=== block 1 ===
Fig. 1: block 1, PDN straps and rails
Pins as bars on the die edge.
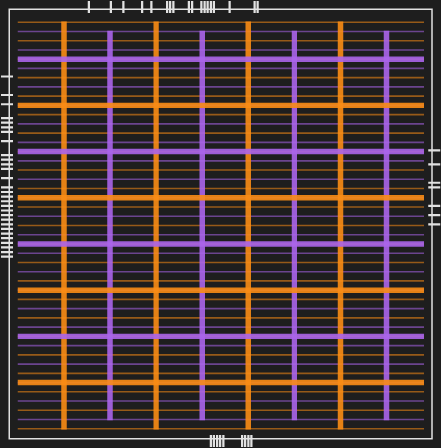

**src/rtl/div_sched_pkg.sv**
```systemverilog
// rtl/div_sched_pkg.sv - shared types and constants for the divide scheduler
package div_sched_pkg;

  localparam int DIVIDEND_W = 8;
  localparam int DIVISOR_W  = 4;
  localparam int QUOT_W     = 8;
  localparam int REM_W      = 4;
  localparam int CNT_W      = 4;
  localparam int DONE_W     = 16;

  // Quotient reported when the divisor is zero
  localparam logic [QUOT_W-1:0] DBZ_QUOTIENT = 8'hFF;

  typedef enum logic [1:0] {
    ST_IDLE    = 2'd0,
    ST_COMPUTE = 2'd1,
    ST_RESP    = 2'd2
  } state_e;

endpackage

```
**src/rtl/div_core.sv**
```systemverilog
// rtl/div_core.sv - combinational unsigned 8/4 restoring divider
module div_core
  import div_sched_pkg::*;
(
  input  logic [DIVIDEND_W-1:0] dividend_i,
  input  logic [DIVISOR_W-1:0]  divisor_i,
  output logic [QUOT_W-1:0]     quotient_o,
  output logic [REM_W-1:0]      remainder_o
);

  // Partial remainder needs one bit more than the divisor before each subtract
  logic [DIVISOR_W:0] part;

  // Long division, one quotient bit per dividend bit, MSB first
  always_comb begin
    part       = '0;
    quotient_o = '0;
    for (int i = DIVIDEND_W - 1; i >= 0; i--) begin
      part = {part[DIVISOR_W-1:0], dividend_i[i]};
      if (part >= {1'b0, divisor_i}) begin
        part          = part - {1'b0, divisor_i};
        quotient_o[i] = 1'b1;
      end
    end
    remainder_o = part[REM_W-1:0];
  end

endmodule

```
**src/rtl/div_sched.sv**
```systemverilog
// rtl/div_sched.sv - two-requester round-robin scheduler around a timed divider
module div_sched
  import div_sched_pkg::*;
#(
  parameter int CORE_LAT = 2
) (
  input  logic                  clk,
  input  logic                  rst_n,
  input  logic                  req0_valid,
  output logic                  req0_ready,
  input  logic [DIVIDEND_W-1:0] req0_dividend,
  input  logic [DIVISOR_W-1:0]  req0_divisor,
  input  logic                  req1_valid,
  output logic                  req1_ready,
  input  logic [DIVIDEND_W-1:0] req1_dividend,
  input  logic [DIVISOR_W-1:0]  req1_divisor,
  output logic                  rsp_valid,
  input  logic                  rsp_ready,
  output logic                  rsp_id,
  output logic [QUOT_W-1:0]     rsp_quotient,
  output logic [REM_W-1:0]      rsp_remainder,
  output logic                  rsp_dbz,
  output logic                  busy,
  output logic [DONE_W-1:0]     done_count
);

  localparam logic [CNT_W-1:0] CNT_LOAD = CNT_W'(CORE_LAT - 1);

  state_e                 state_q;
  logic                   last_id_q;
  logic [CNT_W-1:0]       cnt_q;
  logic [DIVIDEND_W-1:0]  dividend_q;
  logic [DIVISOR_W-1:0]   divisor_q;
  logic                   id_q;
  logic                   rsp_valid_q;
  logic                   rsp_id_q;
  logic [QUOT_W-1:0]      rsp_quot_q;
  logic [REM_W-1:0]       rsp_rem_q;
  logic                   rsp_dbz_q;
  logic                   busy_q;
  logic [DONE_W-1:0]      done_q;

  logic                   grant0;
  logic                   grant1;
  logic                   accept;
  logic                   accept_id;
  logic [DIVIDEND_W-1:0]  sel_dividend;
  logic [DIVISOR_W-1:0]   sel_divisor;
  logic [QUOT_W-1:0]      core_quot;
  logic [REM_W-1:0]       core_rem;

  // Round-robin grant: a lone requester wins, a tie goes to the one not served last
  always_comb begin
    grant0 = 1'b0;
    grant1 = 1'b0;
    if (rst_n && state_q == ST_IDLE) begin
      if (req0_valid && req1_valid) begin
        grant0 = last_id_q;
        grant1 = ~last_id_q;
      end else begin
        grant0 = req0_valid;
        grant1 = req1_valid;
      end
    end
  end

  assign req0_ready   = grant0;
  assign req1_ready   = grant1;
  assign accept       = grant0 | grant1;
  assign accept_id    = grant1;
  assign sel_dividend = accept_id ? req1_dividend : req0_dividend;
  assign sel_divisor  = accept_id ? req1_divisor  : req0_divisor;

  div_core u_core (
    .dividend_i  (dividend_q),
    .divisor_i   (divisor_q),
    .quotient_o  (core_quot),
    .remainder_o (core_rem)
  );

  // Scheduler FSM: accept one operation, let the core settle, then hold the result
  always_ff @(posedge clk) begin
    if (!rst_n) begin
      state_q     <= ST_IDLE;
      last_id_q   <= 1'b1;
      cnt_q       <= '0;
      dividend_q  <= '0;
      divisor_q   <= '0;
      id_q        <= 1'b0;
      rsp_valid_q <= 1'b0;
      rsp_id_q    <= 1'b0;
      rsp_quot_q  <= '0;
      rsp_rem_q   <= '0;
      rsp_dbz_q   <= 1'b0;
      busy_q      <= 1'b0;
      done_q      <= '0;
    end else begin
      unique case (state_q)
        ST_IDLE: begin
          if (accept) begin
            dividend_q <= sel_dividend;
            divisor_q  <= sel_divisor;
            id_q       <= accept_id;
            last_id_q  <= accept_id;
            busy_q     <= 1'b1;
            if (sel_divisor == '0) begin
              // Zero divisor skips the core entirely
              state_q     <= ST_RESP;
              rsp_valid_q <= 1'b1;
              rsp_id_q    <= accept_id;
              rsp_quot_q  <= DBZ_QUOTIENT;
              rsp_rem_q   <= sel_dividend[REM_W-1:0];
              rsp_dbz_q   <= 1'b1;
            end else begin
              state_q <= ST_COMPUTE;
              cnt_q   <= CNT_LOAD;
            end
          end
        end
        ST_COMPUTE: begin
          if (cnt_q == '0) begin
            state_q     <= ST_RESP;
            rsp_valid_q <= 1'b1;
            rsp_id_q    <= id_q;
            rsp_quot_q  <= core_quot;
            rsp_rem_q   <= core_rem;
            rsp_dbz_q   <= 1'b0;
          end else begin
            cnt_q <= cnt_q - 1'b1;
          end
        end
        ST_RESP: begin
          if (rsp_ready) begin
            state_q     <= ST_IDLE;
            rsp_valid_q <= 1'b0;
            busy_q      <= 1'b0;
            done_q      <= done_q + 1'b1;
          end
        end
        default: begin
          state_q <= ST_IDLE;
        end
      endcase
    end
  end

  assign rsp_valid     = rsp_valid_q;
  assign rsp_id        = rsp_id_q;
  assign rsp_quotient  = rsp_quot_q;
  assign rsp_remainder = rsp_rem_q;
  assign rsp_dbz       = rsp_dbz_q;
  assign busy          = busy_q;
  assign done_count    = done_q;

endmodule

```
**config.mk**
```make
export PLATFORM = sky130hd
export DESIGN_NAME = div_sched
export DESIGN_NICKNAME = d
export VERILOG_FILES = /design/src/rtl/div_sched_pkg.sv /design/src/rtl/div_core.sv /design/src/rtl/div_sched.sv
export SDC_FILE = /design/constraint.sdc
export NUM_CORES = 1
export LEC_CHECK = 0
export CAP_MARGIN = 40
export CORE_AREA = 2 2 122 124
export DETAILED_ROUTE_END_ITERATION = 8
export DIE_AREA = 0 0 124 126
export SLEW_MARGIN = 20
export SYNTH_ARGS = -nofsm -noshare
export SYNTH_HDL_FRONTEND = slang
export SYNTH_HIERARCHICAL = 1
export SYNTH_SLANG_ARGS = --single-unit
```
**constraint.sdc**
```tcl
create_clock -name clk -period 31.8 [get_ports clk]
set_input_delay 6.36 -clock clk [delete_from_list [all_inputs] [get_ports clk]]
set_output_delay 6.36 -clock clk [all_outputs]
set_load 0.05 [all_outputs]
```
=== block 2 ===
[src/rtl/alu_issue_stage.sv]
// Operand fetch, issue and writeback for the registered 16-bit ALU; optional MUL_HI_WB_EN adds MUL high-half writeback.
// Latency: ALU ops 3 cycles accept-to-idle (writeback at E2); LDI/NOP/illegal 2 cycles.
// Backpressure: instr_ready is high only in IDLE, so one instruction is in flight at a time.
module alu_issue_stage #(
    parameter int DATA_W = 16,
    parameter int NREG   = 8
) (
    input  logic              clk,
    input  logic              rst,
    input  logic [15:0]       instr,
    input  logic              instr_valid,
    output logic              instr_ready,
    output logic [DATA_W-1:0] alu_in1,
    output logic [DATA_W-1:0] alu_in2,
    output logic [3:0]        operations,
    input  logic [DATA_W-1:0] alu_out_16,
    input  logic [31:0]       alu_out,
    output logic              wb_valid,
    output logic [2:0]        wb_addr,
    output logic [DATA_W-1:0] wb_data,
    output logic [15:0]       retire_cnt,
    output logic              div0_err,
    output logic              illegal_err,
    input  logic [2:0]        dbg_addr,
    output logic [DATA_W-1:0] dbg_data
);

    localparam logic [3:0] OP_NOP = 4'd0;
    localparam logic [3:0] OP_MUL = 4'd3;
    localparam logic [3:0] OP_DIV = 4'd4;
    localparam logic [3:0] OP_ROL = 4'd10;
    localparam logic [3:0] OP_LDI = 4'd11;

    typedef enum logic [1:0] {IDLE, EXEC, WB} state_t;

    state_t state_q, state_d;

    logic [DATA_W-1:0] regs [NREG];
    logic [3:0]        op_q;
    logic [2:0]        rd_q;
    logic [DATA_W-1:0] imm_q;
    logic              div0_q;

    logic [3:0] in_op;
    logic [2:0] in_rd, in_rs, in_rt;
    logic       in_is_alu;
    logic       accept;
    logic       wb_is_alu;
    logic [DATA_W-1:0] alu_res;

    assign in_op     = instr[15:12];
    assign in_rd     = instr[11:9];
    assign in_rs     = instr[8:6];
    assign in_rt     = instr[5:3];
    assign in_is_alu = (in_op != OP_NOP) && (in_op <= OP_ROL);
    assign accept    = instr_valid && instr_ready;
    assign wb_is_alu = (op_q != OP_NOP) && (op_q <= OP_ROL);
    assign alu_res   = (op_q == OP_MUL) ? alu_out[DATA_W-1:0] : alu_out_16;

    assign instr_ready = (state_q == IDLE);
    assign dbg_data    = regs[dbg_addr];

`ifdef MUL_HI_WB_EN
    logic [2:0] rd_hi;
    assign rd_hi = rd_q + 3'd1;
`else
    logic unused_mul_hi;
    assign unused_mul_hi = ^alu_out[31:DATA_W];
`endif

    always_ff @(posedge clk or posedge rst) begin
        if (rst) begin
            state_q <= IDLE;
        end else begin
            state_q <= state_d;
        end
    end

    always_comb begin
        state_d = state_q;
        case (state_q)
            IDLE:    if (instr_valid) state_d = in_is_alu ? EXEC : WB;
            EXEC:    state_d = WB;
            WB:      state_d = IDLE;
            default: state_d = IDLE;
        endcase
    end

    always_ff @(posedge clk or posedge rst) begin
        if (rst) begin
            for (int i = 0; i < NREG; i++) regs[i] <= '0;
            op_q        <= '0;
            rd_q        <= '0;
            imm_q       <= '0;
            div0_q      <= 1'b0;
            alu_in1     <= '0;
            alu_in2     <= '0;
            operations  <= '0;
            wb_valid    <= 1'b0;
            wb_addr     <= '0;
            wb_data     <= '0;
            retire_cnt  <= '0;
            div0_err    <= 1'b0;
            illegal_err <= 1'b0;
        end else begin
            wb_valid <= 1'b0;

            if (accept) begin
                op_q   <= in_op;
                rd_q   <= in_rd;
                imm_q  <= {{(DATA_W-9){instr[8]}}, instr[8:0]};
                // Divisor is judged on the value captured at issue, not at writeback.
                div0_q <= (in_op == OP_DIV) && (regs[in_rt] == '0);
                if (in_is_alu) begin
                    alu_in1    <= regs[in_rs];
                    alu_in2    <= regs[in_rt];
                    operations <= in_op;
                end
                if (in_op > OP_LDI) illegal_err <= 1'b1;
            end

            if (state_q == WB) begin
                operations <= '0;
                retire_cnt <= retire_cnt + 16'd1;
                if (op_q == OP_LDI) begin
                    regs[rd_q] <= imm_q;
                    wb_valid   <= 1'b1;
                    wb_addr    <= rd_q;
                    wb_data    <= imm_q;
                end else if (wb_is_alu) begin
                    if (op_q == OP_DIV && div0_q) begin
                        div0_err <= 1'b1;
                    end else begin
                        regs[rd_q] <= alu_res;
                        wb_valid   <= 1'b1;
                        wb_addr    <= rd_q;
                        wb_data    <= alu_res;
`ifdef MUL_HI_WB_EN
                        if (op_q == OP_MUL) regs[rd_hi] <= alu_out[31:DATA_W];
`endif
                    end
                end
            end
        end
    end

endmodule

[config.mk]
export PLATFORM = sky130hd
export DESIGN_NAME = alu_issue_stage
export DESIGN_NICKNAME = d
export VERILOG_FILES = /design/src/rtl/alu_issue_stage.sv
export SDC_FILE = /design/constraint.sdc
export NUM_CORES = 1
export LEC_CHECK = 0
export ABC_AREA = 1
export CAP_MARGIN = 20
export CORE_ASPECT_RATIO = 0.6
export CORE_MARGIN = 1
export CORE_UTILIZATION = 50
export DETAILED_ROUTE_END_ITERATION = 8
export PLACE_DENSITY = 0.81
export SLEW_MARGIN = 20
export SYNTH_ARGS = -nofsm -noshare
export SYNTH_HDL_FRONTEND = slang
export SYNTH_SLANG_ARGS = --single-unit
[constraint.sdc]
create_clock -name clk -period 22.7 [get_ports clk]
set_input_delay 4.54 -clock clk [delete_from_list [all_inputs] [get_ports clk]]
set_output_delay 4.54 -clock clk [all_outputs]
set_load 0.1 [all_outputs]
=== block 3 ===
[config.mk]
export PLATFORM = sky130hd
export DESIGN_NAME = mem_arbiter
export DESIGN_NICKNAME = d
export VERILOG_FILES = /design/src/rtl/mem_arbiter_pkg.sv /design/src/rtl/mem_arb_pick.sv /design/src/rtl/mem_arbiter.sv
export SDC_FILE = /design/constraint.sdc
export NUM_CORES = 1
export LEC_CHECK = 0
export CORE_MARGIN = 10
export CORE_UTILIZATION = 40
export DETAILED_ROUTE_END_ITERATION = 10
export PLACE_DENSITY = 0.84
export SLEW_MARGIN = 15
export SYNTH_ARGS = -nofsm -noshare
export SYNTH_HDL_FRONTEND = slang
export SYNTH_SLANG_ARGS = --single-unit
[constraint.sdc]
create_clock -name clk -period 1.7 [get_ports clk]
set_clock_uncertainty 0.05 [all_clocks]
set_input_delay 0.51 -clock clk [delete_from_list [all_inputs] [get_ports clk]]
set_output_delay 0.51 -clock clk [all_outputs]
set_load 0.02 [all_outputs]
[src/rtl/mem_arbiter_pkg.sv]
// Shared types and constants for the instruction/data memory arbiter.
// Holds the FSM encoding, port-owner codes and bus opcode values.
package mem_arbiter_pkg;

    typedef enum logic [1:0] {
        StIdle = 2'd0,
        StAddr = 2'd1,
        StResp = 2'd2,
        StDone = 2'd3
    } arb_state_e;

    // Owner codes double as bit positions in the one-hot grant vector.
    localparam logic OWN_INST = 1'b0;
    localparam logic OWN_DATA = 1'b1;

    localparam logic       BUS_RD     = 1'b0;
    localparam logic [3:0] WSTRB_NONE = 4'b0000;

    typedef struct packed {
        logic [31:0] addr;
        logic        wr;
        logic [3:0]  wstrb;
        logic [31:0] wdata;
    } bus_fields_t;

    // Fetches are always full-word reads with no byte enables.
    function automatic bus_fields_t fetch_fields(input logic [31:0] addr);
        bus_fields_t f;
        f.addr  = addr;
        f.wr    = BUS_RD;
        f.wstrb = WSTRB_NONE;
        f.wdata = '0;
        return f;
    endfunction

endpackage

[src/rtl/mem_arb_pick.sv]
// Grant selection between the fetch and data ports.
// Produces a one-hot grant indexed by the owner codes.
module mem_arb_pick
    import mem_arbiter_pkg::*;
#(
    parameter int unsigned DATA_PRIO = 1
) (
    input  logic       inst_req,
    input  logic       data_req,
    input  logic       last_data,
    output logic [1:0] grant
);

    always_comb begin
        grant = '0;
        if (inst_req && data_req) begin
            // Round-robin hands the grant to whichever port was not served last.
            if ((DATA_PRIO != 0) || !last_data) begin
                grant[OWN_DATA] = 1'b1;
            end else begin
                grant[OWN_INST] = 1'b1;
            end
        end else if (data_req) begin
            grant[OWN_DATA] = 1'b1;
        end else if (inst_req) begin
            grant[OWN_INST] = 1'b1;
        end
    end

endmodule

[src/rtl/mem_arbiter.sv]
// Two-port (fetch/data) to single-bus arbiter with one outstanding transaction.
// IDLE latches the winner, ADDR presents the request, RESP waits for data, DONE pulses ok.
module mem_arbiter
    import mem_arbiter_pkg::*;
#(
    parameter int unsigned DATA_PRIO = 1
) (
    input  logic        clk,
    input  logic        resetn,

    input  logic        inst_req,
    input  logic [31:0] inst_addr,
    output logic [31:0] inst_rdata,
    output logic        inst_ok,

    input  logic        data_req,
    input  logic        data_wr,
    input  logic [3:0]  data_wstrb,
    input  logic [31:0] data_addr,
    input  logic [31:0] data_wdata,
    output logic [31:0] data_rdata,
    output logic        data_ok,

    output logic        bus_req,
    output logic        bus_wr,
    output logic [3:0]  bus_wstrb,
    output logic [31:0] bus_addr,
    output logic [31:0] bus_wdata,
    input  logic        bus_addr_ok,
    input  logic        bus_data_ok,
    input  logic [31:0] bus_rdata,

    output logic        stall_F,
    output logic        stall_M
);

    arb_state_e  state_q;
    logic        owner_q;
    logic        last_data_q;
    bus_fields_t req_q;
    logic        bus_req_q;
    logic        inst_ok_q;
    logic        data_ok_q;
    logic [31:0] inst_rdata_q;
    logic [31:0] data_rdata_q;

    logic [1:0]  grant;
    bus_fields_t data_fields;

    assign data_fields = '{addr: data_addr, wr: data_wr, wstrb: data_wstrb, wdata: data_wdata};

    mem_arb_pick #(
        .DATA_PRIO (DATA_PRIO)
    ) u_pick (
        .inst_req  (inst_req),
        .data_req  (data_req),
        .last_data (last_data_q),
        .grant     (grant)
    );

    always_ff @(posedge clk or negedge resetn) begin
        if (!resetn) begin
            state_q      <= StIdle;
            owner_q      <= OWN_INST;
            last_data_q  <= OWN_DATA;
            req_q        <= '0;
            bus_req_q    <= 1'b0;
            inst_ok_q    <= 1'b0;
            data_ok_q    <= 1'b0;
            inst_rdata_q <= '0;
            data_rdata_q <= '0;
        end else begin
            inst_ok_q <= 1'b0;
            data_ok_q <= 1'b0;
            case (state_q)
                StIdle: begin
                    if (grant[OWN_DATA]) begin
                        owner_q     <= OWN_DATA;
                        last_data_q <= OWN_DATA;
                        req_q       <= data_fields;
                        bus_req_q   <= 1'b1;
                        state_q     <= StAddr;
                    end else if (grant[OWN_INST]) begin
                        owner_q     <= OWN_INST;
                        last_data_q <= OWN_INST;
                        req_q       <= fetch_fields(inst_addr);
                        bus_req_q   <= 1'b1;
                        state_q     <= StAddr;
                    end
                end
                StAddr: begin
                    if (bus_addr_ok) begin
                        bus_req_q <= 1'b0;
                        state_q   <= StResp;
                    end
                end
                StResp: begin
                    // Stores also complete here; their returned word still lands in rdata.
                    if (bus_data_ok) begin
                        if (owner_q == OWN_DATA) begin
                            data_rdata_q <= bus_rdata;
                            data_ok_q    <= 1'b1;
                        end else begin
                            inst_rdata_q <= bus_rdata;
                            inst_ok_q    <= 1'b1;
                        end
                        state_q <= StDone;
                    end
                end
                StDone: begin
                    state_q <= StIdle;
                end
                default: begin
                    state_q <= StIdle;
                end
            endcase
        end
    end

    assign bus_req    = bus_req_q;
    assign bus_wr     = req_q.wr;
    assign bus_wstrb  = req_q.wstrb;
    assign bus_addr   = req_q.addr;
    assign bus_wdata  = req_q.wdata;

    assign inst_ok    = inst_ok_q;
    assign data_ok    = data_ok_q;
    assign inst_rdata = inst_rdata_q;
    assign data_rdata = data_rdata_q;

    assign stall_F    = inst_req & ~inst_ok_q;
    assign stall_M    = data_req & ~data_ok_q;

endmodule

=== block 4 ===
**src/rtl/dec7seg_mux_if.sv**
```systemverilog
// Display bus between a datapath/debug source and the multiplexed 7-segment driver.
// The master drives value/strobe/enable; the slave returns segment, point and anode pins.
interface dec7seg_mux_if #(
    parameter int P_DIGITS = 4
) ();
    logic                    en;
    logic                    load;
    logic [4*P_DIGITS-1:0]   value;
    logic [P_DIGITS-1:0]     dp_in;
    logic [6:0]              seg;
    logic                    dp;
    logic [P_DIGITS-1:0]     an;

    modport master (
        output en, load, value, dp_in,
        input  seg, dp, an
    );

    modport slave (
        input  en, load, value, dp_in,
        output seg, dp, an
    );
endinterface

```
**src/rtl/dec7seg_mux.sv**
```systemverilog
// Time-multiplexed hex driver for common-anode 7-segment displays, active-low outputs.
// Optional leading-zero blanking is enabled by defining DEC7SEG_LZ_BLANK_EN.
module dec7seg_mux #(
    parameter int P_DIGITS = 4,
    parameter int P_DIV    = 50000
) (
    input  logic            clk,
    input  logic            rst,
    dec7seg_mux_if.slave    bus
);
    localparam int DIV_W = $clog2(P_DIV);
    localparam int IDX_W = (P_DIGITS > 1) ? $clog2(P_DIGITS) : 1;
    localparam logic [DIV_W-1:0] DIV_LAST = DIV_W'(P_DIV - 1);
    localparam logic [IDX_W-1:0] IDX_LAST = IDX_W'(P_DIGITS - 1);

    logic [4*P_DIGITS-1:0] r_val;
    logic [P_DIGITS-1:0]   r_dp;
    logic [DIV_W-1:0]      r_div;
    logic [IDX_W-1:0]      r_idx;
    logic                  r_live;
    logic [6:0]            r_seg;
    logic                  r_dpOut;
    logic [P_DIGITS-1:0]   r_an;

    logic [3:0]            w_nibble;
    logic                  w_dpSel;
    logic [P_DIGITS-1:0]   w_anSel;
    logic [6:0]            w_segDec;
    logic                  w_lzHide;
    logic                  w_blank;

    always_comb begin
        w_nibble = 4'h0;
        w_dpSel  = 1'b0;
        for (int i = 0; i < P_DIGITS; i++) begin
            if (r_idx == IDX_W'(i)) begin
                w_nibble = r_val[4*i +: 4];
                w_dpSel  = r_dp[i];
            end
        end
    end

    assign w_anSel = ~(P_DIGITS'(1) << r_idx);

    always_comb begin
        case (w_nibble)
            4'h0: w_segDec = 7'h40;
            4'h1: w_segDec = 7'h79;
            4'h2: w_segDec = 7'h24;
            4'h3: w_segDec = 7'h30;
            4'h4: w_segDec = 7'h19;
            4'h5: w_segDec = 7'h12;
            4'h6: w_segDec = 7'h02;
            4'h7: w_segDec = 7'h78;
            4'h8: w_segDec = 7'h00;
            4'h9: w_segDec = 7'h10;
            4'hA: w_segDec = 7'h08;
            4'hB: w_segDec = 7'h03;
            4'hC: w_segDec = 7'h46;
            4'hD: w_segDec = 7'h21;
            4'hE: w_segDec = 7'h06;
            default: w_segDec = 7'h0E;
        endcase
    end

`ifdef DEC7SEG_LZ_BLANK_EN
    // Walk down from the top digit: a digit is a leading zero while every nibble above it is zero too.
    always_comb begin
        logic zeroRun;
        zeroRun  = 1'b1;
        w_lzHide = 1'b0;
        for (int i = P_DIGITS - 1; i >= 1; i--) begin
            zeroRun = zeroRun & (r_val[4*i +: 4] == 4'h0);
            if (r_idx == IDX_W'(i)) begin
                w_lzHide = zeroRun & ~r_dp[i];
            end
        end
    end
`else
    assign w_lzHide = 1'b0;
`endif

    // Blanking on the last divider cycle keeps the old segments off the next anode.
    assign w_blank = (r_div == DIV_LAST) | ~bus.en | ~r_live | w_lzHide;

    // r_live holds the display dark for the first edge after reset release.
    always_ff @(posedge clk) begin
        if (rst) begin
            r_val   <= '0;
            r_dp    <= '0;
            r_div   <= '0;
            r_idx   <= '0;
            r_live  <= 1'b0;
            r_seg   <= 7'h7F;
            r_dpOut <= 1'b1;
            r_an    <= '1;
        end else begin
            if (bus.load) begin
                r_val <= bus.value;
                r_dp  <= bus.dp_in;
            end
            if (r_div == DIV_LAST) begin
                r_div <= '0;
                r_idx <= (r_idx == IDX_LAST) ? '0 : r_idx + 1'b1;
            end else begin
                r_div <= r_div + 1'b1;
            end
            r_live <= 1'b1;
            if (w_blank) begin
                r_seg   <= 7'h7F;
                r_dpOut <= 1'b1;
                r_an    <= '1;
            end else begin
                r_seg   <= w_segDec;
                r_dpOut <= ~w_dpSel;
                r_an    <= w_anSel;
            end
        end
    end

    assign bus.seg = r_seg;
    assign bus.dp  = r_dpOut;
    assign bus.an  = r_an;
endmodule

```
**src/flat_wrapper.sv**
```systemverilog
// flat-port wrapper written by rule: the top's interface ports become plain ports
module dec7seg_mux_flat 
#(
    parameter int P_DIGITS = 4,
    parameter int P_DIV    = 50000
)
  (clk, rst, bus_en, bus_load, bus_value, bus_dp_in, bus_seg, bus_dp, bus_an);
  dec7seg_mux_if #(.P_DIGITS(P_DIGITS)) bus_i ();
  input  logic clk;
  input  logic rst;
  input wire logic [$bits(bus_i.en)-1:0] bus_en;
  input wire logic [$bits(bus_i.load)-1:0] bus_load;
  input wire logic [$bits(bus_i.value)-1:0] bus_value;
  input wire logic [$bits(bus_i.dp_in)-1:0] bus_dp_in;
  output wire logic [$bits(bus_i.seg)-1:0] bus_seg;
  output wire logic [$bits(bus_i.dp)-1:0] bus_dp;
  output wire logic [$bits(bus_i.an)-1:0] bus_an;
  assign bus_i.en = bus_en;
  assign bus_i.load = bus_load;
  assign bus_i.value = bus_value;
  assign bus_i.dp_in = bus_dp_in;
  assign bus_seg = bus_i.seg;
  assign bus_dp = bus_i.dp;
  assign bus_an = bus_i.an;
  dec7seg_mux #(.P_DIGITS(P_DIGITS), .P_DIV(P_DIV)) u_core (.clk(clk), .rst(rst), .bus(bus_i));
endmodule
```
**config.mk**
```make
export PLATFORM = sky130hd
export DESIGN_NAME = dec7seg_mux_flat
export DESIGN_NICKNAME = d
export VERILOG_FILES = /design/src/rtl/dec7seg_mux_if.sv /design/src/rtl/dec7seg_mux.sv /design/src/flat_wrapper.sv
export SDC_FILE = /design/constraint.sdc
export NUM_CORES = 1
export LEC_CHECK = 0
export ABC_AREA = 1
export CAP_MARGIN = 0
export CORE_MARGIN = 2
export CORE_UTILIZATION = 40
export CTS_CLUSTER_DIAMETER = 80
export DETAILED_ROUTE_END_ITERATION = 8
export GPL_TIMING_DRIVEN = 1
export PLACE_DENSITY = 0.64
export SYNTH_ARGS = -nofsm -noshare
export SYNTH_HDL_FRONTEND = slang
export SYNTH_SLANG_ARGS = --single-unit
```
**constraint.sdc**
```tcl
create_clock -name clk -period 4.05 [get_ports clk]
set_input_delay 0.81 -clock clk [delete_from_list [all_inputs] [get_ports clk]]
set_output_delay 0.81 -clock clk [all_outputs]
set_load 0.03 [all_outputs]
```

==> layout pictures side by side <==
PDN straps and rails.
Pins as bars on the die edge.
(a)
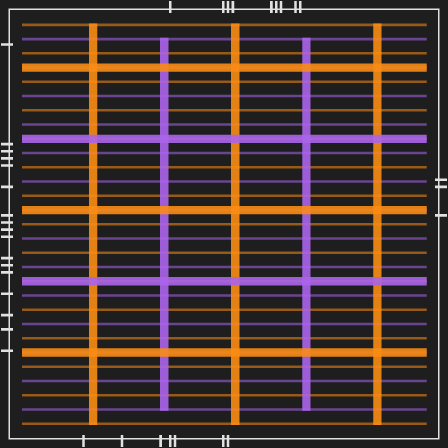
(b)
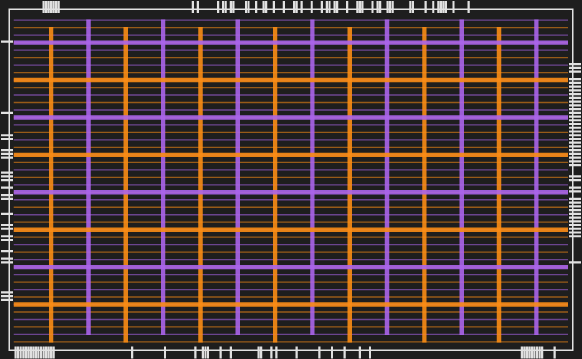
(c)
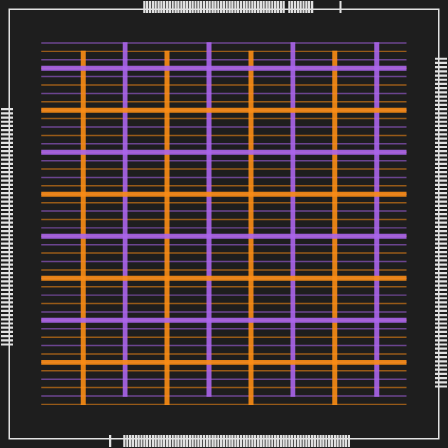
- (c) = block 3
- (b) = block 2
- (a) = block 4

Fig. 2: block 2, gate families picked out
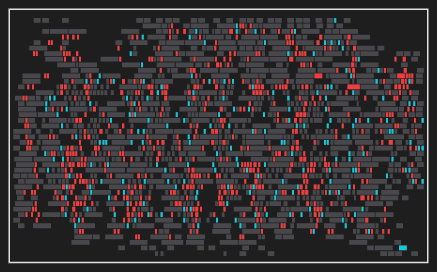
color	family	cells
red	NAND gates	546
cyan	inverters	203

Fig. 3: block 2, metal 1
Supply wires on this layer in gray.
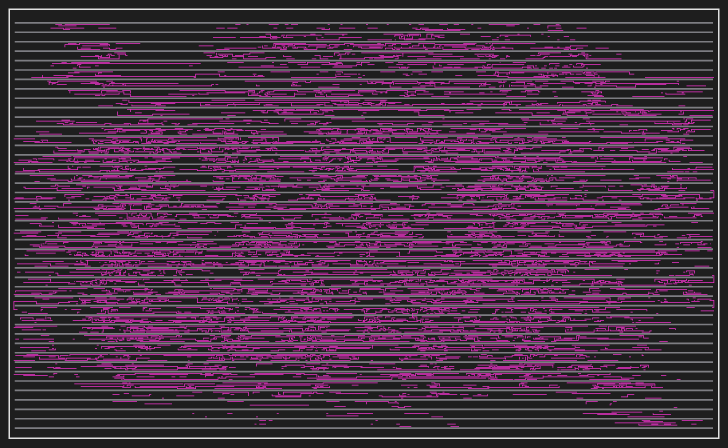
longest straight run	58.0 µm
main direction	horizontal
WL final: 41.64 mm
DR vias: 12300
met1 usage: 0.4538

==> results.json, block 2 <==
{
  "use_met3": 0.1139,
  "clock_tree.root_cell": "clkbuf_16",
  "route.met2.wl_mm": 16.86,
  "clkSlewWorstSetupHoldPaths_ns": 0.07,
  "cp_common_cell": "buf_4",
  "critPathKind": "in2out",
  "design.core.area_um2": 23570,
  "outcome": "complete, but fails checks",
  "antenna_found_initial": 2,
  "antennaDiodeCount": 0,
  "rsz0062_at_grt": "no",
  "synth-xor-area-share": 0.01070,
  "drt_iter0_markers": 1566,
  "whs_ns": 0.4718,
  "cpPeakStageDelay_ns": 1.21,
  "drc": 8,
  "ys_ff": 221,
  "violations": "DRC",
  "max_freq_mhz": 78.13,
  "slew_headroom": 0.2326,
  "worst_pin_slew_ns": 1.147,
  "finalWorstSetupSlack_ns": 9.902,
  "ys_sh_mux": 0,
  "cap_violations": 0,
  "buf_share": 0.1090,
  "num-nonclk-inverters": 203
}
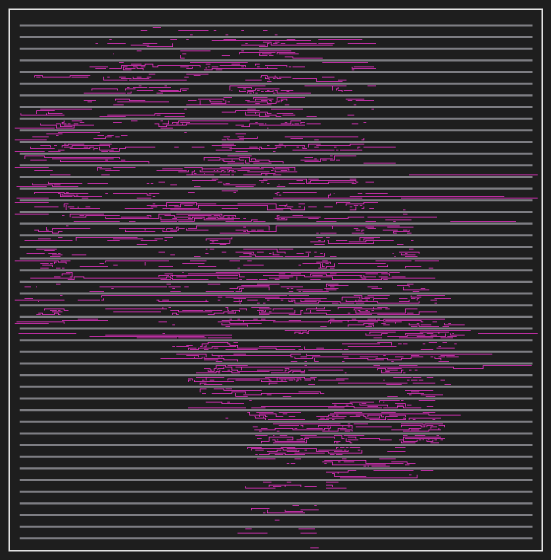
Fig. 4. Metal 1 (block 1).
Supply wires on this layer in gray.
wire length on this layer	4950 µm
share of all routed wire	46%
longest straight run	50.8 µm
nets with wire on the layer	560

About Fig. 1:
color	net
orange	VSS
purple	VDD
met5 straps	8
met1 rails	45
met4 straps	8
rows	44
signal pins	63
chip height: 126 µm
CORE AREA: 14310 µm²
Die X: 124 µm

==> results.json, block 1 <==
{
  "path_delay_family": "buffers and inverters",
  "crit_buf_inv": 5,
  "synth.area.top_cells": "dfxtp_1 26%, ha_1 10%, mux2i_1 7.1%",
  "outcome": "finished clean",
  "worst-path-max-fanout": 32,
  "rsz0062_at_grt": "no",
  "grt_pass1_vias": 3653,
  "synth_area_um2": 4075,
  "ctsHoldBuffers": 0,
  "cts_htree_levels": 2,
  "ios": 63,
  "yosys-top-cells-count": "52 x dfxtp_1, 49 x nand2_1, 43 x nor2_1, 33 x ha_1, 32 x inv_1",
  "clkSlewWorstSetupHoldPaths_ns": 0.07,
  "die_area_um2": 15620,
  "dp_hpwl_mm": 8.236,
  "clock_tree.root_cell": "clkbuf_16",
  "final_cell_mix": "62 x clkdlybuf4s50_1, 52 x dfxtp_1, 49 x nand2_1",
  "biggestCellCategory": "logic gates",
  "cpPeakStageDelay_ns": 0.84,
  "clk-insertion-delay-late_ns": 0.29
}
Fig. 5: block 4, metal 1
Supply wires on this layer in gray.
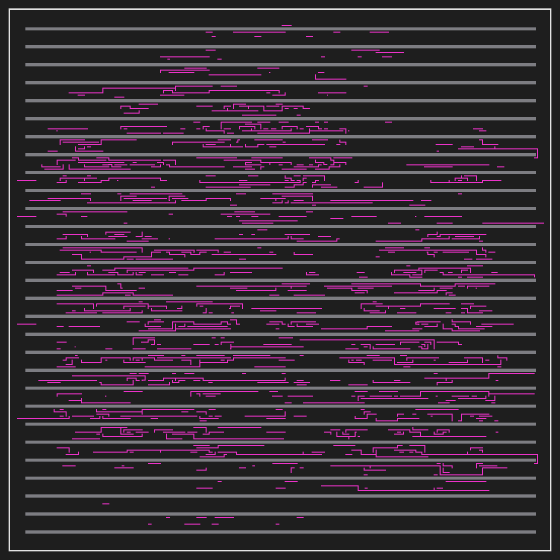
longest straight run	20.2 µm
share of all routed wire	47%
WL final: 4.929 mm
met1 usage: 0.1874
DR vias: 2078

Fig. 6: block 4, gate families picked out
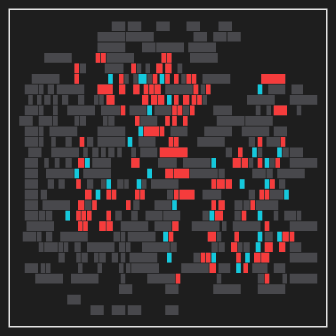
color	family	cells
red	NAND gates	107
cyan	inverters	33
logic share of the area: 0.4228
Commonest Layout Cell: nand2_1
Non-Filler Instances: 439

==> results.json, block 4 <==
{
  "cts_tree": "built",
  "outcome": "finished clean",
  "yosys-top-cells-count": "68 x nand2_1, 61 x nor2_1, 51 x dfxtp_1, 28 x inv_1",
  "clkbuf_count": 6,
  "comb_area_um2": 1230,
  "dp_hpwl_mm": 3.653,
  "drt.antenna.violating_nets": 0,
  "yosysTopAreaCell": "dfxtp_1",
  "placement_rows": 28,
  "drc": 0,
  "die_area_um2": 6678,
  "r2r_end": "u_core.bus.seg[4]",
  "drive_above_1_share": 0.07967,
  "cts-resized-gates": 0
}
Fig. 7: block 3, gate families picked out
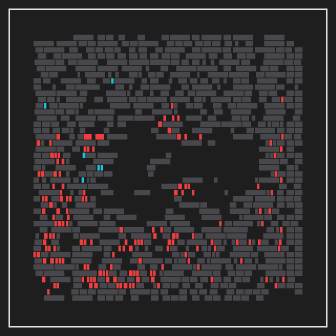
color	family	cells
red	NAND gates	151
cyan	inverters	6
Commonest Layout Cell: dfrtp_1
logic share of the area: 0.2180
Non-Filler Instances: 945

==> results.json, block 3 <==
{
  "synth_cells": 468,
  "outcome": "finished clean",
  "antenna_found_initial": 0,
  "yosys.area.top_type_share": 0.6192,
  "place.gp.congestion": 0.8013,
  "wl_per_cell_um": 18.52,
  "rsz0062_at_grt": "no",
  "hp-class": "reg2reg",
  "wl_mm": 17.50,
  "dp_cells": 912,
  "dpl_cell_area_um2": 8678,
  "clk-insertion-delay-late_ns": 0.41,
  "clock_tree.root_cell": "clkbuf_16",
  "period_needed_ns": 1.660,
  "vias_per_cell": 4.760,
  "ff2ff_setup_slack_ns": 0.05,
  "start_kind": "flop",
  "first_pass_iters": 5
}

=== block 5 ===
$ cat src/rtl/burp_pkg.sv
// Shared definitions for the BURP fetch path: opcode map, fetch state encoding
// and the default reset PC.
package burp_pkg;

    localparam logic [3:0] OP_JC   = 4'hF;
    localparam logic [3:0] OP_JMP  = 4'hE;
    localparam logic [3:0] OP_MOV  = 4'hD;
    localparam logic [3:0] OP_MVI  = 4'hC;
    localparam logic [3:0] OP_INC  = 4'hB;
    localparam logic [3:0] OP_ADD  = 4'hA;
    localparam logic [3:0] OP_SUB  = 4'h9;
    localparam logic [3:0] OP_AND  = 4'h8;
    localparam logic [3:0] OP_OR   = 4'h7;
    localparam logic [3:0] OP_SC   = 4'h6;
    localparam logic [3:0] OP_CC   = 4'h5;
    localparam logic [3:0] OP_PUSH = 4'h4;
    localparam logic [3:0] OP_POP  = 4'h3;
    localparam logic [3:0] OP_IN   = 4'h2;
    localparam logic [3:0] OP_OUT  = 4'h1;
    localparam logic [3:0] OP_NOP  = 4'h0;

    typedef enum logic [1:0] {
        ST_FETCH = 2'd0,
        ST_WAIT  = 2'd1,
        ST_HOLD  = 2'd2,
        ST_EXEC  = 2'd3
    } fetch_state_t;

    localparam logic [15:0] DEFAULT_RESET_PC = 16'h0000;

endpackage

$ cat src/rtl/burp_pc_reg.sv
// 16-bit program counter with independent byte loads and increment.
// Any byte load on an edge suppresses the increment; unloaded bytes hold.
module burp_pc_reg
    import burp_pkg::*;
#(
    parameter logic [15:0] RESET_PC = DEFAULT_RESET_PC
) (
    input  logic        i_clk,
    input  logic        i_rst,
    input  logic        i_ld_hi,
    input  logic        i_ld_lo,
    input  logic        i_inc,
    input  logic [7:0]  i_din,
    output logic [15:0] o_pc
);

    logic [15:0] r_pc;
    logic [15:0] w_pc_next;

    always_comb begin
        w_pc_next = r_pc;
        if (i_ld_hi || i_ld_lo) begin
            if (i_ld_hi) w_pc_next[15:8] = i_din;
            if (i_ld_lo) w_pc_next[7:0]  = i_din;
        end else if (i_inc) begin
            w_pc_next = r_pc + 16'd1;
        end
    end

    always_ff @(posedge i_clk or posedge i_rst) begin
        if (i_rst) r_pc <= RESET_PC;
        else       r_pc <= w_pc_next;
    end

    assign o_pc = r_pc;

endmodule

$ cat src/rtl/burp_fetch_unit.sv
// BURP instruction-fetch responder: owns the PC, reads program memory and holds
// the fetched byte for the controller. Optional fetch timeout: BURP_FETCH_TIMEOUT_EN.
module burp_fetch_unit
    import burp_pkg::*;
#(
    parameter logic [15:0] RESET_PC = DEFAULT_RESET_PC,
    parameter int          MAX_WAIT = 8
) (
    input  logic        clock,
    input  logic        reset,
    input  logic        PCinc,
    input  logic        END,
    input  logic        PCHin,
    input  logic        PCLin,
    input  logic        PCHout,
    input  logic        PCLout,
    input  logic        IRin,
    input  logic [7:0]  bus_in,
    output logic [7:0]  bus_out,
    output logic [15:0] mem_addr,
    output logic        mem_rd,
    input  logic [7:0]  mem_rdata,
    input  logic        mem_ready,
    output logic [7:0]  instr,
    output logic [3:0]  opcode,
    output logic        instr_valid,
    output logic        busy,
    output logic        fetch_err
);

    fetch_state_t r_state, w_next_state;
    logic [15:0]  w_pc;
    logic [7:0]   r_instr;
    logic         r_instr_valid;
    logic         r_mem_rd;
    logic [15:0]  r_mem_addr;
    logic         r_busy;
    logic         w_timeout;

    burp_pc_reg #(.RESET_PC(RESET_PC)) u_pc (
        .i_clk   (clock),
        .i_rst   (reset),
        .i_ld_hi (PCHin),
        .i_ld_lo (PCLin),
        .i_inc   (PCinc && (r_state == ST_EXEC)),
        .i_din   (bus_in),
        .o_pc    (w_pc)
    );

`ifdef BURP_FETCH_TIMEOUT_EN
    localparam int CNT_W = $clog2(MAX_WAIT + 1);
    logic [CNT_W-1:0] r_wait_cnt;
    logic             r_fetch_err;

    assign w_timeout = (r_state == ST_WAIT) && !mem_ready &&
                       (r_wait_cnt == CNT_W'(MAX_WAIT - 1));

    always_ff @(posedge clock or posedge reset) begin
        if (reset) begin
            r_wait_cnt  <= '0;
            r_fetch_err <= 1'b0;
        end else begin
            if (r_state == ST_FETCH)
                r_wait_cnt <= '0;
            else if ((r_state == ST_WAIT) && !mem_ready)
                r_wait_cnt <= r_wait_cnt + 1'b1;
            if (w_timeout)
                r_fetch_err <= 1'b1;
        end
    end

    assign fetch_err = r_fetch_err;
`else
    assign w_timeout = 1'b0;
    assign fetch_err = 1'b0;
`endif

    always_ff @(posedge clock or posedge reset) begin
        if (reset) r_state <= ST_FETCH;
        else       r_state <= w_next_state;
    end

    always_comb begin
        w_next_state = r_state;
        case (r_state)
            ST_FETCH: w_next_state = ST_WAIT;
            ST_WAIT:  if (mem_ready || w_timeout) w_next_state = ST_HOLD;
            ST_HOLD:  if (IRin) w_next_state = ST_EXEC;
            ST_EXEC:  if (PCinc || END) w_next_state = ST_FETCH;
            default:  w_next_state = ST_FETCH;
        endcase
    end

    // Memory port and instruction register are registered so they are quiet out of reset.
    always_ff @(posedge clock or posedge reset) begin
        if (reset) begin
            r_instr       <= 8'h00;
            r_instr_valid <= 1'b0;
            r_mem_rd      <= 1'b0;
            r_mem_addr    <= RESET_PC;
            r_busy        <= 1'b0;
        end else begin
            r_busy <= (w_next_state == ST_FETCH) || (w_next_state == ST_WAIT);
            case (r_state)
                ST_FETCH: begin
                    r_mem_addr <= w_pc;
                    r_mem_rd   <= 1'b1;
                end
                ST_WAIT: begin
                    if (mem_ready) begin
                        r_instr       <= mem_rdata;
                        r_instr_valid <= 1'b1;
                        r_mem_rd      <= 1'b0;
                    end else if (w_timeout) begin
                        r_instr       <= {OP_NOP, 4'h0};
                        r_instr_valid <= 1'b1;
                        r_mem_rd      <= 1'b0;
                    end
                end
                ST_HOLD: if (IRin) r_instr_valid <= 1'b0;
                default: ;
            endcase
        end
    end

    assign bus_out     = PCHout ? w_pc[15:8] : (PCLout ? w_pc[7:0] : 8'h00);
    assign mem_addr    = r_mem_addr;
    assign mem_rd      = r_mem_rd;
    assign instr       = r_instr;
    assign opcode      = r_instr[7:4];
    assign instr_valid = r_instr_valid;
    assign busy        = r_busy;

endmodule
$ cat config.mk
export PLATFORM = sky130hd
export DESIGN_NAME = burp_fetch_unit
export DESIGN_NICKNAME = d
export VERILOG_FILES = /design/src/rtl/burp_pkg.sv /design/src/rtl/burp_pc_reg.sv /design/src/rtl/burp_fetch_unit.sv
export SDC_FILE = /design/constraint.sdc
export NUM_CORES = 1
export LEC_CHECK = 0
export CAP_MARGIN = 20
export CORE_MARGIN = 4
export CORE_UTILIZATION = 35
export CTS_BUF_LIST = sky130_fd_sc_hd__clkbuf_4 sky130_fd_sc_hd__clkbuf_8
export CTS_CLUSTER_SIZE = 24
export DETAILED_ROUTE_END_ITERATION = 8
export MAX_ROUTING_LAYER = met4
export PLACE_DENSITY_LB_ADDON = 0.3
export SLEW_MARGIN = 20
export SYNTH_ARGS = -nofsm -noshare
export SYNTH_HDL_FRONTEND = slang
export SYNTH_HIERARCHICAL = 1
export SYNTH_SLANG_ARGS = --single-unit
$ cat constraint.sdc
create_clock -name clock -period 4.61 [get_ports clock]
set_input_delay 1.383 -clock clock [delete_from_list [all_inputs] [get_ports clock]]
set_output_delay 1.383 -clock clock [all_outputs]
set_load 0.01 [all_outputs]
=== block 6 ===
===== src/rtl/bus_responder_if.sv =====
// Bus-initiator request/response signals plus the FIFO drain port.
// The initiator side drives requests and the target answers them.
interface bus_responder_if;
  logic        i_bus_clk;
  logic        i_bus_we;
  logic [31:0] i_bus_addr;
  logic [31:0] i_bus_data;
  logic [31:0] o_bus_data;
  logic        o_bus_data_ready;
  logic        i_drain_pop;
  logic [7:0]  o_drain_data;
  logic        o_drain_valid;

  modport master (
    output i_bus_clk, i_bus_we, i_bus_addr, i_bus_data,
    output i_drain_pop,
    input  o_bus_data, o_bus_data_ready,
    input  o_drain_data, o_drain_valid
  );

  modport slave (
    input  i_bus_clk, i_bus_we, i_bus_addr, i_bus_data,
    input  i_drain_pop,
    output o_bus_data, o_bus_data_ready,
    output o_drain_data, o_drain_valid
  );
endinterface


===== src/rtl/bus_responder.sv =====
// Bus target with wait states, two scratch registers, a push FIFO
// with a side drain port, and a status register with sticky flags.
module bus_responder #(
  parameter logic [31:0] BASE_ADDR   = 32'h0001_0000,
  parameter int unsigned WAIT_STATES = 2,
  parameter int unsigned FIFO_DEPTH  = 16
) (
  input logic            i_clk,
  input logic            i_rst,
  bus_responder_if.slave bus
);
  localparam int AW = $clog2(FIFO_DEPTH);
  localparam int CW = AW + 1;

  typedef enum logic [1:0] {IDLE, WAIT, ACK, HOLD} state_t;

  typedef struct packed {
    logic        we;
    logic [1:0]  off;
    logic [31:0] wdata;
  } req_t;

  state_t        state_q, state_d;
  req_t          req_q;
  logic [3:0]    wait_q;
  logic [7:0]    mem [FIFO_DEPTH];
  logic [AW-1:0] wr_q, rd_q;
  logic [CW-1:0] cnt_q;
  logic [31:0]   scr0_q, scr1_q;
  logic          ovf_q, unf_q;
  logic [31:0]   data_q;
  logic          ready_q;

  logic        hit, start, in_ack;
  logic        empty, full;
  logic        bus_push, bus_pop, st_wr;
  logic        drain_valid, drain_pop;
  logic        push_ok, pop_any;
  logic [7:0]  head;
  logic [31:0] status, rdata;

  assign hit    = bus.i_bus_addr[31:4] == BASE_ADDR[31:4];
  assign start  = bus.i_bus_clk && hit;
  assign in_ack = state_q == ACK;

  assign empty = cnt_q == '0;
  assign full  = cnt_q == CW'(FIFO_DEPTH);
  assign head  = mem[rd_q];

  assign bus_push = in_ack && req_q.we && req_q.off == 2'd2;
  assign bus_pop  = in_ack && !req_q.we && req_q.off == 2'd2;
  assign st_wr    = in_ack && req_q.we && req_q.off == 2'd3;

  // Block the drain while a bus pop retires so both never hit the head.
  assign drain_valid = !empty && !bus_pop;
  assign drain_pop   = bus.i_drain_pop && drain_valid;
  assign push_ok     = bus_push && (!full || drain_pop);
  assign pop_any     = drain_pop || (bus_pop && !empty);

  assign status = {19'b0, unf_q, ovf_q, full, empty, 9'(cnt_q)};

  always_comb begin
    rdata = '0;
    unique case (req_q.off)
      2'd0: rdata = scr0_q;
      2'd1: rdata = scr1_q;
      2'd2: rdata = empty ? 32'd0 : {24'b0, head};
      2'd3: rdata = status;
    endcase
  end

  always_comb begin
    state_d = state_q;
    unique case (state_q)
      IDLE: if (start) state_d = WAIT;
      WAIT: if (wait_q == 4'd0) state_d = ACK;
      ACK:  state_d = HOLD;
      HOLD: if (!bus.i_bus_clk) state_d = IDLE;
    endcase
  end

  always_ff @(posedge i_clk) begin
    if (i_rst) state_q <= IDLE;
    else       state_q <= state_d;
  end

  always_ff @(posedge i_clk) begin
    if (i_rst) begin
      req_q   <= '0;
      wait_q  <= '0;
      data_q  <= '0;
      ready_q <= 1'b0;
    end else begin
      ready_q <= in_ack;
      if (state_q == IDLE && start) begin
        req_q  <= '{we: bus.i_bus_we, off: bus.i_bus_addr[3:2],
                   wdata: bus.i_bus_data};
        wait_q <= 4'(WAIT_STATES);
      end else if (state_q == WAIT && wait_q != 4'd0) begin
        wait_q <= wait_q - 4'd1;
      end
      if (in_ack)
        data_q <= req_q.we ? 32'd0 : rdata;
      else if (state_q == HOLD && !bus.i_bus_clk)
        data_q <= '0;
    end
  end

  always_ff @(posedge i_clk) begin
    if (i_rst) begin
      scr0_q <= '0;
      scr1_q <= '0;
      wr_q   <= '0;
      rd_q   <= '0;
      cnt_q  <= '0;
      ovf_q  <= 1'b0;
      unf_q  <= 1'b0;
    end else begin
      if (in_ack && req_q.we && req_q.off == 2'd0) scr0_q <= req_q.wdata;
      if (in_ack && req_q.we && req_q.off == 2'd1) scr1_q <= req_q.wdata;
      if (push_ok) wr_q <= wr_q + AW'(1);
      if (pop_any) rd_q <= rd_q + AW'(1);
      cnt_q <= cnt_q + CW'(push_ok) - CW'(pop_any);
      // A fresh event outranks a same-cycle clear.
      if (bus_push && full && !drain_pop) ovf_q <= 1'b1;
      else if (st_wr)                     ovf_q <= 1'b0;
      if (bus_pop && empty) unf_q <= 1'b1;
      else if (st_wr)       unf_q <= 1'b0;
    end
  end

  always_ff @(posedge i_clk) begin
    if (push_ok) mem[wr_q] <= req_q.wdata[7:0];
  end

  assign bus.o_bus_data       = data_q;
  assign bus.o_bus_data_ready = ready_q;
  assign bus.o_drain_data     = empty ? 8'd0 : head;
  assign bus.o_drain_valid    = drain_valid;
endmodule


===== src/flat_wrapper.sv =====
// flat-port wrapper written by rule: the top's interface ports become plain ports
module bus_responder_flat 
#(
  parameter logic [31:0] BASE_ADDR   = 32'h0001_0000,
  parameter int unsigned WAIT_STATES = 2,
  parameter int unsigned FIFO_DEPTH  = 16
)
  (i_clk, i_rst, bus_i_bus_clk, bus_i_bus_we, bus_i_bus_addr, bus_i_bus_data, bus_i_drain_pop, bus_o_bus_data, bus_o_bus_data_ready, bus_o_drain_data, bus_o_drain_valid);
  bus_responder_if bus_i ();
  input logic i_clk;
  input logic i_rst;
  input wire logic [$bits(bus_i.i_bus_clk)-1:0] bus_i_bus_clk;
  input wire logic [$bits(bus_i.i_bus_we)-1:0] bus_i_bus_we;
  input wire logic [$bits(bus_i.i_bus_addr)-1:0] bus_i_bus_addr;
  input wire logic [$bits(bus_i.i_bus_data)-1:0] bus_i_bus_data;
  input wire logic [$bits(bus_i.i_drain_pop)-1:0] bus_i_drain_pop;
  output wire logic [$bits(bus_i.o_bus_data)-1:0] bus_o_bus_data;
  output wire logic [$bits(bus_i.o_bus_data_ready)-1:0] bus_o_bus_data_ready;
  output wire logic [$bits(bus_i.o_drain_data)-1:0] bus_o_drain_data;
  output wire logic [$bits(bus_i.o_drain_valid)-1:0] bus_o_drain_valid;
  assign bus_i.i_bus_clk = bus_i_bus_clk;
  assign bus_i.i_bus_we = bus_i_bus_we;
  assign bus_i.i_bus_addr = bus_i_bus_addr;
  assign bus_i.i_bus_data = bus_i_bus_data;
  assign bus_i.i_drain_pop = bus_i_drain_pop;
  assign bus_o_bus_data = bus_i.o_bus_data;
  assign bus_o_bus_data_ready = bus_i.o_bus_data_ready;
  assign bus_o_drain_data = bus_i.o_drain_data;
  assign bus_o_drain_valid = bus_i.o_drain_valid;
  bus_responder #(.BASE_ADDR(BASE_ADDR), .WAIT_STATES(WAIT_STATES), .FIFO_DEPTH(FIFO_DEPTH)) u_core (.i_clk(i_clk), .i_rst(i_rst), .bus(bus_i));
endmodule

===== config.mk =====
export PLATFORM = sky130hd
export DESIGN_NAME = bus_responder_flat
export DESIGN_NICKNAME = d
export VERILOG_FILES = /design/src/rtl/bus_responder_if.sv /design/src/rtl/bus_responder.sv /design/src/flat_wrapper.sv
export SDC_FILE = /design/constraint.sdc
export NUM_CORES = 1
export LEC_CHECK = 0
export CAP_MARGIN = 20
export CORE_MARGIN = 1.5
export CORE_UTILIZATION = 35
export CTS_BUF_LIST = sky130_fd_sc_hd__clkbuf_4 sky130_fd_sc_hd__clkbuf_8
export DETAILED_ROUTE_END_ITERATION = 6
export MAX_ROUTING_LAYER = met4
export PLACE_DENSITY_LB_ADDON = 0.15
export REMOVE_ABC_BUFFERS = 1
export SLEW_MARGIN = 20
export SYNTH_ARGS = -nofsm -noshare
export SYNTH_HDL_FRONTEND = slang
export SYNTH_SLANG_ARGS = --single-unit

===== constraint.sdc =====
create_clock -name i_clk -period 6.95 [get_ports i_clk]
set_input_delay 1.39 -clock i_clk [delete_from_list [all_inputs] [get_ports i_clk]]
set_output_delay 1.39 -clock i_clk [all_outputs]
set_load 0.01 [all_outputs]

=== block 7 ===
### config.mk
export PLATFORM = sky130hd
export DESIGN_NAME = instr_fetch_seq
export DESIGN_NICKNAME = d
export VERILOG_FILES = /design/src/rtl/instr_fetch_seq.sv
export SDC_FILE = /design/constraint.sdc
export NUM_CORES = 1
export LEC_CHECK = 0
export ABC_AREA = 1
export CAP_MARGIN = 20
export CORE_MARGIN = 1.5
export CORE_UTILIZATION = 45
export DETAILED_ROUTE_END_ITERATION = 12
export PLACE_DENSITY = 0.78
export SLEW_MARGIN = 10
export SYNTH_ARGS = -nofsm -noshare
export SYNTH_HDL_FRONTEND = slang
export SYNTH_SLANG_ARGS = --single-unit
### constraint.sdc
create_clock -name clk -period 3.9 [get_ports clk]
set_clock_uncertainty 0.15 [all_clocks]
set_input_delay 0.78 -clock clk [delete_from_list [all_inputs] [get_ports clk]]
set_output_delay 0.78 -clock clk [all_outputs]
set_load 0.02 [all_outputs]
### src/rtl/instr_fetch_seq.sv
// rtl/instr_fetch_seq.sv - halfword fetch sequencer assembling 1..3 halfword instructions
// Issues 16-bit reads, sizes each instruction from hw0's group field, and holds it for the decoder.
module instr_fetch_seq #(
  parameter int unsigned ADDR_W   = 32,
  parameter logic [31:0] RESET_PC = 32'h0000_0000,
  parameter int unsigned GROUP_HI = 15,
  parameter int unsigned GROUP_LO = 14
) (
  input  logic              clk,
  input  logic              rst,
  output logic              mem_req,
  output logic [ADDR_W-1:0] mem_addr,
  input  logic              mem_ack,
  input  logic [15:0]       mem_rdata,
  output logic [47:0]       instr,
  output logic [ADDR_W-1:0] instr_pc,
  output logic [1:0]        instr_len,
  output logic              instr_valid,
  input  logic              instr_ready,
  input  logic              redirect,
  input  logic [ADDR_W-1:0] redirect_pc
);

  typedef enum logic [2:0] {
    FETCH0 = 3'd0,
    FETCH1 = 3'd1,
    FETCH2 = 3'd2,
    HOLD   = 3'd3,
    DRAIN  = 3'd4
  } state_e;

  localparam logic [ADDR_W-1:0] HW_MASK = ~ADDR_W'(1);
  localparam logic [ADDR_W-1:0] RST_PC  = ADDR_W'(RESET_PC) & HW_MASK;

  state_e            state_q, state_d;
  logic              run_q;
  logic [ADDR_W-1:0] pc_q, pc_d;
  logic [ADDR_W-1:0] tgt_q, tgt_d;
  logic [ADDR_W-1:0] daddr_q, daddr_d;
  logic [15:0]       hw0_q, hw0_d;
  logic [15:0]       hw1_q, hw1_d;
  logic [15:0]       hw2_q, hw2_d;
  logic [ADDR_W-1:0] ipc_q, ipc_d;
  logic [1:0]        len_q, len_d;

  logic [1:0]        idx;
  logic [ADDR_W-1:0] fetch_addr;
  logic [ADDR_W-1:0] rpc;
  logic              ack;
  logic [1:0]        new_len;

  function automatic logic [1:0] len_of(input logic [15:0] hw);
    logic [1:0] g;
    g = 2'(hw[GROUP_HI:GROUP_LO]);
    case (g)
      2'd0:    len_of = 2'd1;
      2'd3:    len_of = 2'd3;
      default: len_of = 2'd2;
    endcase
  endfunction

  always_comb begin
    idx = 2'd0;
    if (state_q == FETCH1) idx = 2'd1;
    if (state_q == FETCH2) idx = 2'd2;
  end

  // DRAIN replays the address of the abandoned request until it is acknowledged.
  assign fetch_addr  = pc_q + ADDR_W'({idx, 1'b0});
  assign mem_addr    = (state_q == DRAIN) ? daddr_q : fetch_addr;
  assign mem_req     = run_q && (state_q != HOLD);
  assign ack         = mem_req && mem_ack;
  assign rpc         = redirect_pc & HW_MASK;
  assign new_len     = len_of(mem_rdata);
  assign instr       = {hw0_q, hw1_q, hw2_q};
  assign instr_pc    = ipc_q;
  assign instr_len   = len_q;
  assign instr_valid = (state_q == HOLD);

  always_comb begin
    state_d = state_q;
    pc_d    = pc_q;
    tgt_d   = tgt_q;
    daddr_d = daddr_q;
    hw0_d   = hw0_q;
    hw1_d   = hw1_q;
    hw2_d   = hw2_q;
    ipc_d   = ipc_q;
    len_d   = len_q;
    case (state_q)
      FETCH0, FETCH1, FETCH2: begin
        if (redirect) begin
          if (mem_req && !ack) begin
            tgt_d   = rpc;
            daddr_d = mem_addr;
            state_d = DRAIN;
          end else begin
            pc_d    = rpc;
            state_d = FETCH0;
          end
        end else if (ack) begin
          case (state_q)
            FETCH0: begin
              hw0_d   = mem_rdata;
              hw1_d   = 16'h0000;
              hw2_d   = 16'h0000;
              ipc_d   = pc_q;
              len_d   = new_len;
              state_d = (new_len == 2'd1) ? HOLD : FETCH1;
            end
            FETCH1: begin
              hw1_d   = mem_rdata;
              state_d = (len_q == 2'd2) ? HOLD : FETCH2;
            end
            default: begin
              hw2_d   = mem_rdata;
              state_d = HOLD;
            end
          endcase
        end
      end
      HOLD: begin
        // A redirect alongside ready still consumes the instruction; the target wins either way.
        if (redirect) begin
          pc_d    = rpc;
          state_d = FETCH0;
        end else if (instr_ready) begin
          pc_d    = pc_q + ADDR_W'({len_q, 1'b0});
          state_d = FETCH0;
        end
      end
      DRAIN: begin
        if (redirect) tgt_d = rpc;
        if (ack) begin
          pc_d    = redirect ? rpc : tgt_q;
          state_d = FETCH0;
        end
      end
      default: state_d = FETCH0;
    endcase
  end

  // run_q keeps mem_req low for the first cycle out of reset.
  always_ff @(posedge clk) begin
    if (rst) begin
      state_q <= FETCH0;
      run_q   <= 1'b0;
      pc_q    <= RST_PC;
      tgt_q   <= '0;
      daddr_q <= '0;
      hw0_q   <= 16'h0000;
      hw1_q   <= 16'h0000;
      hw2_q   <= 16'h0000;
      ipc_q   <= '0;
      len_q   <= 2'd0;
    end else begin
      state_q <= state_d;
      run_q   <= 1'b1;
      pc_q    <= pc_d;
      tgt_q   <= tgt_d;
      daddr_q <= daddr_d;
      hw0_q   <= hw0_d;
      hw1_q   <= hw1_d;
      hw2_q   <= hw2_d;
      ipc_q   <= ipc_d;
      len_q   <= len_d;
    end
  end

endmodule

=== block 8 ===
==> src/rtl/pwm_capture_pkg.sv <==
// -----------------------------------------------------------------------------
// pwm_pkg
//   Shared types and defaults for the PWM capture block.
//   cap_state_t     : measurement FSM states
//   CNT_W_DEF       : default counter / measurement width
//   SYNC_STAGES_DEF : default synchroniser depth
// -----------------------------------------------------------------------------
package pwm_pkg;

   typedef enum logic [1:0] {
      IDLE  = 2'd0,
      HIGH  = 2'd1,
      LOW   = 2'd2,
      STUCK = 2'd3
   } cap_state_t;

   localparam int CNT_W_DEF       = 16;
   localparam int SYNC_STAGES_DEF = 2;

endpackage

==> src/rtl/pwm_capture_if.sv <==
// -----------------------------------------------------------------------------
// pwm_capture_if
//   Bundles the PWM capture signals.
//   PwmIn     : asynchronous PWM waveform to measure
//   Enable    : 1 = measure, 0 = idle with outputs held
//   HighTime  : high cycles of the last complete period
//   Period    : rise-to-rise cycles of the last complete period
//   DutyValid : one-cycle pulse when HighTime/Period update
//   StuckHigh : input held high for the timeout, sticky until the next rise
//   StuckLow  : input held low for the timeout, sticky until the next rise
//   master drives PwmIn/Enable; slave (the capture block) drives the results.
// -----------------------------------------------------------------------------
interface pwm_capture_if #(
   parameter int CNT_W = pwm_pkg::CNT_W_DEF
) ();

   logic             PwmIn;
   logic             Enable;
   logic [CNT_W-1:0] HighTime;
   logic [CNT_W-1:0] Period;
   logic             DutyValid;
   logic             StuckHigh;
   logic             StuckLow;

   modport master (
      output PwmIn,
      output Enable,
      input  HighTime,
      input  Period,
      input  DutyValid,
      input  StuckHigh,
      input  StuckLow
   );

   modport slave (
      input  PwmIn,
      input  Enable,
      output HighTime,
      output Period,
      output DutyValid,
      output StuckHigh,
      output StuckLow
   );

endinterface

==> src/rtl/pwm_capture_edge_sync.sv <==
// -----------------------------------------------------------------------------
// edge_sync
//   Synchronises an asynchronous level into MClk and produces registered
//   single-cycle rise/fall pulses.
//   MClk : clock
//   Rst  : asynchronous active-high reset, clears every flop
//   d    : asynchronous input
//   q    : synchronised level, aligned with the rise/fall pulses
//   rise : one-cycle pulse, SYNC edge-to-pulse latency STAGES+1 cycles
//   fall : one-cycle pulse, same latency as rise
//   STAGES must be at least 2.
// -----------------------------------------------------------------------------
module edge_sync #(
   parameter int STAGES = 2
) (
   input  logic MClk,
   input  logic Rst,
   input  logic d,
   output logic q,
   output logic rise,
   output logic fall
);

   logic [STAGES-1:0] sync_q;
   logic              prev_q;
   logic              rise_q;
   logic              fall_q;

   // Synchroniser chain, previous-level flop and registered edge pulses.
   always_ff @(posedge MClk or posedge Rst) begin
      if (Rst) begin
         sync_q <= {STAGES{1'b0}};
         prev_q <= 1'b0;
         rise_q <= 1'b0;
         fall_q <= 1'b0;
      end else begin
         sync_q <= {sync_q[STAGES-2:0], d};
         prev_q <= sync_q[STAGES-1];
         rise_q <= sync_q[STAGES-1] & ~prev_q;
         fall_q <= ~sync_q[STAGES-1] & prev_q;
      end
   end

   // prev_q is the level the pulses describe, so it is the one exported.
   assign q    = prev_q;
   assign rise = rise_q;
   assign fall = fall_q;

endmodule

==> src/rtl/pwm_capture.sv <==
// -----------------------------------------------------------------------------
// pwm_capture
//   Measures an external PWM waveform: period (rise to rise) and high time in
//   MClk cycles, and flags an input stuck high or low for TIMEOUT cycles.
//   MClk : clock, all logic on posedge
//   Rst  : asynchronous active-high reset
//   cap  : pwm_capture_if.slave (PwmIn, Enable in; HighTime, Period,
//          DutyValid, StuckHigh, StuckLow out, all registered)
//   Parameters: CNT_W counter width, SYNC_STAGES synchroniser depth (>=2),
//   TIMEOUT cycles without a rise before stuck is declared (< 2**CNT_W).
// -----------------------------------------------------------------------------
module pwm_capture
   import pwm_pkg::*;
#(
   parameter int               CNT_W       = CNT_W_DEF,
   parameter int               SYNC_STAGES = SYNC_STAGES_DEF,
   parameter logic [CNT_W-1:0] TIMEOUT     = {CNT_W{1'b1}}
) (
   input logic        MClk,
   input logic        Rst,
   pwm_capture_if.slave cap
);

   localparam logic [CNT_W-1:0] CNT_ZERO   = {CNT_W{1'b0}};
   localparam logic [CNT_W-1:0] CNT_ONE    = {{(CNT_W-1){1'b0}}, 1'b1};
   localparam logic [CNT_W-1:0] TIMEOUT_M1 = TIMEOUT - CNT_ONE;

   // Saturating increment: counters stop at TIMEOUT and never wrap.
   function automatic logic [CNT_W-1:0] sat_inc(input logic [CNT_W-1:0] v);
      logic [CNT_W-1:0] r;
      if (v >= TIMEOUT) begin
         r = TIMEOUT;
      end else begin
         r = v + CNT_ONE;
      end
      return r;
   endfunction

   logic lvl_s;
   logic rise_s;
   logic fall_s;

   cap_state_t       state_q,      state_d;
   logic [CNT_W-1:0] per_cnt_q,    per_cnt_d;
   logic [CNT_W-1:0] hi_cnt_q,     hi_cnt_d;
   logic [CNT_W-1:0] high_time_q,  high_time_d;
   logic [CNT_W-1:0] period_q,     period_d;
   logic             duty_valid_q, duty_valid_d;
   logic             stuck_high_q, stuck_high_d;
   logic             stuck_low_q,  stuck_low_d;

   edge_sync #(
      .STAGES (SYNC_STAGES)
   ) u_sync (
      .MClk (MClk),
      .Rst  (Rst),
      .d    (cap.PwmIn),
      .q    (lvl_s),
      .rise (rise_s),
      .fall (fall_s)
   );

   // Measurement FSM, counters and result next-state logic.
   always_comb begin
      state_d      = state_q;
      per_cnt_d    = per_cnt_q;
      hi_cnt_d     = hi_cnt_q;
      high_time_d  = high_time_q;
      period_d     = period_q;
      duty_valid_d = 1'b0;
      stuck_high_d = stuck_high_q;
      stuck_low_d  = stuck_low_q;

      if (!cap.Enable) begin
         // Disable beats any coincident edge; results and flags hold.
         state_d   = IDLE;
         per_cnt_d = CNT_ZERO;
         hi_cnt_d  = CNT_ZERO;
      end else begin
         case (state_q)
            IDLE: begin
               if (rise_s) begin
                  // First edge only gives a reference: nothing to report yet.
                  state_d      = HIGH;
                  per_cnt_d    = CNT_ONE;
                  hi_cnt_d     = CNT_ONE;
                  stuck_high_d = 1'b0;
                  stuck_low_d  = 1'b0;
               end else begin
                  per_cnt_d = CNT_ZERO;
                  hi_cnt_d  = CNT_ZERO;
               end
            end
            HIGH: begin
               if (per_cnt_q >= TIMEOUT_M1) begin
                  // Level in this cycle decides which way the input is stuck.
                  state_d      = STUCK;
                  per_cnt_d    = TIMEOUT;
                  stuck_high_d = lvl_s;
                  stuck_low_d  = ~lvl_s;
               end else if (fall_s) begin
                  // The fall cycle is already a low cycle: HiCnt freezes.
                  state_d   = LOW;
                  per_cnt_d = sat_inc(per_cnt_q);
               end else begin
                  per_cnt_d = sat_inc(per_cnt_q);
                  hi_cnt_d  = sat_inc(hi_cnt_q);
               end
            end
            LOW: begin
               if (rise_s) begin
                  // Rise wins over a coincident timeout; edge cycle opens the next period.
                  state_d      = HIGH;
                  high_time_d  = hi_cnt_q;
                  period_d     = per_cnt_q;
                  duty_valid_d = 1'b1;
                  per_cnt_d    = CNT_ONE;
                  hi_cnt_d     = CNT_ONE;
               end else if (per_cnt_q >= TIMEOUT_M1) begin
                  state_d      = STUCK;
                  per_cnt_d    = TIMEOUT;
                  stuck_high_d = lvl_s;
                  stuck_low_d  = ~lvl_s;
               end else begin
                  per_cnt_d = sat_inc(per_cnt_q);
               end
            end
            STUCK: begin
               if (rise_s) begin
                  state_d      = HIGH;
                  per_cnt_d    = CNT_ONE;
                  hi_cnt_d     = CNT_ONE;
                  stuck_high_d = 1'b0;
                  stuck_low_d  = 1'b0;
               end else begin
                  state_d = STUCK;
               end
            end
            default: begin
               state_d   = IDLE;
               per_cnt_d = CNT_ZERO;
               hi_cnt_d  = CNT_ZERO;
            end
         endcase
      end
   end

   // State, counter and output registers.
   always_ff @(posedge MClk or posedge Rst) begin
      if (Rst) begin
         state_q      <= IDLE;
         per_cnt_q    <= CNT_ZERO;
         hi_cnt_q     <= CNT_ZERO;
         high_time_q  <= CNT_ZERO;
         period_q     <= CNT_ZERO;
         duty_valid_q <= 1'b0;
         stuck_high_q <= 1'b0;
         stuck_low_q  <= 1'b0;
      end else begin
         state_q      <= state_d;
         per_cnt_q    <= per_cnt_d;
         hi_cnt_q     <= hi_cnt_d;
         high_time_q  <= high_time_d;
         period_q     <= period_d;
         duty_valid_q <= duty_valid_d;
         stuck_high_q <= stuck_high_d;
         stuck_low_q  <= stuck_low_d;
      end
   end

   assign cap.HighTime  = high_time_q;
   assign cap.Period    = period_q;
   assign cap.DutyValid = duty_valid_q;
   assign cap.StuckHigh = stuck_high_q;
   assign cap.StuckLow  = stuck_low_q;

endmodule
==> src/flat_wrapper.sv <==
// flat-port wrapper written by rule: the top's interface ports become plain ports
module pwm_capture_flat import pwm_pkg::*;
#(
   parameter int               CNT_W       = CNT_W_DEF,
   parameter int               SYNC_STAGES = SYNC_STAGES_DEF,
   parameter logic [CNT_W-1:0] TIMEOUT     = {CNT_W{1'b1}}
)
  (MClk, Rst, cap_PwmIn, cap_Enable, cap_HighTime, cap_Period, cap_DutyValid, cap_StuckHigh, cap_StuckLow);
  pwm_capture_if #(.CNT_W(CNT_W)) cap_i ();
  input logic MClk;
  input logic Rst;
  input wire logic [$bits(cap_i.PwmIn)-1:0] cap_PwmIn;
  input wire logic [$bits(cap_i.Enable)-1:0] cap_Enable;
  output wire logic [$bits(cap_i.HighTime)-1:0] cap_HighTime;
  output wire logic [$bits(cap_i.Period)-1:0] cap_Period;
  output wire logic [$bits(cap_i.DutyValid)-1:0] cap_DutyValid;
  output wire logic [$bits(cap_i.StuckHigh)-1:0] cap_StuckHigh;
  output wire logic [$bits(cap_i.StuckLow)-1:0] cap_StuckLow;
  assign cap_i.PwmIn = cap_PwmIn;
  assign cap_i.Enable = cap_Enable;
  assign cap_HighTime = cap_i.HighTime;
  assign cap_Period = cap_i.Period;
  assign cap_DutyValid = cap_i.DutyValid;
  assign cap_StuckHigh = cap_i.StuckHigh;
  assign cap_StuckLow = cap_i.StuckLow;
  pwm_capture #(.CNT_W(CNT_W), .SYNC_STAGES(SYNC_STAGES), .TIMEOUT(TIMEOUT)) u_core (.MClk(MClk), .Rst(Rst), .cap(cap_i));
endmodule
==> config.mk <==
export PLATFORM = sky130hd
export DESIGN_NAME = pwm_capture_flat
export DESIGN_NICKNAME = d
export VERILOG_FILES = /design/src/rtl/pwm_capture_pkg.sv /design/src/rtl/pwm_capture_if.sv /design/src/rtl/pwm_capture_edge_sync.sv /design/src/rtl/pwm_capture.sv /design/src/flat_wrapper.sv
export SDC_FILE = /design/constraint.sdc
export NUM_CORES = 1
export LEC_CHECK = 0
export CELL_PAD_IN_SITES_DETAIL_PLACEMENT = 0
export CELL_PAD_IN_SITES_GLOBAL_PLACEMENT = 1
export CORE_ASPECT_RATIO = 1.25
export CORE_MARGIN = 5
export CORE_UTILIZATION = 44
export CTS_CLUSTER_SIZE = 24
export DETAILED_ROUTE_END_ITERATION = 10
export GPL_TIMING_DRIVEN = 0
export PLACE_DENSITY_LB_ADDON = 0.1
export SYNTH_ARGS = -nofsm -noshare
export SYNTH_HDL_FRONTEND = slang
export SYNTH_HIERARCHICAL = 1
export SYNTH_SLANG_ARGS = --single-unit
==> constraint.sdc <==
create_clock -name MClk -period 2.9 [get_ports MClk]
set_clock_uncertainty 0.1 [all_clocks]
set_input_delay 0.58 -clock MClk [delete_from_list [all_inputs] [get_ports MClk]]
set_output_delay 0.58 -clock MClk [all_outputs]
set_load 0.005 [all_outputs]
Fig. 8: block 7, the clock network
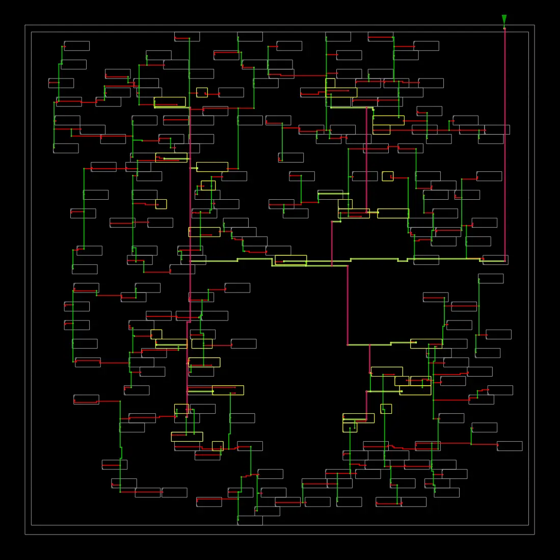
clock sink total: 182
clkbuf count: 18
clock-net power: 1.73 mW

Fig. 9: block 7, PDN straps and rails
Pins as bars on the die edge.
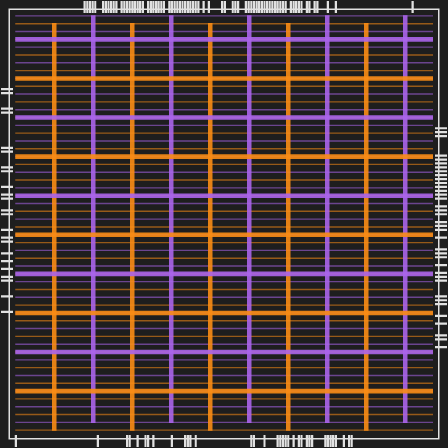
color	net
orange	VSS
purple	VDD
met4 straps	10
met1 rails	54
met5 straps	10
signal pins	169
VDD IR-drop max: 0.2598 mV
CORE AREA: 20960 µm²
chip height: 148.9 µm

==> results.json, block 7 <==
{
  "yosysUniqueCellTypes": 38,
  "warning_count": 27,
  "period_needed_ns": 3.761,
  "layout.cells.non_filler": 1883,
  "place.gp.congestion": 0.9384,
  "crit_buf_inv": 4,
  "tns_ns": 0,
  "whs_ns": 0.3026,
  "dp_hpwl_mm": 22.56,
  "fin_util": 0.5752,
  "leakagePower_nw": 4.947,
  "first_pass_iters": 6,
  "outcome": "finished clean",
  "cts_htree_levels": 4,
  "top_cell": "nand2_1"
}
Fig. 10: block 6, gate families picked out
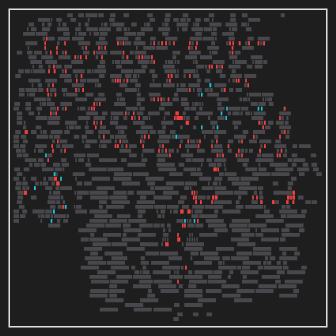
color	family	cells
cyan	inverters	19
red	NAND gates	173

Fig. 11: block 6, metal 1
Supply wires on this layer in gray.
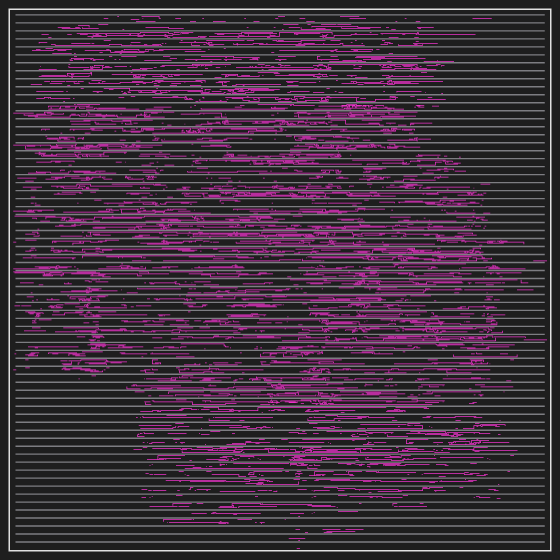
longest straight run	52.9 µm
main direction	horizontal
wire length on this layer	13000 µm
WL final: 27.87 mm
DR vias: 7618
met1 usage: 0.2261

==> results.json, block 6 <==
{
  "p_seq_mw": 1.81,
  "clock_skew_ns": 0.02276,
  "period_needed_ns": 4.946,
  "async_reset_ff_frac": 0,
  "r2r_end": "u_core.mem[12][2]",
  "buf_share": 0.08411,
  "syn_to_final_growth_pct": 22.08,
  "die_x_um": 183.9,
  "wl_met1_mm": 12.99,
  "busiest_layer": "met2",
  "first_pass_iters": 5,
  "ios": 111,
  "ys_ff": 285,
  "ctsHoldBuffers": 0,
  "crit_chain": "buf_4, mux4_1, a22o_1, a221oi_2, nor2_1, clkdlybuf4s50_1",
  "ff_type": "dfxtp_1",
  "clk-insertion-delay-late_ns": 0.57,
  "synth.area.top_cells": "edfxtp_1 34%, dfxtp_1 27%, mux2i_1 5.2%",
  "dp_hpwl_mm": 16.84,
  "wl_per_cell_um": 17.85,
  "grt_overflow_total": 0,
  "p_sw_uw": 900.1,
  "tns_ns": 0,
  "synth_area_um2": 11450,
  "yosys-top-cells-count": "157 x dfxtp_1, 154 x nand2_1, 128 x edfxtp_1, 102 x nor2_1, 76 x a21oi_1",
  "outcome": "finished clean",
  "cts_tree": "built",
  "clk_path_buf_depth": 3,
  "dp_cells": 1470
}
Fig. 12: block 5, gate families picked out
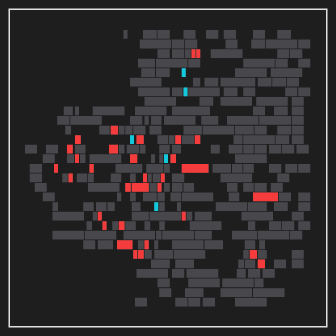
color	family	cells
cyan	inverters	5
red	NAND gates	32
logic share of the area: 0.3493
Non-Filler Instances: 341
Commonest Layout Cell: clkdlybuf4s50_1

==> results.json, block 5 <==
{
  "outcome": "finished clean",
  "fp_util": 0.3657,
  "post-route-period-util": 0.9493,
  "placement_rows": 29,
  "syn_to_final_growth_pct": 33.78,
  "netlist_logic_family_top": "simple AND/OR/NAND/NOR gates",
  "ys_sh_mux": 0.1337,
  "clock_tree.root_cell": "clkbuf_8",
  "ys_ff": 45,
  "worst_pin_slew_ns": 0.7960,
  "adder_share": 0.005328,
  "cts_htree_levels": 2,
  "wl_mm": 5.785,
  "p_sw_frac": 0.3136,
  "synth.avg_cell_area_um2": 11.57,
  "arrival_ns": 2.99,
  "whs_endpoint": "mem_rd",
  "final_cell_mix": "64 x clkdlybuf4s50_1, 45 x dfrtp_1, 15 x mux2_2"
}
Fig. 13: block 8, metal 1
Supply wires on this layer in gray.
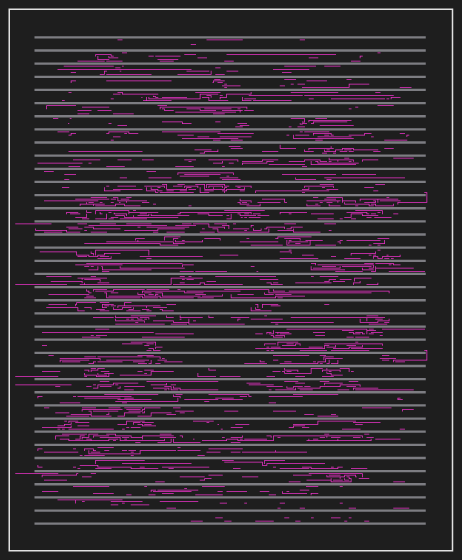
wire length on this layer	3680 µm
main direction	horizontal

==> results.json, block 8 <==
{
  "outcome": "finished clean",
  "ff2ff_setup_slack_ns": 0.34,
  "die_x_um": 91.39,
  "r2r_end": "u_core/hi_cnt_q[14]",
  "flop-count": 74,
  "p_int_mw": 1.794,
  "crit_buf_inv": 2,
  "netlist_logic_family_top": "AND-OR/OR-AND gates",
  "worstHoldStart": "u_core/u_sync/sync_q[0]",
  "biggestCellCategory": "flip-flops and latches",
  "cts-resized-gates": 0,
  "comb_cells": 248,
  "fillCellCount": 757,
  "vias_per_cell": 5.680,
  "grt_pass1_vias": 2871,
  "power_density_nw_per_um2": 551.6,
  "met2_usage": 0.2905,
  "busiest_layer": "met2",
  "cts_htree_levels": 3,
  "worstRegToRegCells": 8,
  "ctsHoldBuffers": 0,
  "period_needed_ns": 2.564,
  "whs_endpoint": "u_core/u_sync/sync_q[1]",
  "rsz0062_at_grt": "no",
  "yosys.area.top_type_share": 0.5082,
  "wl_met1_mm": 3.677,
  "ys_ff": 74
}


==> screenshots <==
Gate families picked out.
Plate I
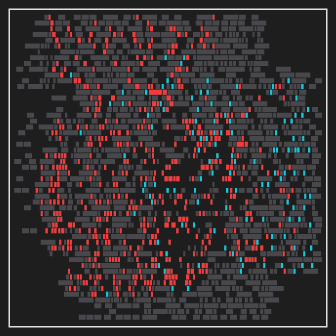
Plate II
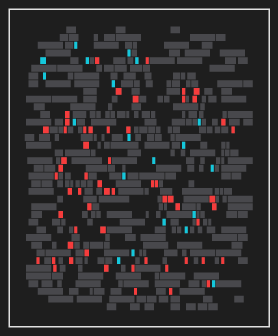
Plate III
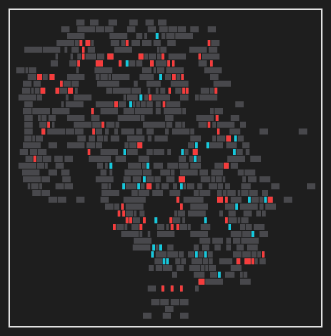
block 1: Plate III
block 7: Plate I
block 8: Plate II
The one with the most cells is Plate I.
The one with the fewest cells is Plate II.

Key to Plate I:
color	family	cells
cyan	inverters	123
red	NAND gates	476


## Gallery

Where the registers sit.
image #1
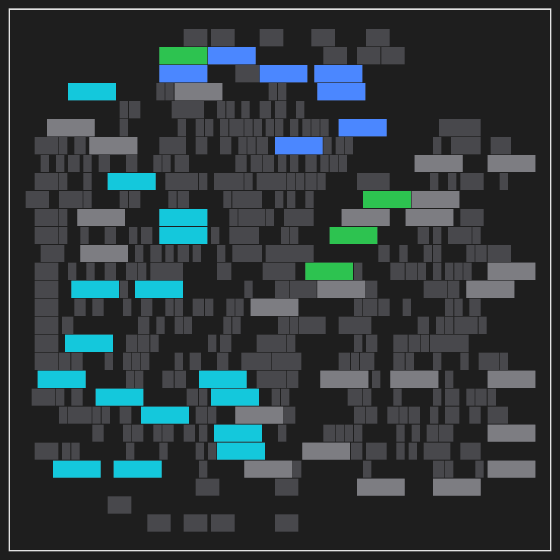
image #2
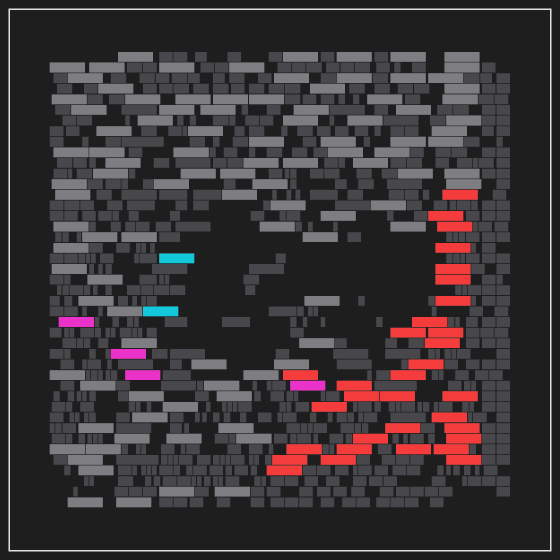
image #3
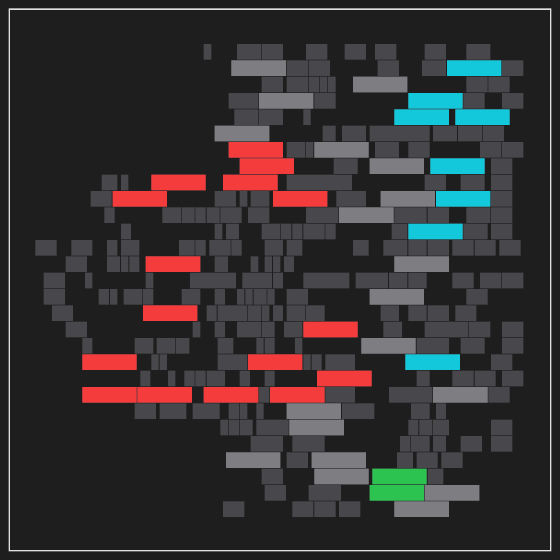
image #4
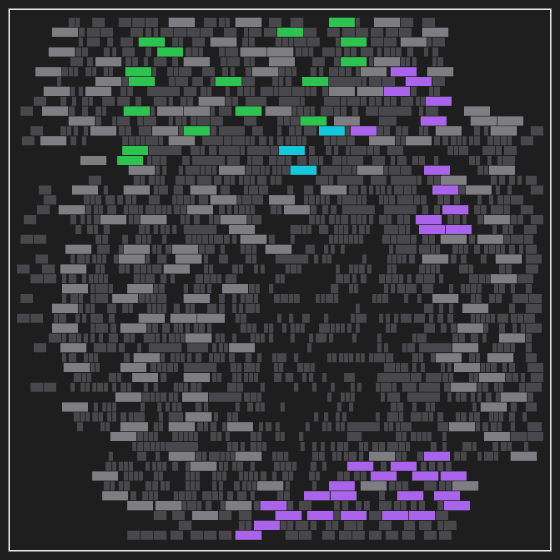
image #5
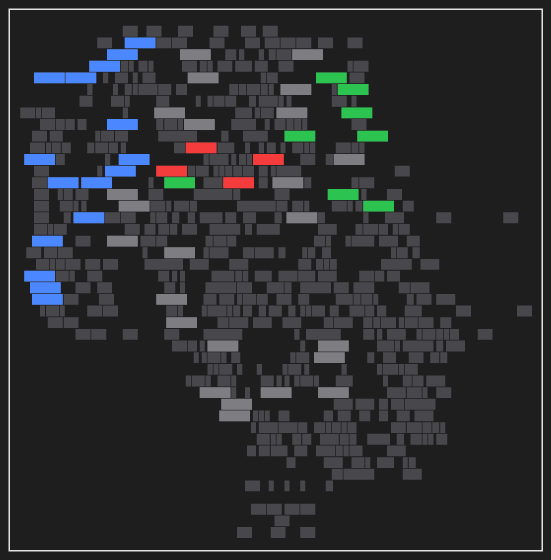
image #6
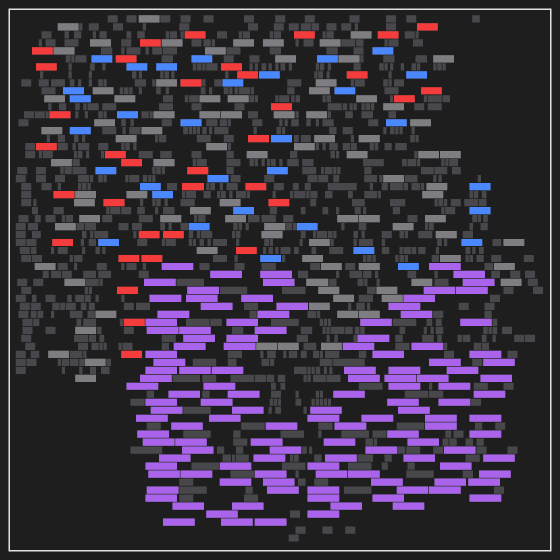
Of these, most sequential cells: image #6
Block 7 is image #4.
Block 4 is image #1.
Block 6 is image #6.
Block 1 is image #5.
Block 5 is image #3.
Block 3 is image #2.

Power is estimated from default activity; no workload was simulated.
